# time_set_ctrl

==> src/rtl/time_set_ctrl.sv <==
// Time-setting controller: freezes the time counter, lets the user edit hour/minute/second
// with mode/inc/dec pulses, and loads the edited value back or aborts on inactivity.
module time_set_ctrl #(
  parameter logic [24:0] BLINK_MAX   = 25'd24_999_999,
  parameter logic [28:0] TIMEOUT_MAX = 29'd499_999_999
) (
  input  logic       clk,
  input  logic       rst_n,
  input  logic       key_mode,
  input  logic       key_inc,
  input  logic       key_dec,
  input  logic [7:0] cur_h,
  input  logic [7:0] cur_m,
  input  logic [7:0] cur_s,
  output logic       run_en,
  output logic       load,
  output logic [7:0] load_h,
  output logic [7:0] load_m,
  output logic [7:0] load_s,
  output logic [1:0] sel,
  output logic       blink
);

  typedef enum logic [2:0] {StRun, StSetH, StSetM, StSetS, StCommit} state_e;

  state_e      r_state, w_state_next;
  logic        r_run_en, r_load, r_blink;
  logic [1:0]  r_sel, w_sel_next;
  logic [7:0]  r_load_h, r_load_m, r_load_s;
  logic [7:0]  r_edit_h, r_edit_m, r_edit_s;
  logic [24:0] r_blink_cnt;
  logic [28:0] r_to_cnt;
  logic        w_in_set, w_next_set, w_any_key, w_timeout, w_adj;

  // Out-of-range captured values snap to 0 on inc and to the field maximum on dec.
  function automatic logic [7:0] f_step(input logic [7:0] v, input logic [7:0] vmax,
                                        input logic up);
    if (up) return (v >= vmax) ? 8'd0 : v + 8'd1;
    else    return (v == 8'd0 || v > vmax) ? vmax : v - 8'd1;
  endfunction

  always_comb begin
    w_in_set   = (r_state == StSetH) || (r_state == StSetM) || (r_state == StSetS);
    w_any_key  = key_mode | key_inc | key_dec;
    w_timeout  = w_in_set && (r_to_cnt == TIMEOUT_MAX);
    w_adj      = w_in_set && !key_mode && !w_timeout && (key_inc ^ key_dec);
    w_state_next = r_state;
    unique case (r_state)
      StRun:    if (key_mode) w_state_next = StSetH;
      StSetH:   if (w_timeout) w_state_next = StRun; else if (key_mode) w_state_next = StSetM;
      StSetM:   if (w_timeout) w_state_next = StRun; else if (key_mode) w_state_next = StSetS;
      StSetS:   if (w_timeout) w_state_next = StRun; else if (key_mode) w_state_next = StCommit;
      StCommit: w_state_next = StRun;
      default:  w_state_next = StRun;
    endcase
    w_next_set = (w_state_next == StSetH) || (w_state_next == StSetM) ||
                 (w_state_next == StSetS);
    w_sel_next = 2'd0;
    unique case (w_state_next)
      StSetH:  w_sel_next = 2'd1;
      StSetM:  w_sel_next = 2'd2;
      StSetS:  w_sel_next = 2'd3;
      default: w_sel_next = 2'd0;
    endcase
  end

  always_ff @(posedge clk or negedge rst_n) begin
    if (!rst_n) begin
      r_state     <= StRun;
      r_run_en    <= 1'b1;
      r_load      <= 1'b0;
      r_sel       <= 2'd0;
      r_blink     <= 1'b1;
      r_load_h    <= 8'd0;
      r_load_m    <= 8'd0;
      r_load_s    <= 8'd0;
      r_edit_h    <= 8'd0;
      r_edit_m    <= 8'd0;
      r_edit_s    <= 8'd0;
      r_blink_cnt <= 25'd0;
      r_to_cnt    <= 29'd0;
    end else begin
      r_state  <= w_state_next;
      r_run_en <= (w_state_next == StRun);
      r_load   <= (w_state_next == StCommit);
      r_sel    <= w_sel_next;
      if (w_state_next == StCommit) begin
        r_load_h <= r_edit_h;
        r_load_m <= r_edit_m;
        r_load_s <= r_edit_s;
      end

      if (r_state == StRun && key_mode) begin
        r_edit_h <= cur_h;
        r_edit_m <= cur_m;
        r_edit_s <= cur_s;
      end else if (w_adj) begin
        unique case (r_state)
          StSetH:  r_edit_h <= f_step(r_edit_h, 8'd23, key_inc);
          StSetM:  r_edit_m <= f_step(r_edit_m, 8'd59, key_inc);
          StSetS:  r_edit_s <= f_step(r_edit_s, 8'd59, key_inc);
          default: ;
        endcase
      end

      // Both counters only run while staying idle inside an edit session.
      if (w_in_set && w_next_set && !w_any_key) begin
        r_to_cnt <= r_to_cnt + 29'd1;
        if (r_blink_cnt == BLINK_MAX) begin
          r_blink_cnt <= 25'd0;
          r_blink     <= ~r_blink;
        end else begin
          r_blink_cnt <= r_blink_cnt + 25'd1;
        end
      end else begin
        r_to_cnt    <= 29'd0;
        r_blink_cnt <= 25'd0;
        r_blink     <= 1'b1;
      end
    end
  end

  assign run_en = r_run_en;
  assign load   = r_load;
  assign load_h = r_load_h;
  assign load_m = r_load_m;
  assign load_s = r_load_s;
  assign sel    = r_sel;
  assign blink  = r_blink;

endmodule

==> config.mk <==
export PLATFORM = sky130hd
export DESIGN_NAME = time_set_ctrl
export DESIGN_NICKNAME = d
export VERILOG_FILES = /design/src/rtl/time_set_ctrl.sv
export SDC_FILE = /design/constraint.sdc
export NUM_CORES = 1
export LEC_CHECK = 0
export ABC_AREA = 0
export CAP_MARGIN = 20
export CORE_MARGIN = 5
export CORE_UTILIZATION = 50
export DETAILED_ROUTE_END_ITERATION = 10
export PLACE_DENSITY = 0.71
export SKIP_CTS_REPAIR_TIMING = 1
export SYNTH_ARGS = -nofsm -noshare
export SYNTH_HDL_FRONTEND = slang
export SYNTH_SLANG_ARGS = --single-unit
==> constraint.sdc <==
create_clock -name clk -period 6.9 [get_ports clk]
set_input_delay 1.38 -clock clk [delete_from_list [all_inputs] [get_ports clk]]
set_output_delay 1.38 -clock clk [all_outputs]
set_load 0.02 [all_outputs]
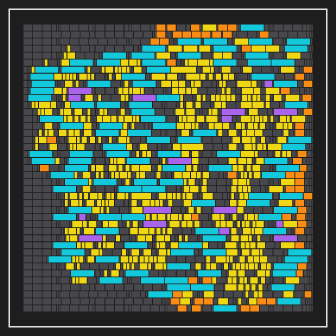
Fig. 1. Placed cells, one colour a class (time_set_ctrl).
Fill, decap, tap and diode cells in grey.
colour	class	cells
cyan	registers	110
yellow	remaining logic cells	502
orange	remaining buffers and delay cells	60
purple	clock drivers and dummy loads	16

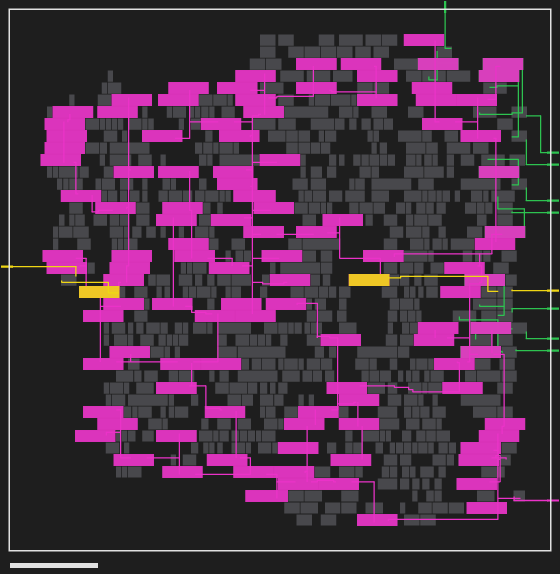
Fig. 2. Port wiring (time_set_ctrl).
Scale bar: 20 µm.
colour	port	bits	direction	end cells	buffers	wire
magenta	`rst_n`	1	input	110	2	831 µm
yellow	`sel`	2	output	2	2	69.1 µm
green	`load_m`	8	output	8	8	196 µm

==> impl_metrics.json <==
{
  "status": "completed",
  "first_global_vias": 4912,
  "synth-async-reset-ratio_pct": 100,
  "dp_worst_setup_slack_ps": 2850,
  "tap_cells": 172,
  "firstDrtPassIters": 5,
  "dr_wl_met3_um": 820,
  "route.detailed.drc": 0,
  "syn_area_per_cell_um2": 9.75,
  "wl_per_cell_um": 16.5,
  "overflow": 0,
  "fin_util_pct": 58.1,
  "seq_area_share_pct": 37.9,
  "topCellsByArea": "dfrtp_1 (43%), xnor2_1 (5.5%), mux2_4 (5.0%), nor2_1 (5.0%), nand3_1 (2.9%)",
  "ys_seq_share_pct": 43.6,
  "wl_met1_mm": 6.20,
  "peakVddDrop_mv": 0.167,
  "gp_congestion": 0.876,
  "ys_cells": 648,
  "critPathRequiredTime_ps": 7140,
  "grt_pass1_wl_mm": 23.6,
  "synth_cells": 648
}
==> sequential cells by signal, summed over array words and instances (netlist names) <==
register,cells
blink,1
load,1
load_h,8
load_m,8
load_s,8
r_blink_cnt,25
r_edit_h,8
r_edit_m,8
r_edit_s,8
r_state,3
r_to_cnt,29
run_en,1
sel,2
==> critical path, delay by kind of cell <==
family	cells	cell delay, ps
compound gates	3	610
simple gates	2	1090
buf+inv	2	880
==> report_power, final <==
part	internal [µW]	switching, µW
Combinational	540	544
Sequential	795	230
Clock	298	248

# wave_rom_player

Fig. 3: wave_rom_player, sizing map
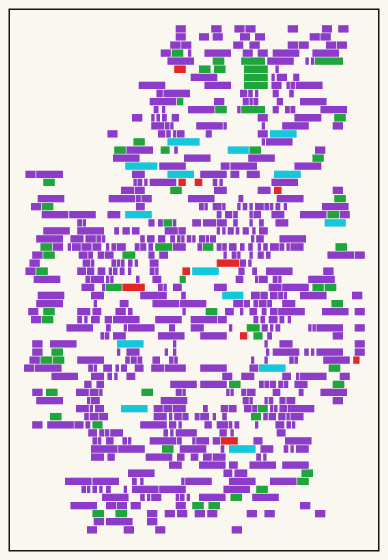
Fig. 4: wave_rom_player, port wiring
Scale bar: 20 µm.
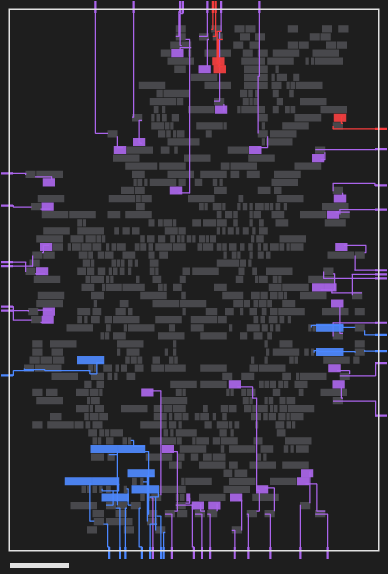
Fig. 5: wave_rom_player, placed cells, one colour a class
Fill, decap, tap and diode cells in grey.
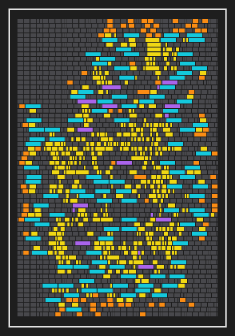
===== src/rtl/wave_rom_player.sv =====
`default_nettype none
// ============================================================================
// Module   : wave_rom_player
// Brief    : Phase-accumulator reader for a single-port waveform ROM that
//            returns latency-aligned, amplitude-scaled samples to the DAC path.
// Revision : 1.0 - initial release
// ============================================================================
module wave_rom_player #(
  parameter int ADDR_WIDTH  = 10,
  parameter int DATA_WIDTH  = 8,
  parameter int PHASE_WIDTH = 32,
  parameter int ROM_LATENCY = 1
) (
  input  logic                   clk,
  input  logic                   rst,
  input  logic                   start,
  input  logic                   stop,
  input  logic [PHASE_WIDTH-1:0] freq_word,
  input  logic [ADDR_WIDTH-1:0]  phase_offset,
  input  logic [2:0]             amp_shift,
  output logic [ADDR_WIDTH-1:0]  rom_addr,
  input  logic [DATA_WIDTH-1:0]  rom_data,
  output logic [DATA_WIDTH-1:0]  dac_data,
  output logic                   dac_valid,
  output logic                   busy,
  output logic                   wrap
);

  localparam logic [1:0] c_ST_IDLE  = 2'd0;
  localparam logic [1:0] c_ST_RUN   = 2'd1;
  localparam logic [1:0] c_ST_DRAIN = 2'd2;

  localparam int CNT_W = $clog2(ROM_LATENCY + 1) + 1;
  localparam logic [CNT_W-1:0]      c_DRAIN_LAST = CNT_W'(ROM_LATENCY);
  localparam logic [DATA_WIDTH-1:0] c_MIDSCALE   = {1'b1, {(DATA_WIDTH-1){1'b0}}};

  logic [1:0]             r_state;
  logic [PHASE_WIDTH-1:0] r_acc;
  logic [PHASE_WIDTH-1:0] r_fw;
  logic [ADDR_WIDTH-1:0]  r_offset;
  logic [2:0]             r_shift;
  logic [CNT_W-1:0]       r_drain_cnt;
  logic [ROM_LATENCY:0]   r_tok;

  logic                          w_issue;
  logic                          w_drain_done;
  logic                          w_carry;
  logic [PHASE_WIDTH-1:0]        w_acc_next;
  logic [ADDR_WIDTH-1:0]         w_addr_next;
  logic signed [DATA_WIDTH:0]    w_centered;
  logic signed [DATA_WIDTH:0]    w_shifted;
  logic [DATA_WIDTH-1:0]         w_scaled;

  assign w_issue      = (r_state == c_ST_RUN) && !stop;
  assign w_drain_done = (r_state == c_ST_DRAIN) && (r_drain_cnt == c_DRAIN_LAST);

  assign {w_carry, w_acc_next} = {1'b0, r_acc} + {1'b0, r_fw};
  // Address uses the pre-increment phase so the first issued address is the offset.
  assign w_addr_next = r_acc[PHASE_WIDTH-1 -: ADDR_WIDTH] + r_offset;

  // Attenuate about midscale; the result always lands back inside DATA_WIDTH bits.
  assign w_centered = $signed({1'b0, rom_data}) - $signed({1'b0, c_MIDSCALE});
  assign w_shifted  = w_centered >>> r_shift;
  assign w_scaled   = w_shifted[DATA_WIDTH-1:0] + c_MIDSCALE;

  assign busy = (r_state != c_ST_IDLE);

  always_ff @(posedge clk or posedge rst) begin
    if (rst) begin
      r_state     <= c_ST_IDLE;
      r_acc       <= '0;
      r_fw        <= '0;
      r_offset    <= '0;
      r_shift     <= '0;
      r_drain_cnt <= '0;
      rom_addr    <= '0;
      wrap        <= 1'b0;
    end else begin
      case (r_state)
        c_ST_IDLE: begin
          wrap <= 1'b0;
          if (start) begin
            r_fw     <= freq_word;
            r_offset <= phase_offset;
            r_shift  <= amp_shift;
            r_acc    <= '0;
            r_state  <= c_ST_RUN;
          end
        end
        c_ST_RUN: begin
          if (stop) begin
            wrap        <= 1'b0;
            r_drain_cnt <= '0;
            r_state     <= c_ST_DRAIN;
          end else begin
            r_acc    <= w_acc_next;
            rom_addr <= w_addr_next;
            wrap     <= w_carry;
          end
        end
        c_ST_DRAIN: begin
          wrap <= 1'b0;
          if (w_drain_done) begin
            r_state <= c_ST_IDLE;
          end else begin
            r_drain_cnt <= r_drain_cnt + 1'b1;
          end
        end
        default: begin
          wrap    <= 1'b0;
          r_state <= c_ST_IDLE;
        end
      endcase
    end
  end

  // Valid tokens ride alongside the ROM read so data and flag stay aligned.
  always_ff @(posedge clk or posedge rst) begin
    if (rst) begin
      r_tok     <= '0;
      dac_valid <= 1'b0;
      dac_data  <= c_MIDSCALE;
    end else begin
      if (w_drain_done) begin
        r_tok     <= '0;
        dac_valid <= 1'b0;
        dac_data  <= c_MIDSCALE;
      end else begin
        r_tok <= {r_tok[ROM_LATENCY-1:0], w_issue};
        if (r_tok[ROM_LATENCY]) begin
          dac_valid <= 1'b1;
          dac_data  <= w_scaled;
        end else begin
          dac_valid <= 1'b0;
          dac_data  <= c_MIDSCALE;
        end
      end
    end
  end

endmodule
`default_nettype wire


===== config.mk =====
export PLATFORM = sky130hd
export DESIGN_NAME = wave_rom_player
export DESIGN_NICKNAME = d
export VERILOG_FILES = /design/src/rtl/wave_rom_player.sv
export SDC_FILE = /design/constraint.sdc
export NUM_CORES = 1
export LEC_CHECK = 0
export CAP_MARGIN = 20
export CORE_ASPECT_RATIO = 1.5
export CORE_MARGIN = 4
export CORE_UTILIZATION = 30
export DETAILED_ROUTE_END_ITERATION = 8
export HOLD_SLACK_MARGIN = 0.06
export PLACE_DENSITY_LB_ADDON = 0.15
export SLEW_MARGIN = 0
export SYNTH_ARGS = -nofsm -noshare
export SYNTH_HDL_FRONTEND = slang
export SYNTH_SLANG_ARGS = --single-unit

===== constraint.sdc =====
create_clock -name clk -period 3.4 [get_ports clk]
set_input_delay 0.34 -clock clk [delete_from_list [all_inputs] [get_ports clk]]
set_output_delay 0.34 -clock clk [all_outputs]
set_load 0.01 [all_outputs]

==> impl_metrics.json <==
{
  "grt_pass1_wl_mm": 24.3,
  "die_x_um": 124,
  "cap_viol_max_count": 0,
  "status": "completed",
  "netlist_area_um2": 6040,
  "setup_viol": 0,
  "hold_path_class": "primary input to async pin",
  "final_common_cell": "dfrtp_1",
  "cp.arrival_ps": 3010,
  "placed_area_um2": 7140,
  "finalCritPeriodShare_pct": 82.1,
  "ys_sh_simple_pct": 11.0,
  "reg2reg_to": "r_acc[24]",
  "holdBufCountCts": 0,
  "power.density_nw_per_um2": 961,
  "tightest_slew_ps": 620,
  "pwr-share-comb_pct": 55.2,
  "startpoint": "r_acc[0]",
  "ys_cells": 591,
  "syn_area_per_cell_um2": 10.2,
  "firstDrtPassIters": 4,
  "crit-reg2reg-launch": "r_acc[0]",
  "cts_root_buffer": "clkbuf_16",
  "regArea_um2": 2580
}
## Picture notes: Fig. 3
colour	size	cells	share
red	x3 and x4	10	1.5%
purple	x1 and smaller	579	87%
cyan	x6 and larger	14	2.1%
green	x2	62	9.3%
final worst setup slack: 607 ps
Plain + repair buffers: 84
Area Overhead vs Synth: 23.2%
fin area: 7440 µm²

## Picture notes: Fig. 4
colour	port	bits	direction	end cells	buffers	wire
purple	`freq_word`	32	input	32	32	889 µm
blue	`rom_addr`	10	output	10	10	288 µm
red	`amp_shift`	3	input	3	3	60.7 µm

## Picture notes: Fig. 5
colour	class	cells
cyan	registers	103
purple	clock drivers and dummy loads	16
yellow	remaining logic cells	462
orange	remaining buffers and delay cells	84
fraction of area in registers: 34.6%
end-of-flow core utilization: 37.6%
standard-cell rows: 63
Core Area: 19800 µm²

-- layer usage --
layer	share of wire (%)	track usage [%]
met2	54	24.6
met1	41	15.7
met5	0	0
met3	2.8	2.43
met4	2.8	5.99
-- state kept, by name, summed over array words and instances, names as in the netlist --
register	count
r_acc	32
r_fw	32
r_offset	10
rom_addr	10
dac_data	8
r_shift	3
r_drain_cnt	2
r_state	2
r_tok	2
dac_valid	1
wrap	1
-- area by class of cell --
type	count	share of cell area, %
repair buffers	84	11.6
multi-input cells	439	44.1
well taps	260	4.37
clock inverters	3	0.908
clock buffers	13	3.23
flip-flops and latches	103	34.6
inverters	23	1.19

# selftest_monitor

Fig. 6: selftest_monitor, port wiring
Scale bar: 100 µm.
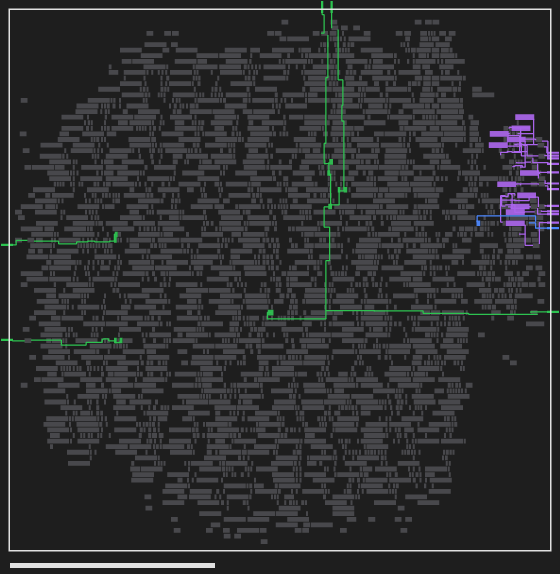
Fig. 7: selftest_monitor, sizing map
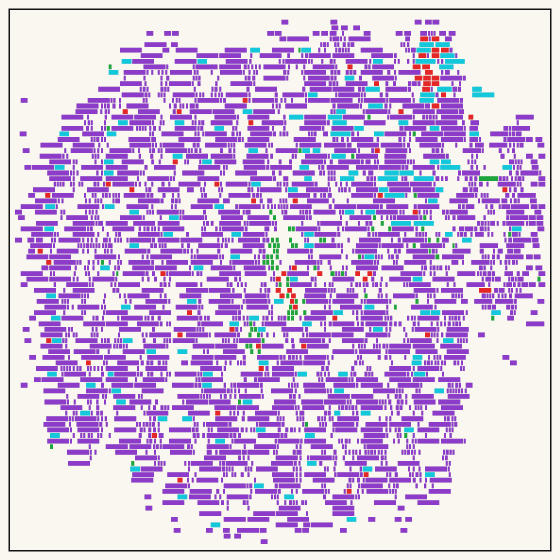
`src/rtl/selftest_monitor.sv`:
```
// Self-check harness beside the processor: sequences its reset, snoops regfile writebacks and
// compares them in order against a loadable table of expected writes.
module selftest_monitor #(
    parameter int unsigned NUM_CHECKS = 16,
    parameter int unsigned DATA_W     = 32,
    parameter int unsigned REG_ADDR_W = 5,
    parameter int unsigned RST_CYCLES = 4,
    parameter int unsigned TIMEOUT    = 1024,
    parameter int unsigned ERR_W      = 8,
    localparam int unsigned IDX_W     = (NUM_CHECKS > 1) ? $clog2(NUM_CHECKS) : 1,
    localparam int unsigned CHK_W     = $clog2(NUM_CHECKS + 1),
    localparam int unsigned CYC_W     = $clog2(TIMEOUT + 1)
) (
    input  logic                  clock,
    input  logic                  reset,
    input  logic                  start,
    input  logic                  exp_we,
    input  logic [IDX_W-1:0]      exp_idx,
    input  logic [REG_ADDR_W-1:0] exp_addr,
    input  logic [DATA_W-1:0]     exp_data,
    input  logic                  wb_en,
    input  logic [REG_ADDR_W-1:0] wb_addr,
    input  logic [DATA_W-1:0]     wb_data,
    output logic                  cpu_reset,
    output logic [CHK_W-1:0]      check_idx,
    output logic [ERR_W-1:0]      errors,
    output logic [CYC_W-1:0]      cycle_count,
    output logic                  timeout,
    output logic                  done,
    output logic                  pass
);

    localparam int unsigned RST_W = (RST_CYCLES > 1) ? $clog2(RST_CYCLES) : 1;
    localparam int unsigned ENT_W = REG_ADDR_W + DATA_W;

    typedef enum logic [1:0] {
        IDLE,
        RESET_DUT,
        RUN,
        DONE
    } state_t;

    state_t           state;
    logic [RST_W-1:0] rst_cnt;
    logic [ENT_W-1:0] exp_table [NUM_CHECKS];

    logic             evt_c;
    logic             last_c;
    logic             tmo_c;
    logic [ENT_W-1:0] exp_entry_c;
    logic [ERR_W-1:0] err_next_c;

    // Expected-write table: loaded only while idle, deliberately not reset.
    always_ff @(posedge clock) begin
        if (state == IDLE && exp_we && 32'(exp_idx) < NUM_CHECKS) begin
            exp_table[exp_idx] <= {exp_addr, exp_data};
        end
    end

    // Writeback qualification and compare against the current table entry.
    always_comb begin
        exp_entry_c = exp_table[check_idx[IDX_W-1:0]];
        evt_c       = (state == RUN) && wb_en && (wb_addr != '0);
        last_c      = (check_idx == CHK_W'(NUM_CHECKS - 1));
        tmo_c       = (cycle_count == CYC_W'(TIMEOUT - 1));
        err_next_c  = errors;
        if (evt_c && ({wb_addr, wb_data} != exp_entry_c) && (errors != '1)) begin
            err_next_c = errors + ERR_W'(1);
        end
    end

    // Sequencer with all outputs registered.
    always_ff @(posedge clock or negedge reset) begin
        if (!reset) begin
            state       <= IDLE;
            rst_cnt     <= '0;
            cpu_reset   <= 1'b1;
            check_idx   <= '0;
            errors      <= '0;
            cycle_count <= '0;
            timeout     <= 1'b0;
            done        <= 1'b0;
            pass        <= 1'b0;
        end else begin
            case (state)
                IDLE, DONE: begin
                    cpu_reset <= 1'b1;
                    if (start) begin
                        state       <= RESET_DUT;
                        rst_cnt     <= '0;
                        check_idx   <= '0;
                        errors      <= '0;
                        cycle_count <= '0;
                        timeout     <= 1'b0;
                        done        <= 1'b0;
                        pass        <= 1'b0;
                    end
                end
                RESET_DUT: begin
                    if (rst_cnt == RST_W'(RST_CYCLES - 1)) begin
                        state     <= RUN;
                        cpu_reset <= 1'b0;
                    end else begin
                        cpu_reset <= 1'b1;
                        rst_cnt   <= rst_cnt + RST_W'(1);
                    end
                end
                RUN: begin
                    cycle_count <= cycle_count + CYC_W'(1);
                    errors      <= err_next_c;
                    if (evt_c) begin
                        check_idx <= check_idx + CHK_W'(1);
                    end
                    // A final compare on the timeout edge wins over the timeout.
                    if (evt_c && last_c) begin
                        state     <= DONE;
                        cpu_reset <= 1'b1;
                        done      <= 1'b1;
                        pass      <= (err_next_c == '0);
                    end else if (tmo_c) begin
                        state     <= DONE;
                        cpu_reset <= 1'b1;
                        done      <= 1'b1;
                        timeout   <= 1'b1;
                        pass      <= 1'b0;
                    end
                end
                default: begin
                    state     <= IDLE;
                    cpu_reset <= 1'b1;
                end
            endcase
        end
    end

endmodule
```
`config.mk`:
```
export PLATFORM = sky130hd
export DESIGN_NAME = selftest_monitor
export DESIGN_NICKNAME = d
export VERILOG_FILES = /design/src/rtl/selftest_monitor.sv
export SDC_FILE = /design/constraint.sdc
export NUM_CORES = 1
export LEC_CHECK = 0
export ABC_AREA = 1
export ABC_CLOCK_PERIOD_IN_PS = 4400
export CAP_MARGIN = 25
export CORE_MARGIN = 2
export CORE_UTILIZATION = 40
export CTS_BUF_LIST = sky130_fd_sc_hd__clkbuf_4 sky130_fd_sc_hd__clkbuf_8
export CTS_CLUSTER_SIZE = 12
export DETAILED_ROUTE_END_ITERATION = 7
export GPL_TIMING_DRIVEN = 0
export SLEW_MARGIN = 5
export SYNTH_ARGS = -nofsm -noshare
export SYNTH_HDL_FRONTEND = slang
export SYNTH_SLANG_ARGS = --single-unit
```
`constraint.sdc`:
```
create_clock -name clock -period 4.4 [get_ports clock]
set_clock_uncertainty 0.05 [all_clocks]
set_input_delay 0.44 -clock clock [delete_from_list [all_inputs] [get_ports clock]]
set_output_delay 0.44 -clock clock [all_outputs]
set_load 0.05 [all_outputs]
```
==> impl_metrics.json <==
{
  "dr_wl_met3_mm": 9.02,
  "path_buffers": 4,
  "cap_viol_max_count": 0,
  "crit_path_top_delay_cell": "clkbuf_1",
  "slew-limit-headroom_pct": 27.9,
  "yosysMostFrequentCell": "nand2_1",
  "dr.max_layer_used": "met5",
  "nonClkBufAreaFrac_pct": 7.36,
  "top_area_cell": "edfxtp_1",
  "power_uw": 14800,
  "critPathRequiredTime_ps": 4930,
  "die_x_um": 263,
  "cts_tree": "built",
  "drive_above_1_share_pct": 10.3,
  "ys_chip_area_um2": 26800,
  "regMostFlops": "exp_table",
  "gp_congestion": 0.861,
  "leakage_uw": 0.0124,
  "edf_count": 592,
  "core-area_um2": 66100,
  "layout.area.comb_um2": 6930,
  "hold_path_class": "primary input to async pin",
  "fin_util_pct": 48.0,
  "status": "completed",
  "tightest_slew_ps": 1080,
  "cts_setup_buffers": 0,
  "timing.critical_path.mode_cell": "nand2_1",
  "numPortBuffers": 110,
  "cts-buffers-inserted": 104,
  "nClkBuffers": 142
}
Notes on Fig. 6 above:
colour	port	bits	direction	end cells	buffers	wire
purple	`cycle_count`	11	output	11	11	355 µm
blue	`wb_en`	1	input	1	1	46.7 µm
green	`wb_addr`	5	input	11	5	535 µm

Notes on Fig. 7 above:
colour	size	cells	share
cyan	x6 and larger	144	5.0%
purple	x1 and smaller	2587	90%
red	x3 and x4	68	2.4%
green	x2	85	2.9%

## cell families (layout without fill, tap and decap cells)
group | count (synthesis) | after routing | synth area share (%)
and+or+nand+nor | 1358 | 1358 | 20.4
DFF | 624 | 624 | 69.2
buffers and inverters | 335 | 662 | 5.36
AOI/OAI and AO/OA | 224 | 224 | 4.39
adders and majority gates | 9 | 9 | 0.420
xor gates and xnor gates | 7 | 7 | 0.229
other | 0 | 2 | 0
## where the power goes
part | switching (µW) | internal (µW) | total, µW
clock network | 2370 | 2600 | 4980
registers | 74.5 | 6660 | 6730
logic | 2270 | 855 | 3130
total | 4720 | 10100 | 14800

# pipe_stage_reg

Fig. 8: pipe_stage_reg, placed cells, one colour a class
Fill, decap, tap and diode cells in grey.
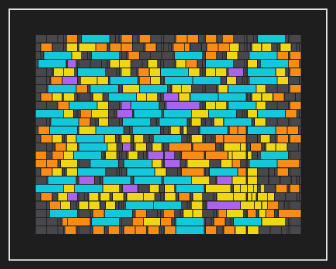
**src/rtl/pipe_stage_reg.sv**
```systemverilog
// pipe_stage_reg: two-entry skid-buffered pipeline register.
// Handshake outputs (in_ready, out_valid) come from registered state only.
// Optional performance counters xfer_cnt / stall_cnt are compiled in
// when PIPE_STAGE_PERF_EN is defined.
//
// state | meaning
// EMPTY | no entry held, in_ready=1, out_valid=0
// ONE   | main holds the head entry, skid unused
// FULL  | main holds the head entry, skid holds the next one, in_ready=0
module pipe_stage_reg #(
  parameter int DATA_W       = 32,
  parameter bit CLR_ON_FLUSH = 1'b1
) (
  input  logic              clk,
  input  logic              rst,
  input  logic              flush,
  input  logic              in_valid,
  output logic              in_ready,
  input  logic [DATA_W-1:0] in_data,
  output logic              out_valid,
  input  logic              out_ready,
  output logic [DATA_W-1:0] out_data
`ifdef PIPE_STAGE_PERF_EN
  ,
  output logic [31:0]       xfer_cnt,
  output logic [31:0]       stall_cnt
`endif
);

  typedef enum logic [1:0] {
    EMPTY = 2'd0,
    ONE   = 2'd1,
    FULL  = 2'd2
  } state_t;

  state_t            state_q, state_d;
  logic [DATA_W-1:0] main_q, main_d;
  logic [DATA_W-1:0] skid_q, skid_d;
  logic              in_xfer;
  logic              out_xfer;

  assign in_ready  = (state_q != FULL);
  assign out_valid = (state_q != EMPTY);
  assign out_data  = main_q;
  assign in_xfer   = in_valid & in_ready;
  assign out_xfer  = out_valid & out_ready;

  // Next-state and payload steering; flush overrides every handshake event.
  always_comb begin
    state_d = state_q;
    main_d  = main_q;
    skid_d  = skid_q;
    if (flush) begin
      state_d = EMPTY;
      if (CLR_ON_FLUSH) begin
        main_d = '0;
        skid_d = '0;
      end
    end else begin
      unique case (state_q)
        EMPTY: begin
          if (in_xfer) begin
            main_d  = in_data;
            state_d = ONE;
          end
        end
        ONE: begin
          if (in_xfer && out_xfer) begin
            main_d = in_data;
          end else if (in_xfer) begin
            skid_d  = in_data;
            state_d = FULL;
          end else if (out_xfer) begin
            state_d = EMPTY;
          end
        end
        FULL: begin
          if (out_xfer) begin
            main_d  = skid_q;
            state_d = ONE;
          end
        end
        default: state_d = EMPTY;
      endcase
    end
  end

  // State and payload registers.
  always_ff @(posedge clk or negedge rst) begin
    if (!rst) begin
      state_q <= EMPTY;
      main_q  <= '0;
      skid_q  <= '0;
    end else begin
      state_q <= state_d;
      main_q  <= main_d;
      skid_q  <= skid_d;
    end
  end

`ifdef PIPE_STAGE_PERF_EN
  logic [31:0] xfer_cnt_q, xfer_cnt_d;
  logic [31:0] stall_cnt_q, stall_cnt_d;

  assign xfer_cnt  = xfer_cnt_q;
  assign stall_cnt = stall_cnt_q;

  // Free-running wrap-around counters; flush deliberately leaves them alone.
  always_comb begin
    xfer_cnt_d  = xfer_cnt_q;
    stall_cnt_d = stall_cnt_q;
    if (out_xfer) xfer_cnt_d = xfer_cnt_q + 32'd1;
    if (out_valid && !out_ready) stall_cnt_d = stall_cnt_q + 32'd1;
  end

  // Counter registers, cleared only by reset.
  always_ff @(posedge clk or negedge rst) begin
    if (!rst) begin
      xfer_cnt_q  <= '0;
      stall_cnt_q <= '0;
    end else begin
      xfer_cnt_q  <= xfer_cnt_d;
      stall_cnt_q <= stall_cnt_d;
    end
  end
`endif

endmodule

```
**config.mk**
```make
export PLATFORM = sky130hd
export DESIGN_NAME = pipe_stage_reg
export DESIGN_NICKNAME = d
export VERILOG_FILES = /design/src/rtl/pipe_stage_reg.sv
export SDC_FILE = /design/constraint.sdc
export NUM_CORES = 1
export LEC_CHECK = 0
export ABC_AREA = 0
export CAP_MARGIN = 20
export CORE_ASPECT_RATIO = 0.75
export CORE_MARGIN = 8
export CORE_UTILIZATION = 51
export CTS_BUF_LIST = sky130_fd_sc_hd__clkbuf_2 sky130_fd_sc_hd__clkbuf_4 sky130_fd_sc_hd__clkbuf_8
export DETAILED_ROUTE_END_ITERATION = 6
export PLACE_DENSITY_LB_ADDON = 0.08
export SYNTH_ARGS = -nofsm -noshare
export SYNTH_HDL_FRONTEND = slang
export SYNTH_SLANG_ARGS = --single-unit
```
**constraint.sdc**
```tcl
create_clock -name clk -period 1.8 [get_ports clk]
set_input_delay 0.18 -clock clk [delete_from_list [all_inputs] [get_ports clk]]
set_output_delay 0.18 -clock clk [all_outputs]
set_load 0.03 [all_outputs]
```
==> impl_metrics.json <==
{
  "status": "completed",
  "ys_seq_share_pct": 56.6,
  "cts_setup_buffers": 1,
  "nonClkBufAreaFrac_pct": 22.7,
  "slew_violations": 0,
  "clockBufferDepth": 2,
  "r2r_slack_ps": 20,
  "numPortBuffers": 70,
  "first_iter_violations": 137,
  "first_global_vias": 2209,
  "non_clock_inverter_count": 4,
  "path_buffers": 2,
  "nClkBuffers": 9,
  "hold_path_class": "primary input to async pin",
  "yosysMostFrequentCell": "dfrtp_1",
  "use_met2_pct": 26.8,
  "reg2reg_to": "out_data[11]"
}
About Fig. 8:
colour	class	cells
cyan	registers	66
purple	clock drivers and dummy loads	16
yellow	remaining logic cells	126
orange	remaining buffers and delay cells	88

[state kept, by name, indices dropped and copies added (netlist names)]
| register | flops |
|---|---|
| out_data | 32 |
| skid_q | 32 |
| state_q | 2 |
[worst max path at each step]
stage	start	end	depth (start not counted)
finish	state_q[1]	out_data[11]	7
global route	state_q[1]	out_data[11]	7
CTS	state_q[1]	out_data[27]	7
detailed placement	state_q[1]	out_data[25]	7
global placement	state_q[1]	out_data[17]	7
floorplan	state_q[0]	out_data[10]	7

# row_fetcher

Fig. 9: row_fetcher, placed cells, one colour a class
Fill, decap, tap and diode cells in grey.
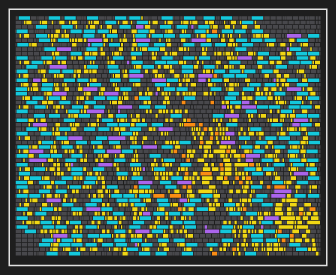
Fig. 10: row_fetcher, cell placement
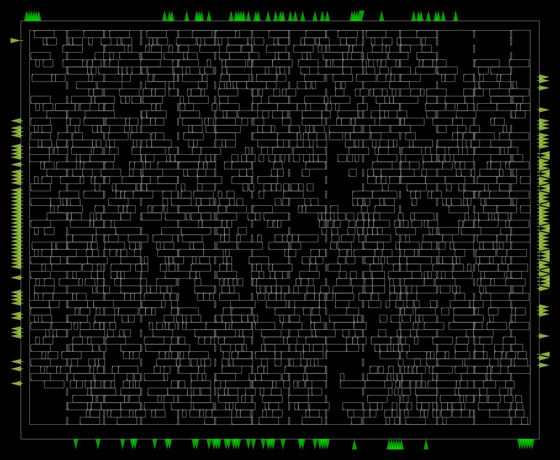
Fig. 11: row_fetcher, port wiring
Scale bar: 50 µm.
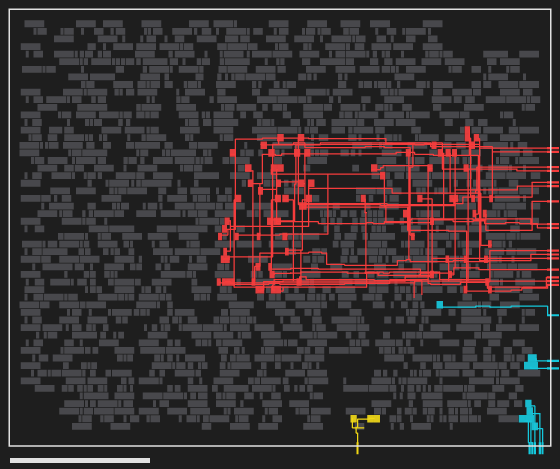
File: src/rtl/row_fetcher.sv
// rtl/row_fetcher.sv - fetches one board row from RAM into a shadow buffer, then swaps it onto Row
// Row only changes on the SWAP edge; requests arriving while busy are kept in a 1-deep newest-wins slot.
module row_fetcher #(
    parameter int COLS = 10,
    parameter int ROWS = 20
) (
    input  logic                  Clk,
    input  logic                  reset,
    input  logic                  LD_Row,
    input  logic [7:0]            rowNum,
    output logic [7:0]            mem_addr,
    output logic                  mem_re,
    input  logic [15:0]           mem_rdata,
    output logic [COLS-1:0][15:0] Row,
    output logic                  rowReady,
    output logic                  busy
);

    localparam int         CW       = (COLS > 1) ? $clog2(COLS) : 1;
    localparam logic [8:0] ROWS_LIM = 9'(ROWS);

    typedef enum logic [1:0] {IDLE, READ, DRAIN, SWAP} state_t;

    state_t                 state_q, state_d;
    logic [CW-1:0]          col_q, col_d;
    logic [7:0]             target_q, target_d;
    logic                   oor_q, oor_d;
    logic                   pend_q, pend_d;
    logic [7:0]             pend_row_q, pend_row_d;
    logic                   ld_prev_q;
    logic [COLS-1:0][15:0]  shadow_q, shadow_d;
    logic [COLS-1:0][15:0]  row_q, row_d;
    logic                   ready_q, ready_d;

    logic                   req;
    logic [7:0]             start_row;

    assign req = LD_Row & ~ld_prev_q;

    always_ff @(posedge Clk) begin
        if (!reset) begin
            state_q    <= IDLE;
            col_q      <= '0;
            target_q   <= '0;
            oor_q      <= 1'b0;
            pend_q     <= 1'b0;
            pend_row_q <= '0;
            ld_prev_q  <= 1'b0;
            shadow_q   <= '0;
            row_q      <= '0;
            ready_q    <= 1'b0;
        end else begin
            state_q    <= state_d;
            col_q      <= col_d;
            target_q   <= target_d;
            oor_q      <= oor_d;
            pend_q     <= pend_d;
            pend_row_q <= pend_row_d;
            ld_prev_q  <= LD_Row;
            shadow_q   <= shadow_d;
            row_q      <= row_d;
            ready_q    <= ready_d;
        end
    end

    always_comb begin
        state_d    = state_q;
        col_d      = col_q;
        target_d   = target_q;
        oor_d      = oor_q;
        pend_d     = pend_q;
        pend_row_d = pend_row_q;
        shadow_d   = shadow_q;
        row_d      = row_q;
        ready_d    = 1'b0;
        start_row  = '0;

        // Any edge outside IDLE (including on the SWAP edge) lands in the pending slot.
        if (req && (state_q != IDLE)) begin
            pend_d     = 1'b1;
            pend_row_d = rowNum;
        end

        case (state_q)
            IDLE: begin
                if (req || pend_q) begin
                    start_row = req ? rowNum : pend_row_q;
                    pend_d    = 1'b0;
                    target_d  = start_row;
                    col_d     = '0;
                    oor_d     = ({1'b0, start_row} >= ROWS_LIM);
                    state_d   = oor_d ? DRAIN : READ;
                end
            end
            READ: begin
                // Read data trails the address by one cycle, so it lands in cell col-1.
                if (col_q != '0) begin
                    shadow_d[col_q - 1'b1] = mem_rdata;
                end
                if (col_q == CW'(COLS - 1)) begin
                    state_d = DRAIN;
                end else begin
                    col_d = col_q + 1'b1;
                end
            end
            DRAIN: begin
                if (oor_q) begin
                    shadow_d = '0;
                end else begin
                    shadow_d[COLS-1] = mem_rdata;
                end
                state_d = SWAP;
            end
            SWAP: begin
                row_d   = shadow_q;
                ready_d = 1'b1;
                state_d = IDLE;
            end
            default: state_d = IDLE;
        endcase
    end

    always_comb begin
        busy     = (state_q != IDLE);
        mem_re   = (state_q == READ);
        mem_addr = '0;
        if (state_q == READ) begin
            mem_addr = target_q * 8'(COLS) + 8'(col_q);
        end
    end

    assign Row      = row_q;
    assign rowReady = ready_q;

endmodule

File: config.mk
export PLATFORM = sky130hd
export DESIGN_NAME = row_fetcher
export DESIGN_NICKNAME = d
export VERILOG_FILES = /design/src/rtl/row_fetcher.sv
export SDC_FILE = /design/constraint.sdc
export NUM_CORES = 1
export LEC_CHECK = 0
export CAP_MARGIN = 25
export CORE_ASPECT_RATIO = 0.8
export CORE_MARGIN = 3
export CORE_UTILIZATION = 50
export DETAILED_ROUTE_END_ITERATION = 7
export DONT_BUFFER_PORTS = 1
export SYNTH_ARGS = -nofsm -noshare
export SYNTH_HDL_FRONTEND = slang
export SYNTH_SLANG_ARGS = --single-unit
File: constraint.sdc
create_clock -name Clk -period 2.57 [get_ports Clk]
set_input_delay 0.3855 -clock Clk [delete_from_list [all_inputs] [get_ports Clk]]
set_output_delay 0.3855 -clock Clk [all_outputs]
set_load 0.02 [all_outputs]
==> impl_metrics.json <==
{
  "ant_nets": 0,
  "wl_met2_mm": 15.6,
  "crit-reg2reg-launch": "col_q[0]",
  "top_cells_by_count": "dfxtp_1 (345), nand2_1 (183), mux2i_1 (178)",
  "nFillCells": 2494,
  "violations": "setup timing",
  "die_x_um": 193,
  "setup_viol": 3,
  "flops": 345,
  "syn_nets": 1546,
  "regArea_um2": 6910,
  "status": "finished with violations",
  "via_per_inst": 5.60,
  "power_uw": 13800,
  "drive_above_1_share_pct": 9.81,
  "finalCritPeriodShare_pct": 110,
  "pwr-share-clk_pct": 39.5,
  "numPortBuffers": 0,
  "track_usage_pct": 24.4,
  "slew_violations": 0,
  "yosysMostFrequentCell": "dfxtp_1",
  "worstSetupPathType": "register to output port",
  "logic_gate_count": 1028,
  "synth-async-reset-ratio_pct": 0,
  "ys_chip_area_um2": 14000,
  "setup_ws_ps": -250,
  "non_clock_inverter_count": 9,
  "endpoint_kind": "output port",
  "first_global_vias": 9739,
  "synth.distinct_cells": 57
}
## Picture notes: Fig. 9
colour	class	cells
cyan	registers	345
purple	clock drivers and dummy loads	64
yellow	remaining logic cells	1037
orange	remaining buffers and delay cells	42

## Picture notes: Fig. 10
tap cell count: 364
Core Area: 27400 µm²
standard-cell rows: 54
fraction of area in registers: 43.9%

## Picture notes: Fig. 11
colour	port	bits	direction	end cells	buffers	wire
cyan	`mem_addr`	8	output	8	0	110 µm
yellow	`LD_Row`	1	input	3	1	24.0 µm
red	`mem_rdata`	16	input	80	2	2990 µm

[power groups by stage]
stage               registers (µW)  clock network [µW]  logic (µW)
CTS                           5600                5540        2710
global route                  5620                5770        2910
finish                        5600                5430        2720
global placement              5710                   0        2640
floorplan                     5690                   0        1930
detailed placement            5720                   0        2650
[state kept, by name, indices dropped and copies added, names as in the netlist]
name and count:
Row 160, col_q 4, ld_prev_q 1, oor_q 1, pend_q 1, pend_row_q 8
rowReady 1, shadow_q 160, state_q 2, target_q 7

# fifo_pack_feeder

Fig. 12: fifo_pack_feeder, signal wires by layer
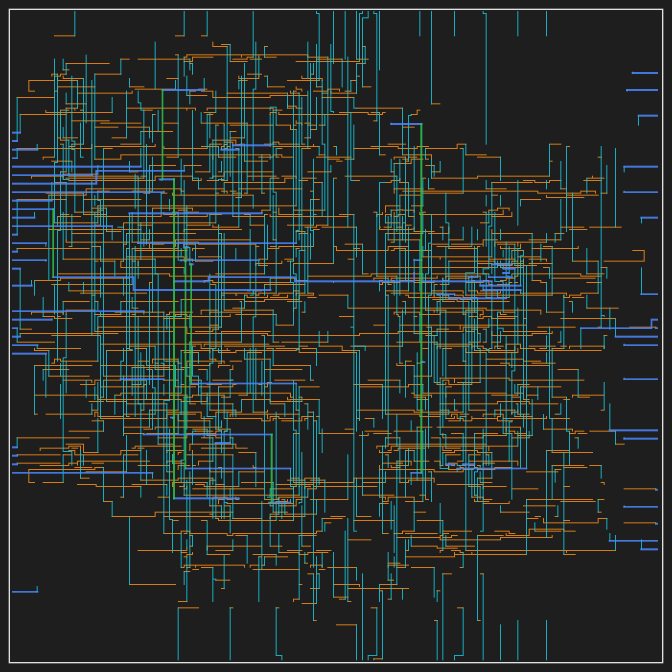
Fig. 13: fifo_pack_feeder, sizing map
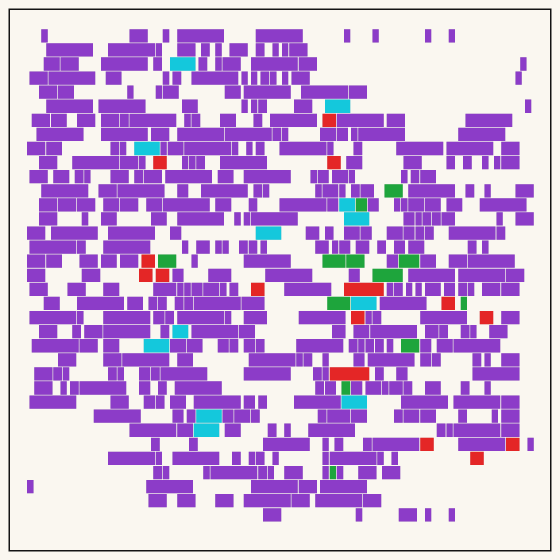
Fig. 14: fifo_pack_feeder, cell placement
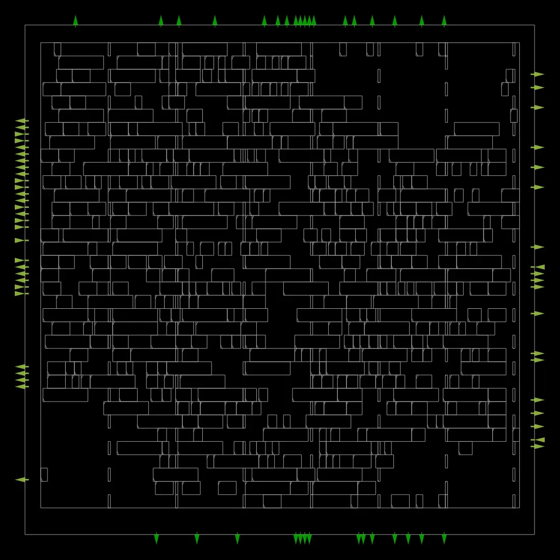
$ cat src/rtl/fifo_pack_feeder.sv
// Packs PACK_RATIO narrow beats little-endian into one word per async-FIFO write,
// flushing zero-padded partial words on in_last. Optional stall counter: FEEDER_STALL_CNT_EN.
module fifo_pack_feeder #(
    parameter int IN_WIDTH   = 8,
    parameter int PACK_RATIO = 4,
    parameter int OUT_WIDTH  = IN_WIDTH * PACK_RATIO,
    parameter int LANE_W     = $clog2(PACK_RATIO)
) (
    input  logic                 wr_clk,
    input  logic                 wr_rstn,
    input  logic                 in_valid,
    input  logic [IN_WIDTH-1:0]  in_data,
    input  logic                 in_last,
    output logic                 in_ready,
    output logic                 fifo_wr_en,
    output logic [OUT_WIDTH-1:0] fifo_wr_data,
    input  logic                 fifo_full,
    output logic                 frame_done,
    output logic [15:0]          frame_words,
    output logic [15:0]          stall_cycles
);

    logic [OUT_WIDTH-1:0] packReg_q, packReg_d;
    logic [LANE_W-1:0]    lane_q, lane_d;
    logic [OUT_WIDTH-1:0] outReg_q, outReg_d;
    logic                 outValid_q, outValid_d;
    logic                 outLast_q, outLast_d;
    logic [15:0]          wordCnt_q, wordCnt_d;
    logic [15:0]          frameWords_q, frameWords_d;
    logic                 frameDone_q, frameDone_d;

    logic                 writeNow;
    logic                 acceptBeat;
    logic                 completing;
    logic [OUT_WIDTH-1:0] mergedWord;

    assign writeNow     = outValid_q && !fifo_full;
    assign in_ready     = wr_rstn && (!outValid_q || !fifo_full);
    assign acceptBeat   = in_valid && in_ready;
    assign completing   = (lane_q == LANE_W'(PACK_RATIO - 1)) || in_last;
    assign fifo_wr_en   = writeNow;
    assign fifo_wr_data = outReg_q;
    assign frame_done   = frameDone_q;
    assign frame_words  = frameWords_q;

    // Lower lanes come from the accumulator, lanes above the current one are forced to zero.
    always_comb begin
        mergedWord = '0;
        for (int i = 0; i < PACK_RATIO; i++) begin
            if (i < int'(lane_q)) begin
                mergedWord[i*IN_WIDTH +: IN_WIDTH] = packReg_q[i*IN_WIDTH +: IN_WIDTH];
            end else if (i == int'(lane_q)) begin
                mergedWord[i*IN_WIDTH +: IN_WIDTH] = in_data;
            end
        end
    end

    always_comb begin
        packReg_d    = packReg_q;
        lane_d       = lane_q;
        outReg_d     = outReg_q;
        outValid_d   = outValid_q;
        outLast_d    = outLast_q;
        wordCnt_d    = wordCnt_q;
        frameWords_d = frameWords_q;
        frameDone_d  = 1'b0;

        if (writeNow) begin
            outValid_d = 1'b0;
            wordCnt_d  = wordCnt_q + 16'd1;
            if (outLast_q) begin
                frameWords_d = wordCnt_q + 16'd1;
                wordCnt_d    = 16'd0;
                frameDone_d  = 1'b1;
            end
        end

        // in_ready only allows a completing beat when the output slot is free this cycle.
        if (acceptBeat) begin
            if (completing) begin
                outReg_d   = mergedWord;
                outValid_d = 1'b1;
                outLast_d  = in_last;
                lane_d     = '0;
                packReg_d  = '0;
            end else begin
                packReg_d  = mergedWord;
                lane_d     = lane_q + LANE_W'(1);
            end
        end
    end

    always_ff @(posedge wr_clk or negedge wr_rstn) begin
        if (!wr_rstn) begin
            packReg_q    <= '0;
            lane_q       <= '0;
            outReg_q     <= '0;
            outValid_q   <= 1'b0;
            outLast_q    <= 1'b0;
            wordCnt_q    <= 16'd0;
            frameWords_q <= 16'd0;
            frameDone_q  <= 1'b0;
        end else begin
            packReg_q    <= packReg_d;
            lane_q       <= lane_d;
            outReg_q     <= outReg_d;
            outValid_q   <= outValid_d;
            outLast_q    <= outLast_d;
            wordCnt_q    <= wordCnt_d;
            frameWords_q <= frameWords_d;
            frameDone_q  <= frameDone_d;
        end
    end

`ifdef FEEDER_STALL_CNT_EN
    logic [15:0] stallCnt_q, stallCnt_d;

    always_comb begin
        stallCnt_d = stallCnt_q;
        if (outValid_q && fifo_full && (stallCnt_q != 16'hFFFF)) begin
            stallCnt_d = stallCnt_q + 16'd1;
        end
    end

    always_ff @(posedge wr_clk or negedge wr_rstn) begin
        if (!wr_rstn) begin
            stallCnt_q <= 16'd0;
        end else begin
            stallCnt_q <= stallCnt_d;
        end
    end

    assign stall_cycles = stallCnt_q;
`else
    assign stall_cycles = 16'h0000;
`endif

endmodule

$ cat config.mk
export PLATFORM = sky130hd
export DESIGN_NAME = fifo_pack_feeder
export DESIGN_NICKNAME = d
export VERILOG_FILES = /design/src/rtl/fifo_pack_feeder.sv
export SDC_FILE = /design/constraint.sdc
export NUM_CORES = 1
export LEC_CHECK = 0
export CORE_MARGIN = 3
export CORE_UTILIZATION = 45
export DETAILED_ROUTE_END_ITERATION = 12
export MAX_ROUTING_LAYER = met4
export PLACE_DENSITY = 0.7
export SYNTH_ARGS = -nofsm -noshare
export SYNTH_HDL_FRONTEND = slang
export SYNTH_SLANG_ARGS = --single-unit
$ cat constraint.sdc
create_clock -name wr_clk -period 2.9 [get_ports wr_clk]
set_input_delay 0.725 -clock wr_clk [delete_from_list [all_inputs] [get_ports wr_clk]]
set_output_delay 0.725 -clock wr_clk [all_outputs]
set_load 0.005 [all_outputs]
==> impl_metrics.json <==
{
  "gp_congestion": 0.887,
  "cts_root_buffer": "clkbuf_8",
  "regArea_um2": 2330,
  "ys_chip_area_um2": 4350,
  "status": "completed",
  "ff2ff_path_depth": 4,
  "placedCellCount": 596,
  "timing.critical_path.mode_cell": "clkdlybuf4s50_1",
  "synth-async-reset-ratio_pct": 100,
  "final_common_cell": "dfrtp_1",
  "seq-power_uw": 1640,
  "die_x_um": 104,
  "r2r_slack_ps": 790,
  "route.detailed.drc": 0,
  "fin_util_pct": 55.5,
  "overflow": 0,
  "ys_seq_share_pct": 53.6,
  "hold_path_class": "primary input to async pin",
  "ant_nets": 0,
  "clkTransAtPathRegs_ps": 100,
  "syn_area_per_cell_um2": 10.2,
  "startpoint": "fifo_full",
  "syn_to_final_growth_pct": 19.1
}
## Picture notes: Fig. 12
colour	layer	wire length
blue	M3	596 µm
green	M4	197 µm
orange	M1	4280 µm
cyan	M2	4310 µm
WL/cell: 15.3 µm
GRT Util Overall: 18.3%
detailed-route via count: 3254
WL final: 9.39 mm

## Picture notes: Fig. 13
colour	size	cells	share
green	x2	12	2.5%
cyan	x6 and larger	12	2.5%
purple	x1 and smaller	444	92%
red	x3 and x4	15	3.1%

## Picture notes: Fig. 14
filler cell count: 849
fraction of area in registers: 45.0%

-- final cells by class --
type                    count  area share [%]
inverters                   6           0.435
flip-flops and latches     93            45.0
clock inverters             6           0.870
clock buffers              10            2.66
multi-input cells         296            34.5
repair buffers             72            13.4
well taps                 129            3.12
-- routing by layer --
layer | wire length [µm] | GRT usage [%]
met1 | 4280 | 24.4
met2 | 4310 | 27.0
met3 | 595 | 4.84
met4 | 197 | 6.65
met5 | 0 | -
-- state kept, by name (all words and copies together) (netlist names) --
name,count
frame_words,16
frame_done,1
fifo_wr_data,32
wordCnt_q,16
lane_q,2
packReg_q,24
outValid_q,1
outLast_q,1

# display_scan_controller

Fig. 15: display_scan_controller, sizing map
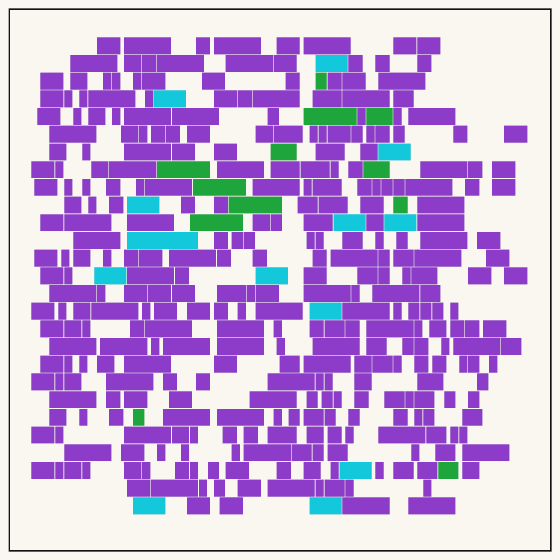
Fig. 16: display_scan_controller, cell placement
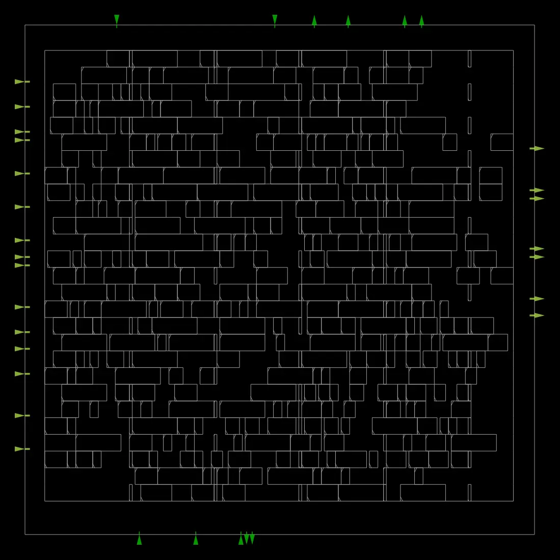
$ cat src/rtl/display_pkg.sv
// Shared constants for the digit scanner: segment encodings, blank pattern,
// anode polarity and the slot phase type.
package display_pkg;

    localparam logic [6:0] SEG_BLANK = 7'b0000000;
    localparam logic       AN_OFF    = 1'b1;

    // Segments a..g on [6]..[0], active-high; entry n is the glyph for nibble n.
    localparam logic [15:0][6:0] SEG_HEX = {
        7'b1000111, 7'b1001111, 7'b0111101, 7'b1001110,  // F E d C
        7'b0011111, 7'b1110111, 7'b1111011, 7'b1111111,  // b A 9 8
        7'b1110000, 7'b1011111, 7'b1011011, 7'b0110011,  // 7 6 5 4
        7'b1111001, 7'b1101101, 7'b0110000, 7'b1111110   // 3 2 1 0
    };

    typedef enum logic {
        PH_BLANK,
        PH_SHOW
    } phase_e;

endpackage

$ cat src/rtl/display_scan_controller_hex7seg.sv
// Registered hex-to-7-segment decoder; output lags the nibble by one cycle.
module hex7seg_reg
    import display_pkg::*;
(
    input  logic       clk,
    input  logic       rst_n,
    input  logic [3:0] nib_i,
    output logic [6:0] seg_o
);

    logic [6:0] seg_q;

    always_ff @(posedge clk) begin
        if (!rst_n) seg_q <= SEG_BLANK;
        else        seg_q <= SEG_HEX[nib_i];
    end

    assign seg_o = seg_q;

endmodule

$ cat src/rtl/display_scan_controller.sv
// Multiplexed 7-segment scanner with blanking gaps, leading-zero suppression
// and a frame-synchronous load handshake.
module display_scan_controller
    import display_pkg::*;
#(
    parameter int NUM_DIGITS   = 4,
    parameter int SLOT_CYCLES  = 50000,
    parameter int BLANK_CYCLES = 2
) (
    input  logic                    clk,
    input  logic                    rst_n,
    input  logic [4*NUM_DIGITS-1:0] value,
    input  logic                    load,
    output logic                    ready,
    input  logic                    blank_lz,
    output logic [6:0]              seg,
    output logic [NUM_DIGITS-1:0]   an,
    output logic                    frame_done
);

    localparam int CW = $clog2(SLOT_CYCLES);
    localparam int IW = $clog2(NUM_DIGITS);
    localparam int DW = 4 * NUM_DIGITS;

    logic [CW-1:0]         cnt_q, cnt_d;
    logic [IW-1:0]         idx_q, idx_d;
    logic [DW-1:0]         disp_q, disp_d, pend_q, pend_d;
    logic                  pend_v_q, pend_v_d;
    logic [NUM_DIGITS-1:0] an_q, an_d;
    logic                  lz_q, lz_d;
    logic                  slot_end, frame_end, accept;
    phase_e                phase_d;
    logic [6:0]            dec_seg;

    always_comb begin
        slot_end  = (cnt_q == CW'(SLOT_CYCLES - 1));
        frame_end = slot_end && (idx_q == IW'(NUM_DIGITS - 1));
        cnt_d     = slot_end ? '0 : cnt_q + CW'(1);
        idx_d     = idx_q;
        if (slot_end) idx_d = (idx_q == IW'(NUM_DIGITS - 1)) ? '0 : idx_q + IW'(1);

        // Anodes are registered from the next slot position so they track cnt_q exactly.
        phase_d = (cnt_d < CW'(BLANK_CYCLES)) ? PH_BLANK : PH_SHOW;
        an_d    = {NUM_DIGITS{AN_OFF}};
        if (phase_d == PH_SHOW) an_d[idx_d] = ~AN_OFF;

        accept   = load && ready;
        disp_d   = disp_q;
        pend_d   = pend_q;
        pend_v_d = pend_v_q;
        if (frame_end && pend_v_q) begin
            disp_d   = pend_q;
            pend_v_d = 1'b0;
        end
        if (accept) begin
            pend_d   = value;
            pend_v_d = 1'b1;
        end

        lz_d = blank_lz && (idx_q != '0) && ((disp_q >> {idx_q, 2'b00}) == '0);
    end

    always_ff @(posedge clk) begin
        if (!rst_n) begin
            cnt_q    <= '0;
            idx_q    <= '0;
            disp_q   <= '0;
            pend_q   <= '0;
            pend_v_q <= 1'b0;
            an_q     <= {NUM_DIGITS{AN_OFF}};
            lz_q     <= 1'b0;
        end else begin
            cnt_q    <= cnt_d;
            idx_q    <= idx_d;
            disp_q   <= disp_d;
            pend_q   <= pend_d;
            pend_v_q <= pend_v_d;
            an_q     <= an_d;
            lz_q     <= lz_d;
        end
    end

    hex7seg_reg u_dec (
        .clk   (clk),
        .rst_n (rst_n),
        .nib_i (disp_q[{idx_q, 2'b00} +: 4]),
        .seg_o (dec_seg)
    );

    assign seg        = lz_q ? SEG_BLANK : dec_seg;
    assign an         = an_q;
    assign ready      = ~pend_v_q;
    assign frame_done = frame_end;

endmodule

$ cat config.mk
export PLATFORM = sky130hd
export DESIGN_NAME = display_scan_controller
export DESIGN_NICKNAME = d
export VERILOG_FILES = /design/src/rtl/display_pkg.sv /design/src/rtl/display_scan_controller_hex7seg.sv /design/src/rtl/display_scan_controller.sv
export SDC_FILE = /design/constraint.sdc
export NUM_CORES = 1
export LEC_CHECK = 0
export CORE_MARGIN = 3
export CORE_UTILIZATION = 50
export DETAILED_ROUTE_END_ITERATION = 10
export PLACE_DENSITY = 0.7
export RECOVER_POWER = 25
export SKIP_LAST_GASP = 1
export SYNTH_ARGS = -nofsm -noshare
export SYNTH_HDL_FRONTEND = slang
export SYNTH_SLANG_ARGS = --single-unit
$ cat constraint.sdc
create_clock -name clk -period 6.1 [get_ports clk]
set_input_delay 1.22 -clock clk [delete_from_list [all_inputs] [get_ports clk]]
set_output_delay 1.22 -clock clk [all_outputs]
set_load 0.05 [all_outputs]
==> impl_metrics.json <==
{
  "status": "finished with violations",
  "violations": "capacitance limit, slew limit",
  "yosysWarnings": 0,
  "placed_area_um2": 3290,
  "cpPeakStageDelay_ps": 820,
  "pwr-share-seq_pct": 49.3,
  "topCellsByArea": "dfxtp_1 (43%), mux2i_1 (6.7%), nor2b_1 (6.7%), nand2_1 (5.6%), ha_1 (4.2%)",
  "clkLatencyLatePin_ps": 350,
  "fin_crit_ps": 4170,
  "slew_violations": 51,
  "seq-power_uw": 428,
  "layout.area.comb_um2": 1570,
  "drive_above_1_share_pct": 7.12,
  "final_common_cell": "dfxtp_1",
  "cts_setup_buffers": 0,
  "power.density_nw_per_um2": 248,
  "numPortBuffers": 32,
  "startpoint_type": "register",
  "cp.arrival_ps": 2950,
  "cap_viol_max_count": 1,
  "antenna_cells": 0,
  "die_x_um": 83.0,
  "hold_path_class": "register to register",
  "syn_nets": 350,
  "internal-power_uw": 673,
  "comb_share_pct": 44.9,
  "stdcell_count": 423,
  "tightest_slew_ps": 1690,
  "ys_sh_simple_pct": 22.8,
  "dr.max_layer_used": "met4"
}
## Picture notes: Fig. 15
colour	size	cells	share
cyan	x6 and larger	13	3.7%
green	x2	12	3.4%
purple	x1 and smaller	326	93%
Plain + repair buffers: 33
fin area: 3500 µm²
final worst setup slack: 1930 ps
Area Overhead vs Synth: 17.9%

## Picture notes: Fig. 16
end-of-flow core utilization: 62.4%
filler cell count: 502
fraction of area in registers: 36.1%
Core Area: 5610 µm²
standard-cell rows: 27

## per-stage QoR
stage	power, µW	worst slack, ps
global route	906	1740
detailed placement	501	2280
finish	868	1930
global placement	500	2300
CTS	877	1890
floorplan	475	2680
## flip-flops by register name, indices dropped and copies added, names as in the netlist
| name | cells |
|---|---|
| an | 4 |
| cnt_q | 16 |
| disp_q | 16 |
| idx_q | 2 |
| lz_q | 1 |
| pend_q | 16 |
| pend_v_q | 1 |
| u_dec.seg_o | 7 |

# bist_engine

==> src/rtl/bist_engine.sv <==
// BIST engine: Galois LFSR pattern generator, parallel MISR response compactor and
// start/busy/done controller. Define BIST_HOLD_EN to add a hold input that stalls a run.
module bist_engine #(
    parameter int                LFSR_W       = 5,
    parameter logic [LFSR_W-1:0] LFSR_TAPS    = 5'b00100,
    parameter int                SIG_W        = 4,
    parameter logic [SIG_W-1:0]  SIG_TAPS     = 4'b0010,
    parameter int                NUM_PATTERNS = 31,
    parameter logic [SIG_W-1:0]  GOLDEN       = 4'h0
) (
    input  logic              clk,
    input  logic              rst_b,
    input  logic              start,
    input  logic              abort,
    output logic [LFSR_W-1:0] pat,
    input  logic [SIG_W-1:0]  resp,
`ifdef BIST_HOLD_EN
    input  logic              hold,
`endif
    output logic              busy,
    output logic              done,
    output logic              pass,
    output logic [SIG_W-1:0]  sig
);

    localparam int CNT_W = $clog2(NUM_PATTERNS + 1);
    localparam logic [CNT_W-1:0] LAST_CNT = CNT_W'(NUM_PATTERNS - 1);

    typedef enum logic [1:0] {
        S_IDLE,
        S_RUN,
        S_DONE
    } state_t;

    state_t            state, state_d;
    logic [LFSR_W-1:0] lfsr, lfsr_d;
    logic [SIG_W-1:0]  sig_q, sig_d, sig_upd;
    logic [CNT_W-1:0]  cnt, cnt_d;
    logic              pass_q, pass_d;
    logic              step;

    function automatic logic [LFSR_W-1:0] lfsr_next(input logic [LFSR_W-1:0] q);
        logic [LFSR_W-1:0] n;
        n[0] = q[LFSR_W-1];
        for (int k = 1; k < LFSR_W; k++) begin
            n[k] = q[k-1] ^ (LFSR_TAPS[k] & q[LFSR_W-1]);
        end
        return n;
    endfunction

    function automatic logic [SIG_W-1:0] misr_next(input logic [SIG_W-1:0] s,
                                                   input logic [SIG_W-1:0] r);
        logic [SIG_W-1:0] m;
        m[0] = s[SIG_W-1] ^ r[0];
        for (int k = 1; k < SIG_W; k++) begin
            m[k] = s[k-1] ^ (SIG_TAPS[k] & s[SIG_W-1]) ^ r[k];
        end
        return m;
    endfunction

    // A held cycle neither shifts the LFSR nor absorbs a response nor counts.
`ifdef BIST_HOLD_EN
    assign step = ~hold;
`else
    assign step = 1'b1;
`endif

    assign sig_upd = misr_next(sig_q, resp);

    // NOTE: every target gets a default first so no path through the case leaves a latch.
    always_comb begin
        state_d = state;
        lfsr_d  = lfsr;
        sig_d   = sig_q;
        cnt_d   = cnt;
        pass_d  = pass_q;
        case (state)
            S_IDLE, S_DONE: begin
                if (start) begin
                    state_d = S_RUN;
                    lfsr_d  = '1;
                    sig_d   = '0;
                    cnt_d   = '0;
                    pass_d  = 1'b0;
                end
            end
            S_RUN: begin
                // Abort wins over the terminal count and leaves sig/lfsr where they were.
                if (abort) begin
                    state_d = S_IDLE;
                    pass_d  = 1'b0;
                end else if (step) begin
                    sig_d  = sig_upd;
                    lfsr_d = lfsr_next(lfsr);
                    cnt_d  = cnt + 1'b1;
                    if (cnt == LAST_CNT) begin
                        state_d = S_DONE;
                        pass_d  = (sig_upd == GOLDEN);
                    end
                end
            end
            default: state_d = S_IDLE;
        endcase
    end

    // NOTE: state registers use non-blocking assignments so all of them update together.
    always_ff @(posedge clk or negedge rst_b) begin
        if (!rst_b) begin
            state  <= S_IDLE;
            lfsr   <= '1;
            sig_q  <= '0;
            cnt    <= '0;
            pass_q <= 1'b0;
        end else begin
            state  <= state_d;
            lfsr   <= lfsr_d;
            sig_q  <= sig_d;
            cnt    <= cnt_d;
            pass_q <= pass_d;
        end
    end

    assign pat  = lfsr;
    assign sig  = sig_q;
    assign pass = pass_q;
    assign busy = (state == S_RUN);
    assign done = (state == S_DONE);

endmodule
==> config.mk <==
export PLATFORM = sky130hd
export DESIGN_NAME = bist_engine
export DESIGN_NICKNAME = d
export VERILOG_FILES = /design/src/rtl/bist_engine.sv
export SDC_FILE = /design/constraint.sdc
export NUM_CORES = 1
export LEC_CHECK = 0
export CORE_MARGIN = 2
export CORE_UTILIZATION = 50
export CTS_CLUSTER_SIZE = 28
export DETAILED_ROUTE_END_ITERATION = 16
export GPL_TIMING_DRIVEN = 0
export PLACE_DENSITY = 0.77
export SKIP_LAST_GASP = 1
export SYNTH_ARGS = -nofsm -noshare
export SYNTH_HDL_FRONTEND = slang
export SYNTH_SLANG_ARGS = --single-unit
==> constraint.sdc <==
create_clock -name clk -period 3.95 [get_ports clk]
set_input_delay 0.79 -clock clk [delete_from_list [all_inputs] [get_ports clk]]
set_output_delay 0.79 -clock clk [all_outputs]
set_load 0.02 [all_outputs]
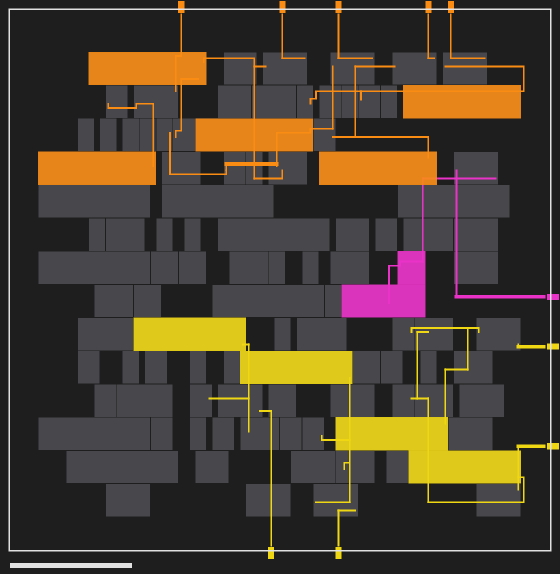
Fig. 17. Port wiring (bist_engine).
Scale bar: 10 µm.
colour	port	bits	direction	end cells	buffers	wire
orange	`pat`	5	output	5	5	135 µm
magenta	`abort`	1	input	2	1	36.4 µm
yellow	`sig`	4	output	4	4	93.9 µm

==> impl_metrics.json <==
{
  "status": "completed",
  "final-clk-cell-share_pct": 2.51,
  "leakage_uw": 0.000454,
  "ys.flops": 17,
  "edf_count": 0,
  "logic_gate_count": 58,
  "grt_busiest_layer": "met2",
  "setup_viol": 0,
  "synth-async-reset-ratio_pct": 100,
  "cap_viol_max_count": 0,
  "post_cts_resized": 0,
  "synth.distinct_cells": 22,
  "nonClkBufAreaFrac_pct": 19.7,
  "fin_crit_ps": 2350,
  "grt_pass1_wl_mm": 2.72,
  "grt_max_degree": 18,
  "nClkBuffers": 4,
  "hold_path_class": "register to register",
  "seq-power_uw": 256,
  "syn_to_final_growth_pct": 29.2,
  "hold_violations": 0,
  "syn_area_per_cell_um2": 10.2,
  "cts_tree": "built",
  "wl_met1_um": 769
}
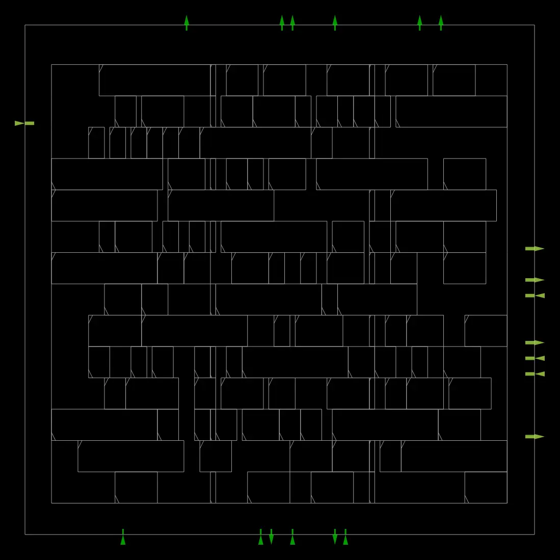
Fig. 18. Cell placement (bist_engine).
standard-cell rows: 14
Flops: 17
Core Area: 1510 µm²
Non-Filler Instances: 118

[worst max-delay path, cell delays in order (launching register included)]
cell and delay, ps:
dfrtp_1 420, and2b_1 240, clkdlybuf4s50_1 610
[per-stage QoR]
step                total power, µW  utilization (%)  cells  instance area [µm²]  hold slack (ps)
floorplan                       371                -     79                  810              492
global placement                455             67.7    114                 1020              447
detailed placement              460             67.7    114                 1020              454
CTS                             556             69.4    118                 1050              469
global route                    583             69.4    118                 1050              489
finish                          550             69.4    118                 1050              467
[registers in the layout, indices dropped and copies added (netlist names)]
name and flops:
pat 5, cnt 5, state 2, pass 1
sig 4

# mux8_4to1_rr

Fig. 19: mux8_4to1_rr, sizing map
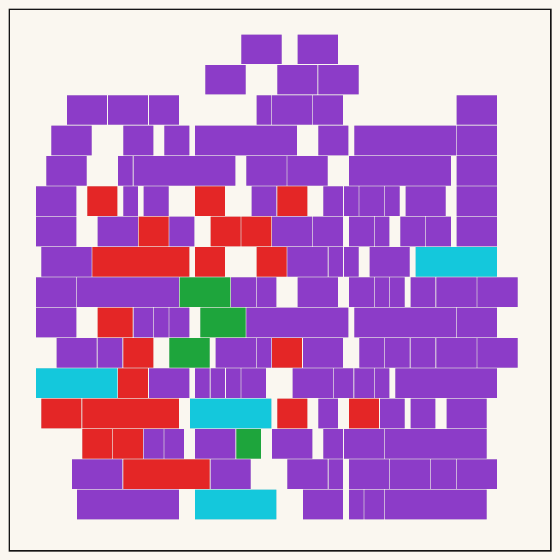
Fig. 20: mux8_4to1_rr, cell placement
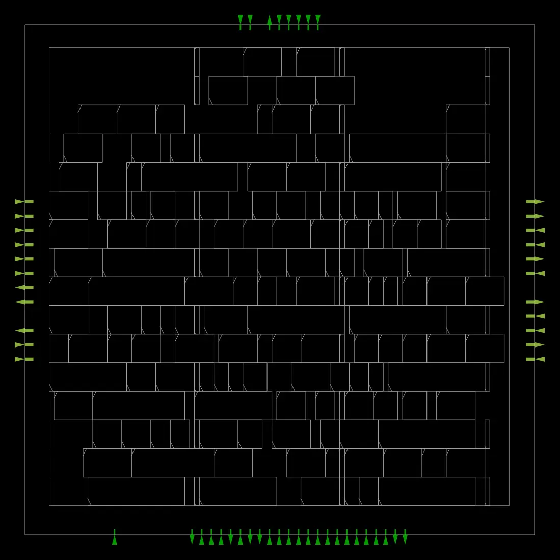
Fig. 21: mux8_4to1_rr, signal wires by layer
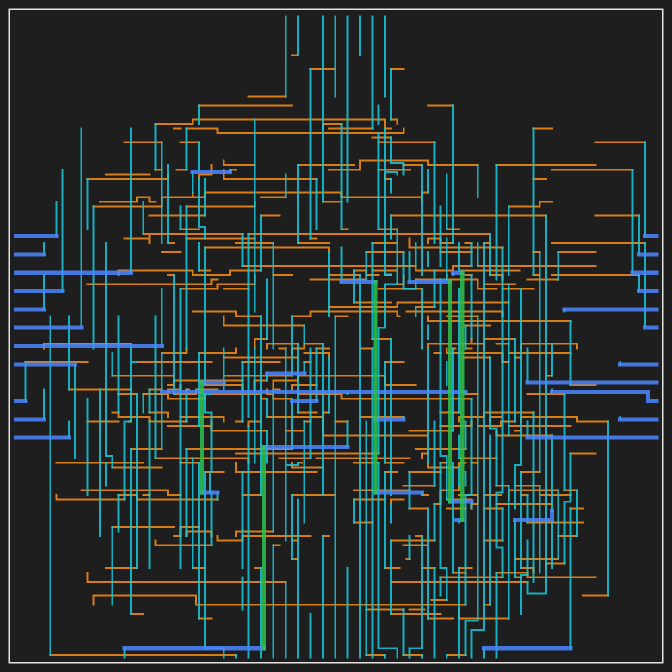
<file path="src/rtl/mux8_4to1_rr_pkg.sv">
// Shared definitions for the 4-to-1 merge and its 1-to-4 demux counterpart:
// channel count, default width, Sel encodings and a lowest-index priority encoder.
package mux8_4to1_rr_pkg;

   localparam int NUM_CH    = 4;
   localparam int DEF_WIDTH = 8;

   localparam logic [1:0] SEL_W = 2'd0;
   localparam logic [1:0] SEL_X = 2'd1;
   localparam logic [1:0] SEL_Y = 2'd2;
   localparam logic [1:0] SEL_Z = 2'd3;

   // Index of the lowest set bit; also converts a one-hot vector to its index.
   function automatic logic [1:0] prio_idx(input logic [NUM_CH-1:0] req);
      logic [1:0] idx_s;
      casez (req)
         4'b???1: idx_s = SEL_W;
         4'b??10: idx_s = SEL_X;
         4'b?100: idx_s = SEL_Y;
         4'b1000: idx_s = SEL_Z;
         default: idx_s = SEL_W;
      endcase
      return idx_s;
   endfunction

endpackage

</file>
<file path="src/rtl/rr_arb4.sv">
// Four-way arbiter with one-hot grant. MUX8_RR_EN selects round-robin with a
// last-grant pointer; without it the policy is fixed priority W>X>Y>Z.
module rr_arb4
   import mux8_4to1_rr_pkg::*;
(
`ifdef MUX8_RR_EN
   input  logic              clk,
   input  logic              rst,
`endif
   input  logic [NUM_CH-1:0] req,
   input  logic              en,
   output logic [NUM_CH-1:0] gnt
);

   logic [1:0] idx_s;
   logic       any_s;

   // Any source requesting at all
   always_comb begin
      any_s = |req;
   end

`ifdef MUX8_RR_EN
   logic [1:0] last_r;
   logic [1:0] start_s;
   logic [7:0] dbl_s;
   logic [3:0] rot_s;

   // Rotate requests so the source after the last grant sits at bit 0
   always_comb begin
      start_s = last_r + 2'd1;
      dbl_s   = {req, req};
      rot_s   = dbl_s[start_s +: 4];
      idx_s   = start_s + prio_idx(rot_s);
   end

   // Pointer moves only when a grant is actually taken
   always_ff @(posedge clk or posedge rst) begin
      if (rst) begin
         last_r <= SEL_Z;
      end else if (en && any_s) begin
         last_r <= idx_s;
      end else begin
         last_r <= last_r;
      end
   end
`else
   // Fixed priority, lowest index wins
   always_comb begin
      idx_s = prio_idx(req);
   end
`endif

   // One-hot grant, only to a requester and only while enabled
   always_comb begin
      gnt = 4'b0000;
      if (en && any_s) begin
         gnt[idx_s] = 1'b1;
      end else begin
         gnt = 4'b0000;
      end
   end

endmodule

</file>
<file path="src/rtl/mux8_4to1_rr.sv">
// Four-source valid/ready merge into one registered output word with its Sel tag.
// Arbitration policy chosen by MUX8_RR_EN (round-robin) or fixed priority otherwise.
module mux8_4to1_rr
   import mux8_4to1_rr_pkg::*;
#(
   parameter int WIDTH = DEF_WIDTH
)
(
   input  logic             clk,
   input  logic             rst,
   input  logic [WIDTH-1:0] W,
   input  logic [WIDTH-1:0] X,
   input  logic [WIDTH-1:0] Y,
   input  logic [WIDTH-1:0] Z,
   input  logic [3:0]       in_valid,
   output logic [3:0]       in_ready,
   output logic [WIDTH-1:0] A,
   output logic [1:0]       Sel,
   output logic             out_valid,
   input  logic             out_ready
);

   logic             load_s;
   logic             arb_en_s;
   logic [3:0]       gnt_s;
   logic [1:0]       gidx_s;
   logic [WIDTH-1:0] gdata_s;

   // Output register is free or being drained; grants are blocked during reset
   always_comb begin
      load_s   = !out_valid || out_ready;
      arb_en_s = load_s && !rst;
   end

   rr_arb4 u_arb (
`ifdef MUX8_RR_EN
      .clk (clk),
      .rst (rst),
`endif
      .req (in_valid),
      .en  (arb_en_s),
      .gnt (gnt_s)
   );

   // Granted source index and its data
   always_comb begin
      in_ready = gnt_s;
      gidx_s   = prio_idx(gnt_s);
      case (gidx_s)
         SEL_W:   gdata_s = W;
         SEL_X:   gdata_s = X;
         SEL_Y:   gdata_s = Y;
         SEL_Z:   gdata_s = Z;
         default: gdata_s = W;
      endcase
   end

   // Output register: load on a transfer, empty when free with no requester
   always_ff @(posedge clk or posedge rst) begin
      if (rst) begin
         out_valid <= 1'b0;
         A         <= '0;
         Sel       <= SEL_W;
      end else if (load_s && (|gnt_s)) begin
         out_valid <= 1'b1;
         A         <= gdata_s;
         Sel       <= gidx_s;
      end else if (load_s) begin
         out_valid <= 1'b0;
         A         <= A;
         Sel       <= Sel;
      end else begin
         out_valid <= out_valid;
         A         <= A;
         Sel       <= Sel;
      end
   end

endmodule

</file>
<file path="config.mk">
export PLATFORM = sky130hd
export DESIGN_NAME = mux8_4to1_rr
export DESIGN_NICKNAME = d
export VERILOG_FILES = /design/src/rtl/mux8_4to1_rr_pkg.sv /design/src/rtl/rr_arb4.sv /design/src/rtl/mux8_4to1_rr.sv
export SDC_FILE = /design/constraint.sdc
export NUM_CORES = 1
export LEC_CHECK = 0
export CAP_MARGIN = 20
export CORE_MARGIN = 2
export CORE_UTILIZATION = 34
export DETAILED_ROUTE_END_ITERATION = 16
export PLACE_DENSITY = 0.93
export SLEW_MARGIN = 15
export SYNTH_ARGS = -nofsm -noshare
export SYNTH_HDL_FRONTEND = slang
export SYNTH_SLANG_ARGS = --single-unit
</file>
<file path="constraint.sdc">
create_clock -name clk -period 2.08 [get_ports clk]
set_input_delay 0.416 -clock clk [delete_from_list [all_inputs] [get_ports clk]]
set_output_delay 0.416 -clock clk [all_outputs]
set_load 0.05 [all_outputs]
</file>
==> impl_metrics.json <==
{
  "status": "completed",
  "worst-path-max-fanout": 5,
  "clkLatencyLatePin_ps": 270,
  "syn_nets": 113,
  "numPortBuffers": 53,
  "switching_power_uw": 331,
  "ant_nets": 0,
  "switching_share_pct": 39.4,
  "final_common_cell": "clkdlybuf4s50_1",
  "cts-htree-levels": 1,
  "peakVddDrop_mv": 0.365,
  "clockBufferDepth": 2,
  "crit_path_top_delay_cell": "clkdlybuf4s50_1",
  "p_clk_uw": 153,
  "startpoint": "rst"
}
## Picture notes: Fig. 19
colour	size	cells	share
red	x3 and x4	20	14%
cyan	x6 and larger	4	2.8%
green	x2	4	2.8%
purple	x1 and smaller	113	80%

## Picture notes: Fig. 20
tap cell count: 27
end-of-flow core utilization: 73.8%

## Picture notes: Fig. 21
colour	layer	wire length
blue	M3	165 µm
orange	M1	976 µm
cyan	M2	1490 µm
green	M4	73.4 µm
detailed-route via count: 911
WL/cell: 16.1 µm
WL final: 2.71 mm

[stage by stage]
| stage | area [µm²] | total power [µW] | hold slack [ps] |
|---|---|---|---|
| 4_1_cts | 1400 | 841 | 561 |
| 2_1_floorplan | 687 | 491 | 488 |
| 3_5_place_dp | 1360 | 686 | 535 |
| 5_1_grt | 1400 | 878 | 559 |
| 6_report | 1400 | 839 | 539 |
| 3_3_place_gp | 1360 | 676 | 516 |
[area by class of cell]
class                      count  area share (%)
sequential                    11            19.6
tap                           27            2.41
clock buffer                   4            1.87
multi-input combinational     56            27.4
inverter                       5            1.34
timing repair buffer          65            47.4

# aiso_sync_bank

Fig. 22: aiso_sync_bank, port wiring
Scale bar: 20 µm.
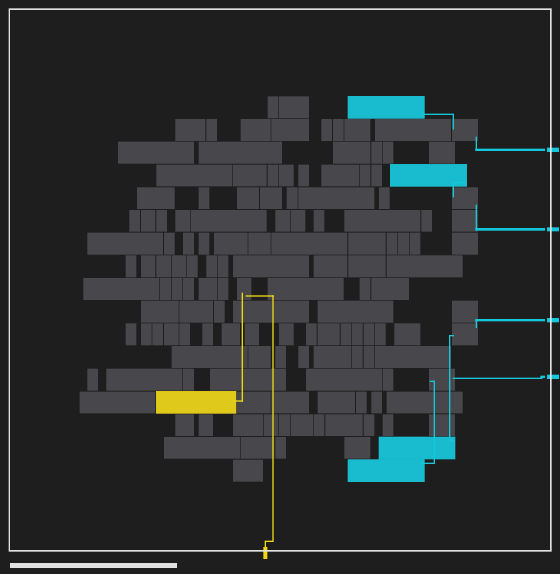
## src/rtl/aiso_sync_bank.sv

```systemverilog
// Asynchronous-input conditioning: reset-release sequencer plus a bank of
// synchronised, optionally debounced input channels with edge pulses.
module aiso_sync_bank #(
    parameter int unsigned SYNC_STAGES     = 2,
    parameter int unsigned HOLD_CYCLES     = 4,
    parameter int unsigned CHANNELS        = 4,
    parameter int unsigned DEBOUNCE_CYCLES = 0,
    parameter logic [CHANNELS-1:0] RESET_VAL = '0
) (
    input  logic                clock,
    input  logic                a_reset,
    input  logic [CHANNELS-1:0] async_in,
    output logic                s_reset,
    output logic [CHANNELS-1:0] sync_out,
    output logic [CHANNELS-1:0] rise_pulse,
    output logic [CHANNELS-1:0] fall_pulse
);

    localparam int unsigned HOLD_W = (HOLD_CYCLES > 0) ? $clog2(HOLD_CYCLES + 1) : 1;
    localparam int unsigned DEB_W  = (DEBOUNCE_CYCLES > 0) ? $clog2(DEBOUNCE_CYCLES + 1) : 1;
    localparam logic [HOLD_W:0]  HOLD_END = (HOLD_W + 1)'(HOLD_CYCLES);
    localparam logic [DEB_W-1:0] DEB_END  = DEB_W'(DEBOUNCE_CYCLES);

    typedef enum logic [1:0] {
        RST,
        SYNC,
        HOLD,
        RUN
    } state_t;

    state_t                  state;
    state_t                  state_next;
    logic [SYNC_STAGES-1:0]  rst_chain;
    logic [SYNC_STAGES-1:0]  rst_chain_next;
    logic [HOLD_W-1:0]       hold_cnt;
    logic [HOLD_W-1:0]       hold_cnt_next;

    logic [CHANNELS-1:0]     ch_chain [SYNC_STAGES];
    logic [CHANNELS-1:0]     sample;
    logic [DEB_W-1:0]        cnt [CHANNELS];

    assign sample = ch_chain[SYNC_STAGES-1];

    always_ff @(posedge clock or posedge a_reset) begin
        if (a_reset) begin
            state     <= RST;
            rst_chain <= '0;
            hold_cnt  <= '0;
            s_reset   <= 1'b1;
        end else begin
            state     <= state_next;
            rst_chain <= rst_chain_next;
            hold_cnt  <= hold_cnt_next;
            s_reset   <= (state_next != RUN);
        end
    end

    // Exit SYNC on the edge that fills the last chain flop, so release
    // lands exactly SYNC_STAGES+HOLD_CYCLES edges after a_reset falls.
    always_comb begin
        state_next     = state;
        hold_cnt_next  = hold_cnt;
        rst_chain_next = {rst_chain[SYNC_STAGES-2:0], 1'b1};
        case (state)
            RST: begin
                state_next = SYNC;
            end
            SYNC: begin
                hold_cnt_next = '0;
                if (rst_chain_next[SYNC_STAGES-1]) begin
                    state_next = (HOLD_CYCLES == 0) ? RUN : HOLD;
                end
            end
            HOLD: begin
                if (({1'b0, hold_cnt} + (HOLD_W + 1)'(1)) == HOLD_END) begin
                    state_next = RUN;
                end else begin
                    hold_cnt_next = hold_cnt + HOLD_W'(1);
                end
            end
            RUN: begin
                state_next = RUN;
            end
            default: begin
                state_next = RST;
            end
        endcase
    end

    always_ff @(posedge clock or posedge a_reset) begin
        if (a_reset) begin
            for (int unsigned s = 0; s < SYNC_STAGES; s++) begin
                ch_chain[s] <= RESET_VAL;
            end
            for (int unsigned c = 0; c < CHANNELS; c++) begin
                cnt[c] <= '0;
            end
            sync_out   <= RESET_VAL;
            rise_pulse <= '0;
            fall_pulse <= '0;
        end else begin
            if (state != RST) begin
                ch_chain[0] <= async_in;
                for (int unsigned s = 1; s < SYNC_STAGES; s++) begin
                    ch_chain[s] <= ch_chain[s-1];
                end
            end
            rise_pulse <= '0;
            fall_pulse <= '0;
            if (state != RUN) begin
                sync_out <= RESET_VAL;
                for (int unsigned c = 0; c < CHANNELS; c++) begin
                    cnt[c] <= '0;
                end
            end else begin
                for (int unsigned c = 0; c < CHANNELS; c++) begin
                    if (sample[c] == sync_out[c]) begin
                        cnt[c] <= '0;
                    end else if (cnt[c] == DEB_END) begin
                        sync_out[c]   <= sample[c];
                        rise_pulse[c] <= sample[c];
                        fall_pulse[c] <= ~sample[c];
                        cnt[c]        <= '0;
                    end else begin
                        cnt[c] <= cnt[c] + DEB_W'(1);
                    end
                end
            end
        end
    end

endmodule

```

## config.mk

```make
export PLATFORM = sky130hd
export DESIGN_NAME = aiso_sync_bank
export DESIGN_NICKNAME = d
export VERILOG_FILES = /design/src/rtl/aiso_sync_bank.sv
export SDC_FILE = /design/constraint.sdc
export NUM_CORES = 1
export LEC_CHECK = 0
export ABC_AREA = 1
export CAP_MARGIN = 20
export CORE_MARGIN = 8
export CORE_UTILIZATION = 51
export DETAILED_ROUTE_END_ITERATION = 10
export GPL_TIMING_DRIVEN = 0
export PLACE_DENSITY = 0.86
export SKIP_LAST_GASP = 1
export SLEW_MARGIN = 0
export SYNTH_ARGS = -nofsm -noshare
export SYNTH_HDL_FRONTEND = slang
export SYNTH_SLANG_ARGS = --single-unit
```

## constraint.sdc

```tcl
create_clock -name clock -period 1.55 [get_ports clock]
set_clock_uncertainty 0.05 [all_clocks]
set_input_delay 0.31 -clock clock [delete_from_list [all_inputs] [get_ports clock]]
set_output_delay 0.31 -clock clock [all_outputs]
set_load 0.02 [all_outputs]
```

==> impl_metrics.json <==
{
  "crit-reg2reg-launch": "hold_cnt[0]",
  "final_area_um2": 1460,
  "topCellsByArea": "dfrtp_1 (54%), ha_1 (10%), inv_1 (7.1%), nor2_1 (5.6%), nand2_1 (4.0%)",
  "antenna_cells": 0,
  "cts_sinks": 27,
  "fp.dieH_um": 64.7,
  "finalCritPeriodShare_pct": 92.4,
  "status": "completed",
  "reg2reg_to": "hold_cnt[1]",
  "ys_cells": 120,
  "clkTransAtPathRegs_ps": 140,
  "track_usage_pct": 9.67,
  "netlist_area_um2": 1210,
  "final-clk-cell-share_pct": 1.89,
  "rsz0062_at_grt": "false",
  "firstDrtPassIters": 3,
  "edf_count": 0
}
Notes on Fig. 22 above:
colour	port	bits	direction	end cells	buffers	wire
cyan	`fall_pulse`	4	output	4	4	74.1 µm
yellow	`s_reset`	1	output	1	1	48.1 µm
IO Pins: 19
port bufs: 18

where the power goes:
part	internal (µW)	total, µW	leakage [µW]	switching [µW]
logic	408	1020	0.000419	609
registers	928	1080	0.000329	153
clock network	96.4	294	0.0000177	197
routing by layer:
| metal | up-vias | track usage [%] | wire, µm |
|---|---|---|---|
| li1 | 411 | - | - |
| met2 | 11 | 18.4 | 1080 |
| met1 | 378 | 10.2 | 800 |
| met4 | 0 | 2.45 | 0 |
| met3 | 0 | 2.58 | 96 |
| met5 | - | 0 | 0 |

# clk_rst_sequencer

Fig. 23: clk_rst_sequencer, placed cells, one colour a class
Fill, decap, tap and diode cells in grey.
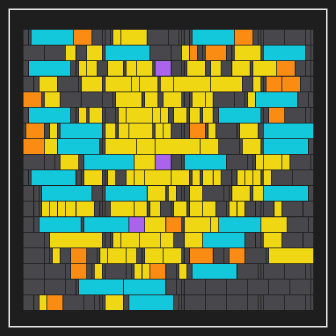
--- src/rtl/clk_rst_sequencer.sv ---
// Power-up / relock sequencer for the DCM clock chain: pulses dcmRst, waits for lock,
// holds sysRst through a settle window. Optional RETRY_LIMIT_EN macro adds a latched FAULT state.
module clk_rst_sequencer #(
    parameter int DCM_RST_CYCLES = 4,
    parameter int LOCK_TIMEOUT   = 65536,
    parameter int SETTLE_CYCLES  = 1024,
    parameter int MAX_RETRIES    = 7,
    parameter int RETRY_W        = 3
) (
    input  logic               clk,
    input  logic               rst,
    input  logic               lockedIn,
    output logic               dcmRst,
    output logic               sysRst,
    output logic               ready,
    output logic [RETRY_W-1:0] retryCount,
    output logic               fault
);

    localparam int MAX_AB  = (DCM_RST_CYCLES > LOCK_TIMEOUT) ? DCM_RST_CYCLES : LOCK_TIMEOUT;
    localparam int CNT_MAX = (MAX_AB > SETTLE_CYCLES) ? MAX_AB : SETTLE_CYCLES;
    localparam int CNT_W   = (CNT_MAX > 1) ? $clog2(CNT_MAX) : 1;

    localparam logic [CNT_W-1:0] DCM_LAST    = CNT_W'(DCM_RST_CYCLES - 1);
    localparam logic [CNT_W-1:0] LOCK_LAST   = CNT_W'(LOCK_TIMEOUT - 1);
    localparam logic [CNT_W-1:0] SETTLE_LAST = CNT_W'(SETTLE_CYCLES - 1);

`ifdef RETRY_LIMIT_EN
    typedef enum logic [2:0] {
        DCMRST = 3'd0, WAIT = 3'd1, SETTLE = 3'd2, RUN = 3'd3, FAULT = 3'd4
    } state_t;
`else
    typedef enum logic [2:0] {
        DCMRST = 3'd0, WAIT = 3'd1, SETTLE = 3'd2, RUN = 3'd3
    } state_t;
`endif

    state_t             state;
    state_t             retryTarget;
    logic [CNT_W-1:0]   counter;
    logic [RETRY_W-1:0] retryNext;
    logic               lockMeta;
    logic               lockSync;

    // {dcmRst, sysRst, ready, fault} for the state being entered
    function automatic logic [3:0] outsFor(input state_t s);
        case (s)
            DCMRST:  return 4'b1100;
            WAIT:    return 4'b0100;
            SETTLE:  return 4'b0100;
            RUN:     return 4'b0010;
`ifdef RETRY_LIMIT_EN
            FAULT:   return 4'b1101;
`endif
            default: return 4'b1100;
        endcase
    endfunction

    function automatic logic [RETRY_W-1:0] bumpRetry(input logic [RETRY_W-1:0] cnt);
        if (cnt == {RETRY_W{1'b1}}) begin
            return cnt;
        end else begin
            return cnt + RETRY_W'(1);
        end
    endfunction

    assign retryNext = bumpRetry(retryCount);

`ifdef RETRY_LIMIT_EN
    assign retryTarget = (retryNext == RETRY_W'(MAX_RETRIES)) ? FAULT : DCMRST;
`else
    // The retry limit only matters when the FAULT state is built in
    logic unusedParams;
    assign unusedParams = (MAX_RETRIES > 0);
    assign retryTarget  = DCMRST;
`endif

    // Two-flop synchronizer: lockedIn comes from the DCM domain, asynchronous to clk
    always_ff @(posedge clk) begin
        if (rst) begin
            lockMeta <= 1'b0;
            lockSync <= 1'b0;
        end else begin
            lockMeta <= lockedIn;
            lockSync <= lockMeta;
        end
    end

    // Sequencer FSM; outputs are loaded from the state entered on the same edge
    always_ff @(posedge clk) begin
        if (rst) begin
            state                          <= DCMRST;
            counter                        <= {CNT_W{1'b0}};
            retryCount                     <= {RETRY_W{1'b0}};
            {dcmRst, sysRst, ready, fault} <= outsFor(DCMRST);
        end else begin
            case (state)
                DCMRST: begin
                    if (counter == DCM_LAST) begin
                        state                          <= WAIT;
                        counter                        <= {CNT_W{1'b0}};
                        {dcmRst, sysRst, ready, fault} <= outsFor(WAIT);
                    end else begin
                        counter <= counter + CNT_W'(1);
                    end
                end
                WAIT: begin
                    // Lock wins over a coincident timeout
                    if (lockSync) begin
                        state                          <= SETTLE;
                        counter                        <= {CNT_W{1'b0}};
                        {dcmRst, sysRst, ready, fault} <= outsFor(SETTLE);
                    end else if (counter == LOCK_LAST) begin
                        state                          <= retryTarget;
                        counter                        <= {CNT_W{1'b0}};
                        retryCount                     <= retryNext;
                        {dcmRst, sysRst, ready, fault} <= outsFor(retryTarget);
                    end else begin
                        counter <= counter + CNT_W'(1);
                    end
                end
                SETTLE: begin
                    if (!lockSync) begin
                        state                          <= retryTarget;
                        counter                        <= {CNT_W{1'b0}};
                        retryCount                     <= retryNext;
                        {dcmRst, sysRst, ready, fault} <= outsFor(retryTarget);
                    end else if (counter == SETTLE_LAST) begin
                        state                          <= RUN;
                        counter                        <= {CNT_W{1'b0}};
                        retryCount                     <= {RETRY_W{1'b0}};
                        {dcmRst, sysRst, ready, fault} <= outsFor(RUN);
                    end else begin
                        counter <= counter + CNT_W'(1);
                    end
                end
                RUN: begin
                    // Lock loss in RUN restarts the chain without counting as a retry
                    if (!lockSync) begin
                        state                          <= DCMRST;
                        counter                        <= {CNT_W{1'b0}};
                        {dcmRst, sysRst, ready, fault} <= outsFor(DCMRST);
                    end else begin
                        counter <= {CNT_W{1'b0}};
                    end
                end
`ifdef RETRY_LIMIT_EN
                FAULT: begin
                    counter <= {CNT_W{1'b0}};
                end
`endif
                default: begin
                    state                          <= DCMRST;
                    counter                        <= {CNT_W{1'b0}};
                    {dcmRst, sysRst, ready, fault} <= outsFor(DCMRST);
                end
            endcase
        end
    end

endmodule

--- config.mk ---
export PLATFORM = sky130hd
export DESIGN_NAME = clk_rst_sequencer
export DESIGN_NICKNAME = d
export VERILOG_FILES = /design/src/rtl/clk_rst_sequencer.sv
export SDC_FILE = /design/constraint.sdc
export NUM_CORES = 1
export LEC_CHECK = 0
export CORE_MARGIN = 2
export CORE_UTILIZATION = 51
export CTS_CLUSTER_DIAMETER = 40
export CTS_CLUSTER_SIZE = 12
export DETAILED_ROUTE_END_ITERATION = 16
export GPL_ROUTABILITY_DRIVEN = 0
export GPL_TIMING_DRIVEN = 0
export PLACE_DENSITY = 0.74
export RECOVER_POWER = 25
export SYNTH_ARGS = -nofsm -noshare
export SYNTH_HDL_FRONTEND = slang
export SYNTH_SLANG_ARGS = --single-unit
--- constraint.sdc ---
create_clock -name clk -period 1.9 [get_ports clk]
set_clock_uncertainty 0.05 [all_clocks]
set_input_delay 0.38 -clock clk [delete_from_list [all_inputs] [get_ports clk]]
set_output_delay 0.38 -clock clk [all_outputs]
set_load 0.05 [all_outputs]
==> impl_metrics.json <==
{
  "status": "completed",
  "pwr-share-comb_pct": 34.8,
  "crit_path_end": "state[0]",
  "hp-start": "sysRst",
  "max_freq_ghz": 0.541,
  "final_common_cell": "nor2_1",
  "regMostFlops": "counter",
  "overflow": 0,
  "fin_crit_ps": 1850,
  "post_cts_resized": 11,
  "leakage_uw": 0.000635,
  "hold_path_depth": 2,
  "die_x_um": 55.1,
  "ff2ff_path_depth": 5,
  "dr.max_layer_used": "met4",
  "synth_cells": 144
}
## Picture notes: Fig. 23
colour	class	cells
cyan	registers	26
orange	remaining buffers and delay cells	19
purple	clock-net drivers	3
yellow	remaining logic cells	115

[cell type report]
| type | count | area, µm² |
|---|---|---|
| Buffer | 3 | 22.5 |
| Clock buffer | 3 | 22.5 |
| Fill cell | 221 | 901 |
| Inverter | 8 | 30.0 |
| Multi-Input combinational cell | 107 | 790 |
| Sequential cell | 26 | 542 |
| Tap cell | 30 | 37.5 |
| Timing Repair Buffer | 16 | 133 |
[power groups by stage]
stage	Sequential (µW)	Clock, µW	Combinational, µW
2_1_floorplan	673	0	265
3_3_place_gp	640	0	372
3_5_place_dp	645	0	385
4_1_cts	637	240	393
5_1_grt	658	254	521
6_report	648	231	469

# maxpool_stream

Fig. 24: maxpool_stream, port wiring
Scale bar: 50 µm.
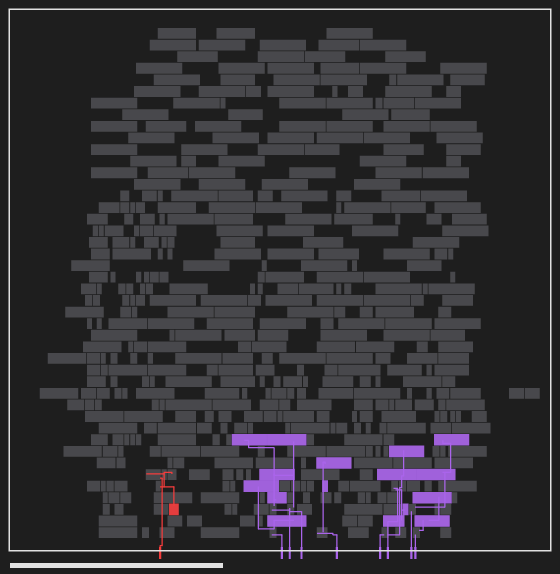
Fig. 25: maxpool_stream, placed cells, one colour a class
Fill, decap, tap and diode cells in grey.
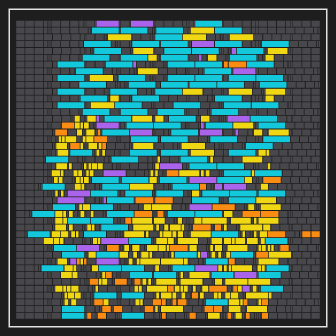
==> config.mk <==
export PLATFORM = sky130hd
export DESIGN_NAME = maxpool_stream
export DESIGN_NICKNAME = d
export VERILOG_FILES = /design/src/rtl/tpu_pkg.sv /design/src/rtl/maxpool_linebuf.sv /design/src/rtl/maxpool_stream.sv
export SDC_FILE = /design/constraint.sdc
export NUM_CORES = 1
export LEC_CHECK = 0
export CORE_MARGIN = 2
export CORE_UTILIZATION = 40
export DETAILED_ROUTE_END_ITERATION = 10
export GPL_ROUTABILITY_DRIVEN = 0
export GPL_TIMING_DRIVEN = 0
export PLACE_DENSITY = 0.61
export SLEW_MARGIN = 10
export SYNTH_ARGS = -nofsm -noshare
export SYNTH_HDL_FRONTEND = slang
export SYNTH_SLANG_ARGS = --single-unit
==> constraint.sdc <==
create_clock -name clk -period 4.6 [get_ports clk]
set_clock_uncertainty 0.2 [all_clocks]
set_input_delay 1.38 -clock clk [delete_from_list [all_inputs] [get_ports clk]]
set_output_delay 1.38 -clock clk [all_outputs]
set_load 0.01 [all_outputs]
==> src/rtl/tpu_pkg.sv <==
// Shared TPU datapath types, default map geometry and compare helper.
// Used by the conv, dense and max-pool stages.
package tpu_pkg;

    localparam int PIX_W     = 8;
    localparam int DEF_IMG_W = 24;
    localparam int DEF_IMG_H = 24;
    localparam int DEF_POOL  = 2;
    localparam int MAX_W     = 32;

    typedef logic [PIX_W-1:0] pixel_t;
    typedef logic [MAX_W-1:0] word_t;

    // Max of two w-bit values held zero-extended in a word; ties keep a.
    // Signed mode flips the sign bit so one unsigned compare serves both.
    function automatic word_t max_sel(
        input word_t a,
        input word_t b,
        input bit    sgn,
        input int    w
    );
        word_t ka;
        word_t kb;
        ka = a;
        kb = b;
        if (sgn) begin
            ka[w-1] = ~ka[w-1];
            kb[w-1] = ~kb[w-1];
        end
        return (kb > ka) ? b : a;
    endfunction

endpackage

==> src/rtl/maxpool_linebuf.sv <==
// Row of partial vertical maxima, one entry per pooling window column.
// Synchronous write, combinational read.
module maxpool_linebuf #(
    parameter int DEPTH  = 12,
    parameter int DATA_W = 8,
    localparam int AW    = (DEPTH > 1) ? $clog2(DEPTH) : 1
) (
    input  logic              clk,
    input  logic              wr_en,
    input  logic [AW-1:0]     wr_idx,
    input  logic [DATA_W-1:0] wr_data,
    input  logic [AW-1:0]     rd_idx,
    output logic [DATA_W-1:0] rd_data
);

    logic [DATA_W-1:0] mem [DEPTH];

    // Store the partial maximum for one window column
    always_ff @(posedge clk) begin
        if (wr_en) mem[wr_idx] <= wr_data;
    end

    assign rd_data = mem[rd_idx];

endmodule

==> src/rtl/maxpool_stream.sv <==
// Streaming POOLxPOOL max-pool over a raster pixel stream.
// Optional fused ReLU on the output when MAXPOOL_RELU_EN is defined.
module maxpool_stream
    import tpu_pkg::*;
#(
    parameter int DATA_W = 8,
    parameter int IMG_W  = DEF_IMG_W,
    parameter int IMG_H  = DEF_IMG_H,
    parameter int POOL   = DEF_POOL,
    parameter int SIGNED = 1
) (
    input  logic              clk,
    input  logic              rst_n,
    input  logic [DATA_W-1:0] in_data,
    input  logic              in_valid,
    output logic              in_ready,
    output logic [DATA_W-1:0] out_data,
    output logic              out_valid,
    input  logic              out_ready,
    output logic              out_last
);

    localparam int NWIN = IMG_W / POOL;
    localparam int CW   = (IMG_W > 1) ? $clog2(IMG_W) : 1;
    localparam int RW   = (IMG_H > 1) ? $clog2(IMG_H) : 1;
    localparam int PW   = (POOL > 1) ? $clog2(POOL) : 1;
    localparam int KW   = (NWIN > 1) ? $clog2(NWIN) : 1;

    function automatic logic [DATA_W-1:0] mx(
        input logic [DATA_W-1:0] a,
        input logic [DATA_W-1:0] b
    );
        return DATA_W'(max_sel(word_t'(a), word_t'(b), SIGNED != 0, DATA_W));
    endfunction

    logic [CW-1:0]     col;
    logic [RW-1:0]     row;
    logic [PW-1:0]     cp;
    logic [PW-1:0]     rp;
    logic [KW-1:0]     k;
    logic [DATA_W-1:0] h_acc;
    logic [DATA_W-1:0] h_new;
    logic [DATA_W-1:0] lb_rd;
    logic [DATA_W-1:0] v;
    logic [DATA_W-1:0] v_out;
    logic              acc;
    logic              col_end;
    logic              row_end;
    logic              lb_we;
    logic              load;
    logic              frame_end;

    assign in_ready  = !out_valid || out_ready;
    assign acc       = in_valid && in_ready;
    assign col_end   = (cp == PW'(POOL - 1));
    assign row_end   = (rp == PW'(POOL - 1));
    assign h_new     = (cp == '0) ? in_data : mx(h_acc, in_data);
    assign v         = (rp == '0) ? h_new : mx(lb_rd, h_new);
    assign lb_we     = acc && col_end && !row_end;
    assign load      = acc && col_end && row_end;
    assign frame_end = (row == RW'(IMG_H - 1)) && (col == CW'(IMG_W - 1));

`ifdef MAXPOOL_RELU_EN
    assign v_out = ((SIGNED != 0) && v[DATA_W-1]) ? '0 : v;
`else
    assign v_out = v;
`endif

    maxpool_linebuf #(
        .DEPTH  (NWIN),
        .DATA_W (DATA_W)
    ) u_lbuf (
        .clk     (clk),
        .wr_en   (lb_we),
        .wr_idx  (k),
        .wr_data (v),
        .rd_idx  (k),
        .rd_data (lb_rd)
    );

    // Raster position counters and the running horizontal maximum
    always_ff @(posedge clk or negedge rst_n) begin
        if (!rst_n) begin
            col   <= '0;
            row   <= '0;
            cp    <= '0;
            rp    <= '0;
            k     <= '0;
            h_acc <= '0;
        end else if (acc) begin
            h_acc <= h_new;
            if (col == CW'(IMG_W - 1)) begin
                col <= '0;
                cp  <= '0;
                k   <= '0;
                rp  <= row_end ? '0 : rp + 1'b1;
                row <= (row == RW'(IMG_H - 1)) ? '0 : row + 1'b1;
            end else begin
                col <= col + 1'b1;
                if (col_end) begin
                    cp <= '0;
                    k  <= k + 1'b1;
                end else begin
                    cp <= cp + 1'b1;
                end
            end
        end
    end

    // Single output register; held while downstream stalls
    always_ff @(posedge clk or negedge rst_n) begin
        if (!rst_n) begin
            out_data  <= '0;
            out_valid <= 1'b0;
            out_last  <= 1'b0;
        end else if (load) begin
            out_data  <= v_out;
            out_valid <= 1'b1;
            out_last  <= frame_end;
        end else if (out_ready) begin
            out_valid <= 1'b0;
        end
    end

endmodule

==> impl_metrics.json <==
{
  "tap_cells": 184,
  "ys_sh_simple_pct": 7.00,
  "use_met2_pct": 27.8,
  "grt_pass1_wl_mm": 20.0,
  "max_freq_ghz": 0.223,
  "syn_area_per_cell_um2": 15.2,
  "synth.distinct_cells": 50,
  "nNetsFinal": 487,
  "logic_gate_count": 224,
  "gr-usage-met1_pct": 21.2,
  "ys_cells": 394,
  "slew-limit-headroom_pct": 34.2,
  "clockBufferDepth": 2,
  "regArea_um2": 3730,
  "status": "completed",
  "cts-buffers-inserted": 17,
  "dr_wl_met3_um": 421,
  "layout.area.comb_um2": 2320,
  "critPathRequiredTime_ps": 4570,
  "comb_share_pct": 30.6,
  "p_clk_uw": 1320,
  "dp_hpwl_mm": 8.20,
  "dieArea_um2": 16000,
  "edf_count": 96,
  "layout.cells.most_common_list": "edfxtp_1 (96), nand2_1 (36), dfrtp_1 (34)",
  "pwr-share-seq_pct": 32.2,
  "crit_cells": 17,
  "via_per_inst": 5.42,
  "ff2ff_path_depth": 12,
  "finalCritPeriodShare_pct": 97.6
}
Notes on Fig. 24 above:
colour	port	bits	direction	end cells	buffers	wire
red	`in_ready`	1	output	1	1	34.8 µm
purple	`in_data`	8	input	16	8	222 µm
IO Pins: 23
port bufs: 22

Notes on Fig. 25 above:
colour	class	cells
purple	clock drivers and dummy loads	31
cyan	registers	130
yellow	remaining logic cells	246
orange	remaining buffers and delay cells	58

==> per-stage QoR <==
| step | worst slack, ps | setup TNS (ps) | power [µW] | instance area [µm²] |
|---|---|---|---|---|
| after floorplan | 5.81 | 0 | 3030 | 6160 |
| after global placement | -1030 | -103780 | 3450 | 6610 |
| after detailed placement | -1090 | -109420 | 3510 | 6620 |
| after CTS | 0.748 | 0 | 5240 | 7500 |
| after global routing | -4.60 | -17.4 | 5550 | 7580 |
| final | 112 | 0 | 5280 | 7580 |

# maxpool2x2_stream_flat

Fig. 26: maxpool2x2_stream_flat, signal wires by layer
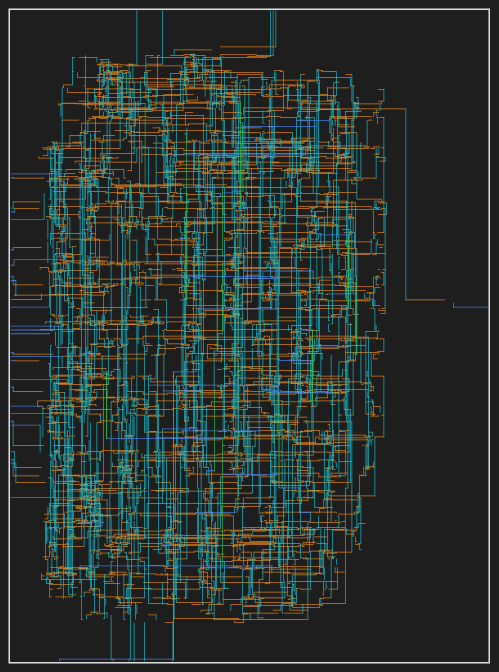
[src/rtl/nn_pkg.sv]
// Shared definitions for the pooling datapath: default geometry and the unsigned max helper.
package nn_pkg;

  localparam int N_DEF      = 16;
  localparam int IMG_W_DEF  = 24;
  localparam int IMG_H_DEF  = 24;
  localparam int POOL_W     = IMG_W_DEF / 2;
  localparam int POOL_H     = IMG_H_DEF / 2;
  localparam int COL_W      = $clog2(IMG_W_DEF);
  localparam int ROW_W      = $clog2(IMG_H_DEF);
  localparam int LB_AW      = $clog2(POOL_W);
  localparam int MAX_N      = 32;

  // Operands are zero-extended by the caller, so any N up to MAX_N shares this one helper.
  function automatic logic [MAX_N-1:0] umax(input logic [MAX_N-1:0] a, input logic [MAX_N-1:0] b);
    return (a > b) ? a : b;
  endfunction

endpackage

[src/rtl/maxpool2x2_stream_if.sv]
// Pixel stream bundle between the conv/ReLU stage and the 2x2 pooling stage.
interface maxpool2x2_stream_if #(
    parameter int N = 16
);
    logic         clr;
    logic         din_vld;
    logic [N-1:0] din;
    logic [N-1:0] dout;
    logic         dout_vld;
    logic         dout_end;
    logic         busy;

    modport master (output clr, din_vld, din, input dout, dout_vld, dout_end, busy);
    modport slave  (input clr, din_vld, din, output dout, dout_vld, dout_end, busy);
endinterface

[src/rtl/pool_line_buf.sv]
// Half-width line buffer holding the horizontal maxima of the last even row.
module pool_line_buf #(
    parameter int N     = 16,
    parameter int DEPTH = 12,
    parameter int AW    = 4
) (
    input  logic          clk,
    input  logic          we,
    input  logic [AW-1:0] addr,
    input  logic [N-1:0]  wdata,
    output logic [N-1:0]  rdata
);
    logic [N-1:0] mem [DEPTH];

    // NOTE: no reset on the array; every entry is written in an even row before an odd row reads it.
    always_ff @(posedge clk) begin
        if (we) mem[addr] <= wdata;
    end

    assign rdata = mem[addr];
endmodule

[src/rtl/maxpool2x2_stream.sv]
// Streaming 2x2 stride-2 max-pool over one raster-ordered channel, one pixel per valid beat.
module maxpool2x2_stream
    import nn_pkg::*;
#(
    parameter int N     = N_DEF,
    parameter int IMG_W = IMG_W_DEF,
    parameter int IMG_H = IMG_H_DEF
) (
    input  logic                  clk,
    input  logic                  rst_n,
    maxpool2x2_stream_if.slave    s
);
    localparam int PW  = IMG_W / 2;
    localparam int CW  = $clog2(IMG_W);
    localparam int RW  = $clog2(IMG_H);
    localparam int LAW = (PW > 1) ? $clog2(PW) : 1;

    logic [CW-1:0]  col_cnt;
    logic [RW-1:0]  row_cnt;
    logic [N-1:0]   pair_r;
    logic [N-1:0]   dout_r;
    logic           dout_vld_r;
    logic           dout_end_r;
    logic [N-1:0]   hmax;
    logic [N-1:0]   lb_rdata;
    logic [LAW-1:0] lb_addr;
    logic           accept;
    logic           col_last;
    logic           row_last;
    logic           lb_we;

    assign accept   = s.din_vld & ~s.clr;
    assign col_last = (col_cnt == CW'(IMG_W - 1));
    assign row_last = (row_cnt == RW'(IMG_H - 1));
    assign hmax     = N'(umax(MAX_N'(pair_r), MAX_N'(s.din)));
    assign lb_addr  = LAW'(col_cnt >> 1);
    // Even rows only write and odd rows only read, so one port never sees both at an address.
    assign lb_we    = accept & col_cnt[0] & ~row_cnt[0];

    pool_line_buf #(
        .N     (N),
        .DEPTH (PW),
        .AW    (LAW)
    ) u_line_buf (
        .clk   (clk),
        .we    (lb_we),
        .addr  (lb_addr),
        .wdata (hmax),
        .rdata (lb_rdata)
    );

    // NOTE: sequential state uses non-blocking assignments so every register samples pre-edge values.
    always_ff @(posedge clk or negedge rst_n) begin
        if (!rst_n) begin
            col_cnt    <= '0;
            row_cnt    <= '0;
            pair_r     <= '0;
            dout_r     <= '0;
            dout_vld_r <= 1'b0;
            dout_end_r <= 1'b0;
        end else begin
            dout_vld_r <= 1'b0;
            dout_end_r <= 1'b0;
            if (s.clr) begin
                col_cnt <= '0;
                row_cnt <= '0;
                pair_r  <= '0;
            end else if (s.din_vld) begin
                if (col_last) begin
                    col_cnt <= '0;
                    row_cnt <= row_last ? '0 : row_cnt + 1'b1;
                end else begin
                    col_cnt <= col_cnt + 1'b1;
                end

                if (!col_cnt[0]) begin
                    pair_r <= s.din;
                end else if (row_cnt[0]) begin
                    dout_r     <= N'(umax(MAX_N'(lb_rdata), MAX_N'(hmax)));
                    dout_vld_r <= 1'b1;
                    dout_end_r <= row_last & col_last;
                end
            end
        end
    end

    assign s.dout     = dout_r;
    assign s.dout_vld = dout_vld_r;
    assign s.dout_end = dout_end_r;
    assign s.busy     = (col_cnt != '0) || (row_cnt != '0);
endmodule
[src/flat_wrapper.sv]
// flat-port wrapper written by rule: the top's interface ports become plain ports
module maxpool2x2_stream_flat import nn_pkg::*;
#(
    parameter int N     = N_DEF,
    parameter int IMG_W = IMG_W_DEF,
    parameter int IMG_H = IMG_H_DEF
)
  (clk, rst_n, s_clr, s_din_vld, s_din, s_dout, s_dout_vld, s_dout_end, s_busy);
  maxpool2x2_stream_if #(.N(N)) s_i ();
  input  logic clk;
  input  logic rst_n;
  input wire logic [$bits(s_i.clr)-1:0] s_clr;
  input wire logic [$bits(s_i.din_vld)-1:0] s_din_vld;
  input wire logic [$bits(s_i.din)-1:0] s_din;
  output wire logic [$bits(s_i.dout)-1:0] s_dout;
  output wire logic [$bits(s_i.dout_vld)-1:0] s_dout_vld;
  output wire logic [$bits(s_i.dout_end)-1:0] s_dout_end;
  output wire logic [$bits(s_i.busy)-1:0] s_busy;
  assign s_i.clr = s_clr;
  assign s_i.din_vld = s_din_vld;
  assign s_i.din = s_din;
  assign s_dout = s_i.dout;
  assign s_dout_vld = s_i.dout_vld;
  assign s_dout_end = s_i.dout_end;
  assign s_busy = s_i.busy;
  maxpool2x2_stream #(.N(N), .IMG_W(IMG_W), .IMG_H(IMG_H)) u_core (.clk(clk), .rst_n(rst_n), .s(s_i));
endmodule
[config.mk]
export PLATFORM = sky130hd
export DESIGN_NAME = maxpool2x2_stream_flat
export DESIGN_NICKNAME = d
export VERILOG_FILES = /design/src/rtl/nn_pkg.sv /design/src/rtl/maxpool2x2_stream_if.sv /design/src/rtl/pool_line_buf.sv /design/src/rtl/maxpool2x2_stream.sv /design/src/flat_wrapper.sv
export SDC_FILE = /design/constraint.sdc
export NUM_CORES = 1
export LEC_CHECK = 0
export ABC_AREA = 1
export ABC_CLOCK_PERIOD_IN_PS = 4360
export CORE_AREA = 10 10 161 223
export DETAILED_ROUTE_END_ITERATION = 8
export DIE_AREA = 0 0 171 233
export PLACE_DENSITY = 0.5
export SYNTH_ARGS = -nofsm -noshare
export SYNTH_HDL_FRONTEND = slang
export SYNTH_SLANG_ARGS = --single-unit
[constraint.sdc]
create_clock -name clk -period 4.36 [get_ports clk]
set_clock_uncertainty 0.1 [all_clocks]
set_input_delay 0.872 -clock clk [delete_from_list [all_inputs] [get_ports clk]]
set_output_delay 0.872 -clock clk [all_outputs]
set_load 0.01 [all_outputs]
==> impl_metrics.json <==
{
  "route.detailed.drc": 0,
  "finalSetupTns_ps": 0,
  "regMostFlops": "u_core.u_line_buf.mem",
  "synth_cells": 1160,
  "cts_root_buffer": "clkbuf_16",
  "tap_cells": 395,
  "cts_tree": "built",
  "hold_violations": 0,
  "status": "completed",
  "gp_congestion": 0.806,
  "core-area_um2": 31600,
  "cp_cell_sequence": "clkdlybuf4s50_1 > inv_1 > ha_1 > nand4_1 > nor3_1 > nand3_2 > nand2_1 > buf_4 > nand2_1 > nand2_1 > inv_1 > ha_1 > a21oi_1 > o21ai_0 > a21oi_1 > nand2_2 > nand2_1 > buf_4 > nand3_1 > nand2_1 > nand2_1",
  "holdBufCountCts": 0,
  "synth.distinct_cells": 28,
  "startpoint": "s_din[11]",
  "setup_viol": 0,
  "nonClkBufAreaFrac_pct": 6.28,
  "ys_chip_area_um2": 10900,
  "firstDrtPassIters": 5,
  "use_met2_pct": 25.2,
  "non_clock_inverter_count": 109,
  "timing.hold.ws_ps": 375,
  "ff2ff_path_depth": 18,
  "slew_violations": 0,
  "rsz0062_at_grt": "false",
  "logic_gate_count": 777
}
## Picture notes: Fig. 26
colour	layer	wire length
cyan	M2	14200 µm
blue	M3	1270 µm
orange	M1	11400 µm
green	M4	773 µm
WL/cell: 16.8 µm
detailed-route via count: 7826

## cells in the final DEF, fill, tap and decap left out, types with 2 or more instances in the layout
cell type,n
ha_1,36
nand3_1,72
o21ai_0,7
nor2_2,3
dfrtp_1,43
clkinvlp_4,2
inv_1,102
clkbuf_8,2
clkbuf_16,23
inv_2,5
nor3_2,4
clkinv_1,5
edfxtp_1,192
nor2_1,70
clkdlybuf4s50_1,37
nand4_1,3
o22ai_1,18
nand3_2,2
buf_4,44
nand2_2,2
a21oi_1,21
nor3_1,7
clkinv_2,7
buf_12,5
bufinv_16,3
nand2_1,526

# led_event_blinker

Fig. 27: led_event_blinker, port wiring
Scale bar: 20 µm.
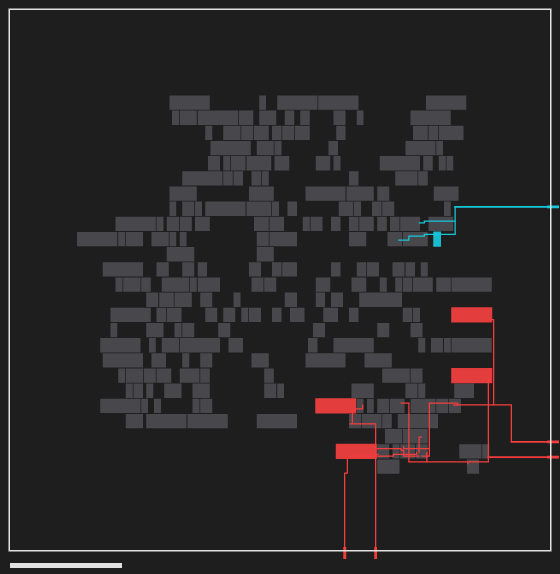
Fig. 28: led_event_blinker, placed cells, one colour a class
Fill, decap, tap and diode cells in grey.
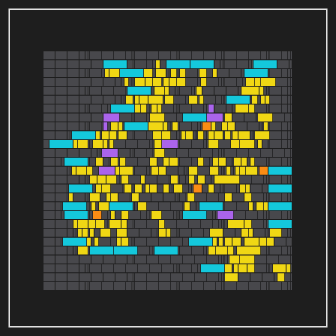
`src/rtl/led_event_blinker.sv`:
```
// ---------------------------------------------------------------------------
// led_event_blinker
//
// Turns single-cycle event pulses into LED blinks a person can see. Each
// accepted event gives one ON pulse of ON_CYCLES clocks followed by an OFF
// gap of OFF_CYCLES clocks. Events that arrive while a blink is running are
// counted in a saturating pending counter and played back in order, with no
// idle cycle between back-to-back blinks.
//
// Parameters
//   ON_CYCLES   LED-high duration per blink, in clocks (>= 1)
//   OFF_CYCLES  LED-low gap after each blink, in clocks (>= 1)
//   PEND_W      pending-counter width; up to 2**PEND_W-1 queued events
//
// Ports
//   i_Clk       system clock, rising edge
//   i_Reset     synchronous reset, active-high; discards queued events
//   i_Event     event request; every high cycle counts as one event
//   o_LED       registered LED drive, 1 = on
//   o_Busy      1 while a blink (ON or GAP phase) is in progress
//   o_Pending   queued events not yet started
//   o_Overflow  sticky flag: an event was dropped because the queue was full
// ---------------------------------------------------------------------------
module led_event_blinker #(
    parameter int ON_CYCLES  = 2500000,
    parameter int OFF_CYCLES = 2500000,
    parameter int PEND_W     = 4
) (
    input  logic              i_Clk,
    input  logic              i_Reset,
    input  logic              i_Event,
    output logic              o_LED,
    output logic              o_Busy,
    output logic [PEND_W-1:0] o_Pending,
    output logic              o_Overflow
);

    localparam int MAX_CYC = (ON_CYCLES > OFF_CYCLES) ? ON_CYCLES : OFF_CYCLES;
    localparam int TIMER_W = (MAX_CYC < 1) ? 1 : $clog2(MAX_CYC + 1);

    // The timer holds "cycles remaining after this one", so a phase of N
    // cycles is loaded with N-1 and ends when the timer reads zero.
    localparam logic [TIMER_W-1:0] ON_LOAD  = TIMER_W'(ON_CYCLES - 1);
    localparam logic [TIMER_W-1:0] OFF_LOAD = TIMER_W'(OFF_CYCLES - 1);
    localparam logic [PEND_W-1:0]  PEND_MAX = '1;

    typedef enum logic [1:0] {
        ST_IDLE = 2'd0,
        ST_ON   = 2'd1,
        ST_GAP  = 2'd2
    } state_t;

    state_t              state_q, state_d;
    logic [TIMER_W-1:0]  timer_q, timer_d;
    logic [PEND_W-1:0]   pend_q,  pend_d;
    logic                ovf_q,   ovf_d;
    logic                led_q,   led_d;

    logic                start_ok;
    logic                start;
    logic                queue_nonempty;
    logic                take_queue;
    logic                take_direct;
    logic                ev_to_queue;

    // -----------------------------------------------------------------------
    // Next-state, timer, and queue logic
    // -----------------------------------------------------------------------
    always_comb begin
        state_d        = state_q;
        timer_d        = timer_q;
        pend_d         = pend_q;
        ovf_d          = ovf_q;
        start_ok       = 1'b0;
        queue_nonempty = (pend_q != '0);

        case (state_q)
            ST_IDLE: begin
                start_ok = 1'b1;
            end

            ST_ON: begin
                if (timer_q == '0) begin
                    state_d = ST_GAP;
                    timer_d = OFF_LOAD;
                end else begin
                    timer_d = timer_q - 1'b1;
                end
            end

            ST_GAP: begin
                if (timer_q == '0) begin
                    // Last gap cycle: either chain straight into the next
                    // blink (handled below) or fall back to idle.
                    start_ok = 1'b1;
                    state_d  = ST_IDLE;
                    timer_d  = '0;
                end else begin
                    timer_d = timer_q - 1'b1;
                end
            end

            default: begin
                state_d = ST_IDLE;
                timer_d = '0;
            end
        endcase

        start = start_ok & (i_Event | queue_nonempty);
        if (start) begin
            state_d = ST_ON;
            timer_d = ON_LOAD;
        end

        // Queued events are served first; a concurrent event is consumed
        // directly only when nothing is waiting, otherwise it joins the queue.
        take_queue  = start & queue_nonempty;
        take_direct = start & ~queue_nonempty;
        ev_to_queue = i_Event & ~take_direct;

        if (ev_to_queue && !take_queue) begin
            if (pend_q == PEND_MAX) begin
                ovf_d = 1'b1;
            end else begin
                pend_d = pend_q + 1'b1;
            end
        end else if (!ev_to_queue && take_queue) begin
            pend_d = pend_q - 1'b1;
        end

        led_d = (state_d == ST_ON);
    end

    // -----------------------------------------------------------------------
    // State registers
    // -----------------------------------------------------------------------
    always_ff @(posedge i_Clk) begin
        if (i_Reset) begin
            state_q <= ST_IDLE;
            timer_q <= '0;
            pend_q  <= '0;
            ovf_q   <= 1'b0;
            led_q   <= 1'b0;
        end else begin
            state_q <= state_d;
            timer_q <= timer_d;
            pend_q  <= pend_d;
            ovf_q   <= ovf_d;
            led_q   <= led_d;
        end
    end

    assign o_LED      = led_q;
    assign o_Busy     = (state_q != ST_IDLE);
    assign o_Pending  = pend_q;
    assign o_Overflow = ovf_q;

endmodule

```
`config.mk`:
```
export PLATFORM = sky130hd
export DESIGN_NAME = led_event_blinker
export DESIGN_NICKNAME = d
export VERILOG_FILES = /design/src/rtl/led_event_blinker.sv
export SDC_FILE = /design/constraint.sdc
export NUM_CORES = 1
export LEC_CHECK = 0
export CORE_MARGIN = 10
export CORE_UTILIZATION = 32
export DETAILED_ROUTE_END_ITERATION = 10
export DONT_BUFFER_PORTS = 1
export PLACE_DENSITY = 0.43
export SLEW_MARGIN = 15
export SYNTH_ARGS = -nofsm -noshare
export SYNTH_HDL_FRONTEND = slang
export SYNTH_SLANG_ARGS = --single-unit
```
`constraint.sdc`:
```
create_clock -name i_Clk -period 3.5 [get_ports i_Clk]
set_input_delay 0.525 -clock i_Clk [delete_from_list [all_inputs] [get_ports i_Clk]]
set_output_delay 0.525 -clock i_Clk [all_outputs]
set_load 0.01 [all_outputs]
```
==> impl_metrics.json <==
{
  "status": "completed",
  "grt_util_met3_pct": 2.91,
  "switching_power_uw": 693,
  "synth.distinct_cells": 50,
  "drive_above_1_share_pct": 8.70,
  "hold_path_depth": 1,
  "cp.arrival_ps": 3150,
  "fp_util_pct": 33.7,
  "io_pins": 10,
  "dr_wl_met3_um": 283,
  "topCellsByArea": "dfxtp_1 (32%), ha_1 (5.3%), o21ai_0 (5.0%), nor2_1 (4.8%), xor2_1 (3.7%)",
  "worstSetupPathType": "register to register",
  "placed_area_um2": 1950,
  "ys_sh_simple_pct": 27.0,
  "grt_pass1_wl_mm": 8.13,
  "cts_sinks": 30,
  "slew-limit-headroom_pct": 63.6,
  "layout.cells.most_common_list": "dfxtp_1 (30), nor2_1 (24), o21ai_0 (19)",
  "synthXorXnorAreaFrac_pct": 6.49,
  "pwr-share-seq_pct": 35.2,
  "edf_count": 0
}
## Picture notes: Fig. 27
colour	port	bits	direction	end cells	buffers	wire
red	`o_Pending`	4	output	4	0	189 µm
cyan	`o_Busy`	1	output	1	0	39.2 µm

## Picture notes: Fig. 28
colour	class	cells
purple	clock drivers and dummy loads	8
yellow	remaining logic cells	188
orange	remaining buffers and delay cells	4
cyan	registers	30

-- critical path, cell delays in order (launching register included) --
cell and delay, ps:
dfxtp_1 440, inv_1 110, ha_1 200, nor3b_1 140, and4_1 330, a31oi_4 310
nand2_1 160, ha_1 290, a21o_1 170, a21oi_1 150, nand2_1 70, mux2i_1 150
mux2_2 350
-- flip-flops by register name, indices dropped and copies added (netlist names) --
| name | cells |
|---|---|
| o_Overflow | 1 |
| timer_q | 22 |
| o_LED | 1 |
| o_Pending | 4 |
| state_q | 2 |


==> notes/layouts.md <==
Pictures saved along the way, in no particular order.

Signal wires by layer.
picture 1
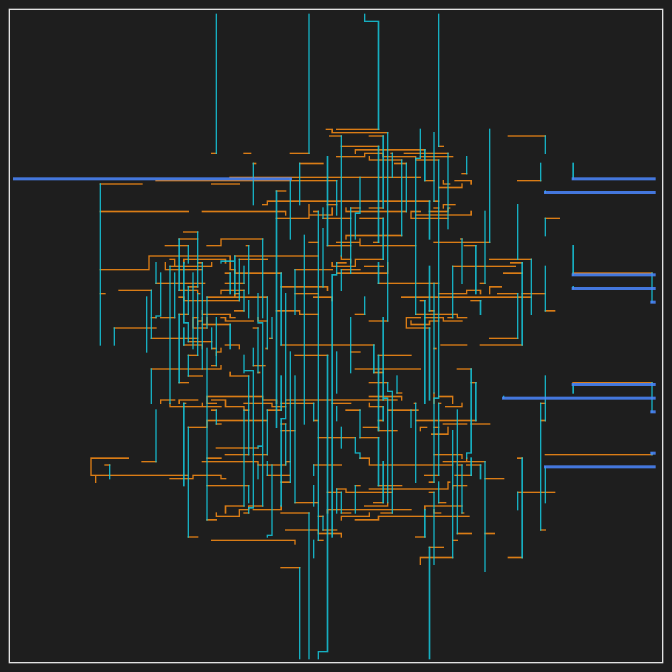
picture 2
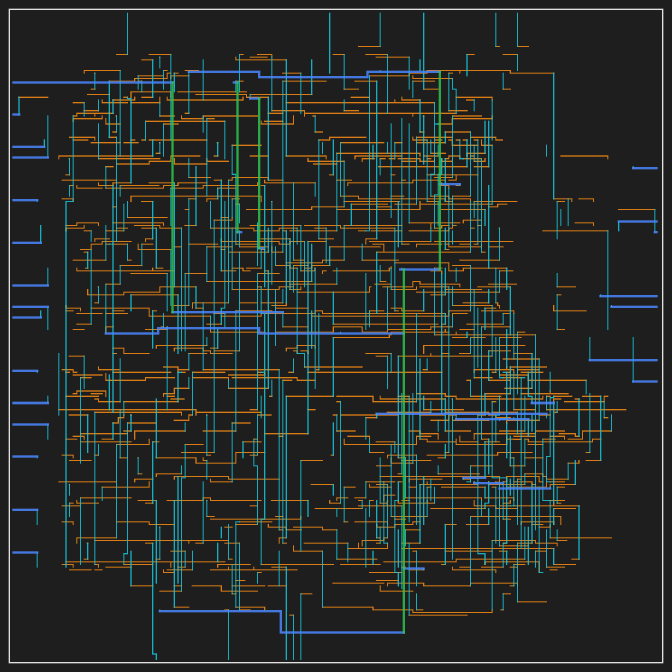
picture 3
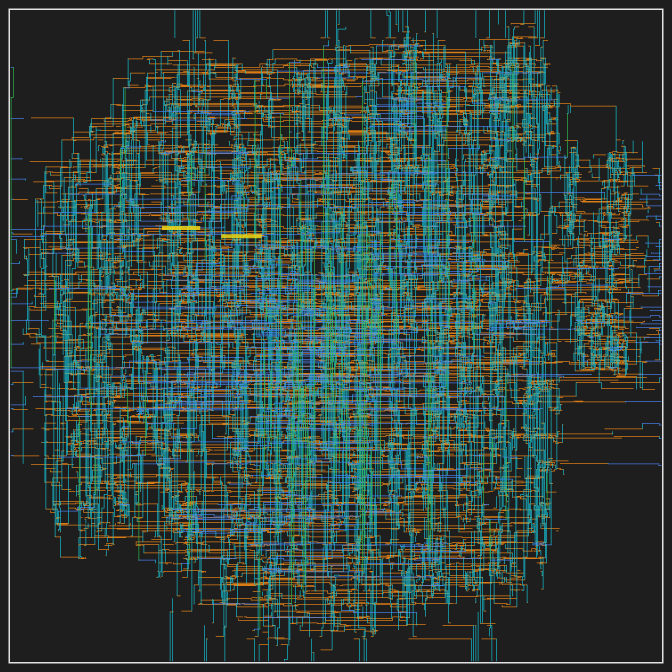
picture 4
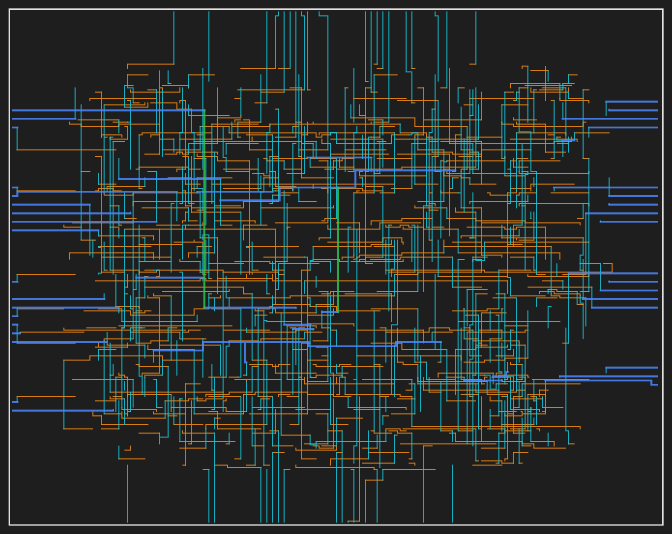
picture 5
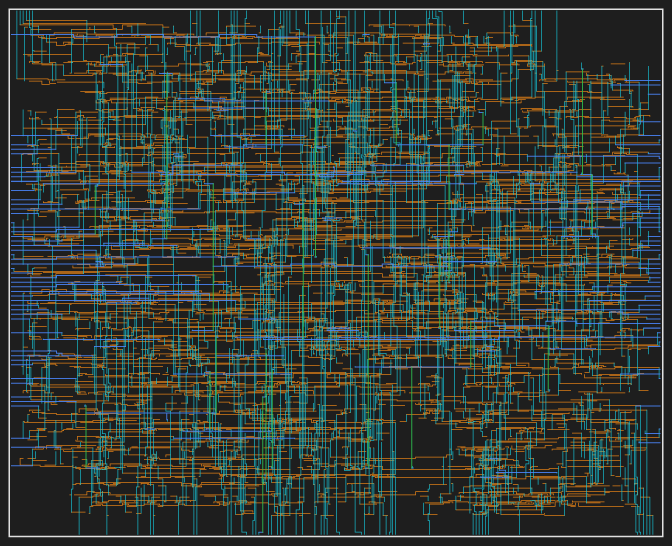
picture 6
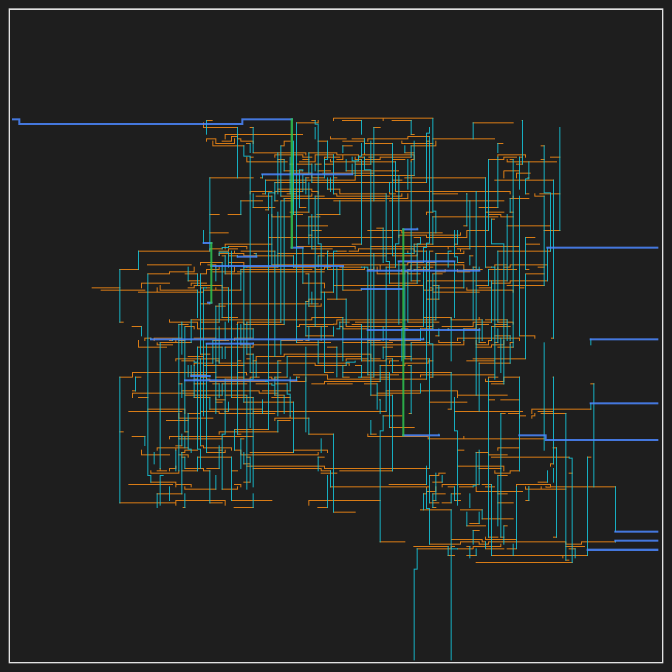
- picture 6 = led_event_blinker
- picture 2 = display_scan_controller
- picture 4 = pipe_stage_reg
- picture 5 = row_fetcher
- picture 3 = selftest_monitor
- picture 1 = aiso_sync_bank
The one with the least wire is picture 1.


==> layout pictures side by side <==
Sizing map.
(a)
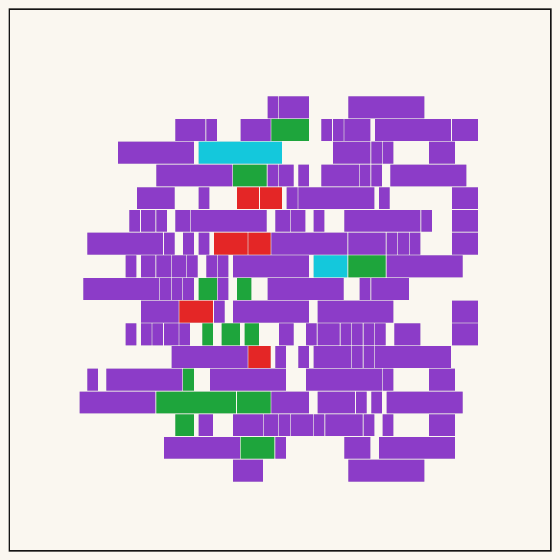
(b)
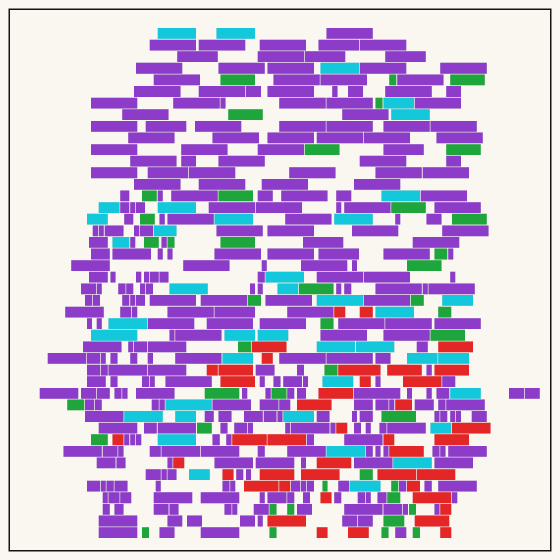
(c)
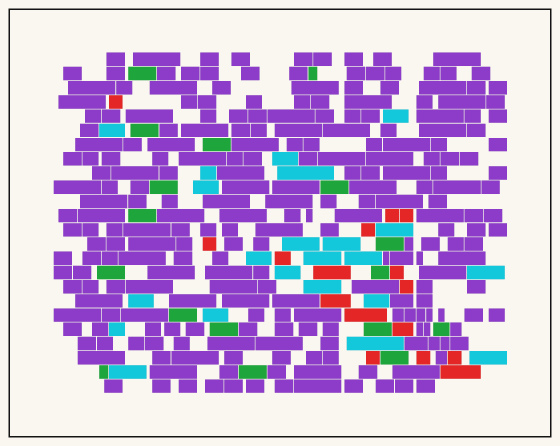
(d)
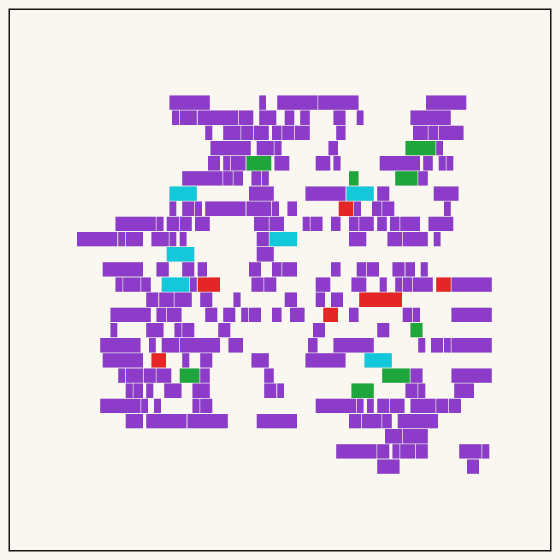
| from | picture |
|---|---|
| maxpool_stream | (b) |
| pipe_stage_reg | (c) |
| led_event_blinker | (d) |
| aiso_sync_bank | (a) |
Of these, most cells: (b)
Of these, fewest cells: (a)

Key to (d):
colour	size	cells	share
cyan	x6 and larger	6	2.6%
red	x3 and x4	6	2.6%
purple	x1 and smaller	210	91%
green	x2	8	3.5%

No activity file was given, so power comes from the tool's default toggle rates.
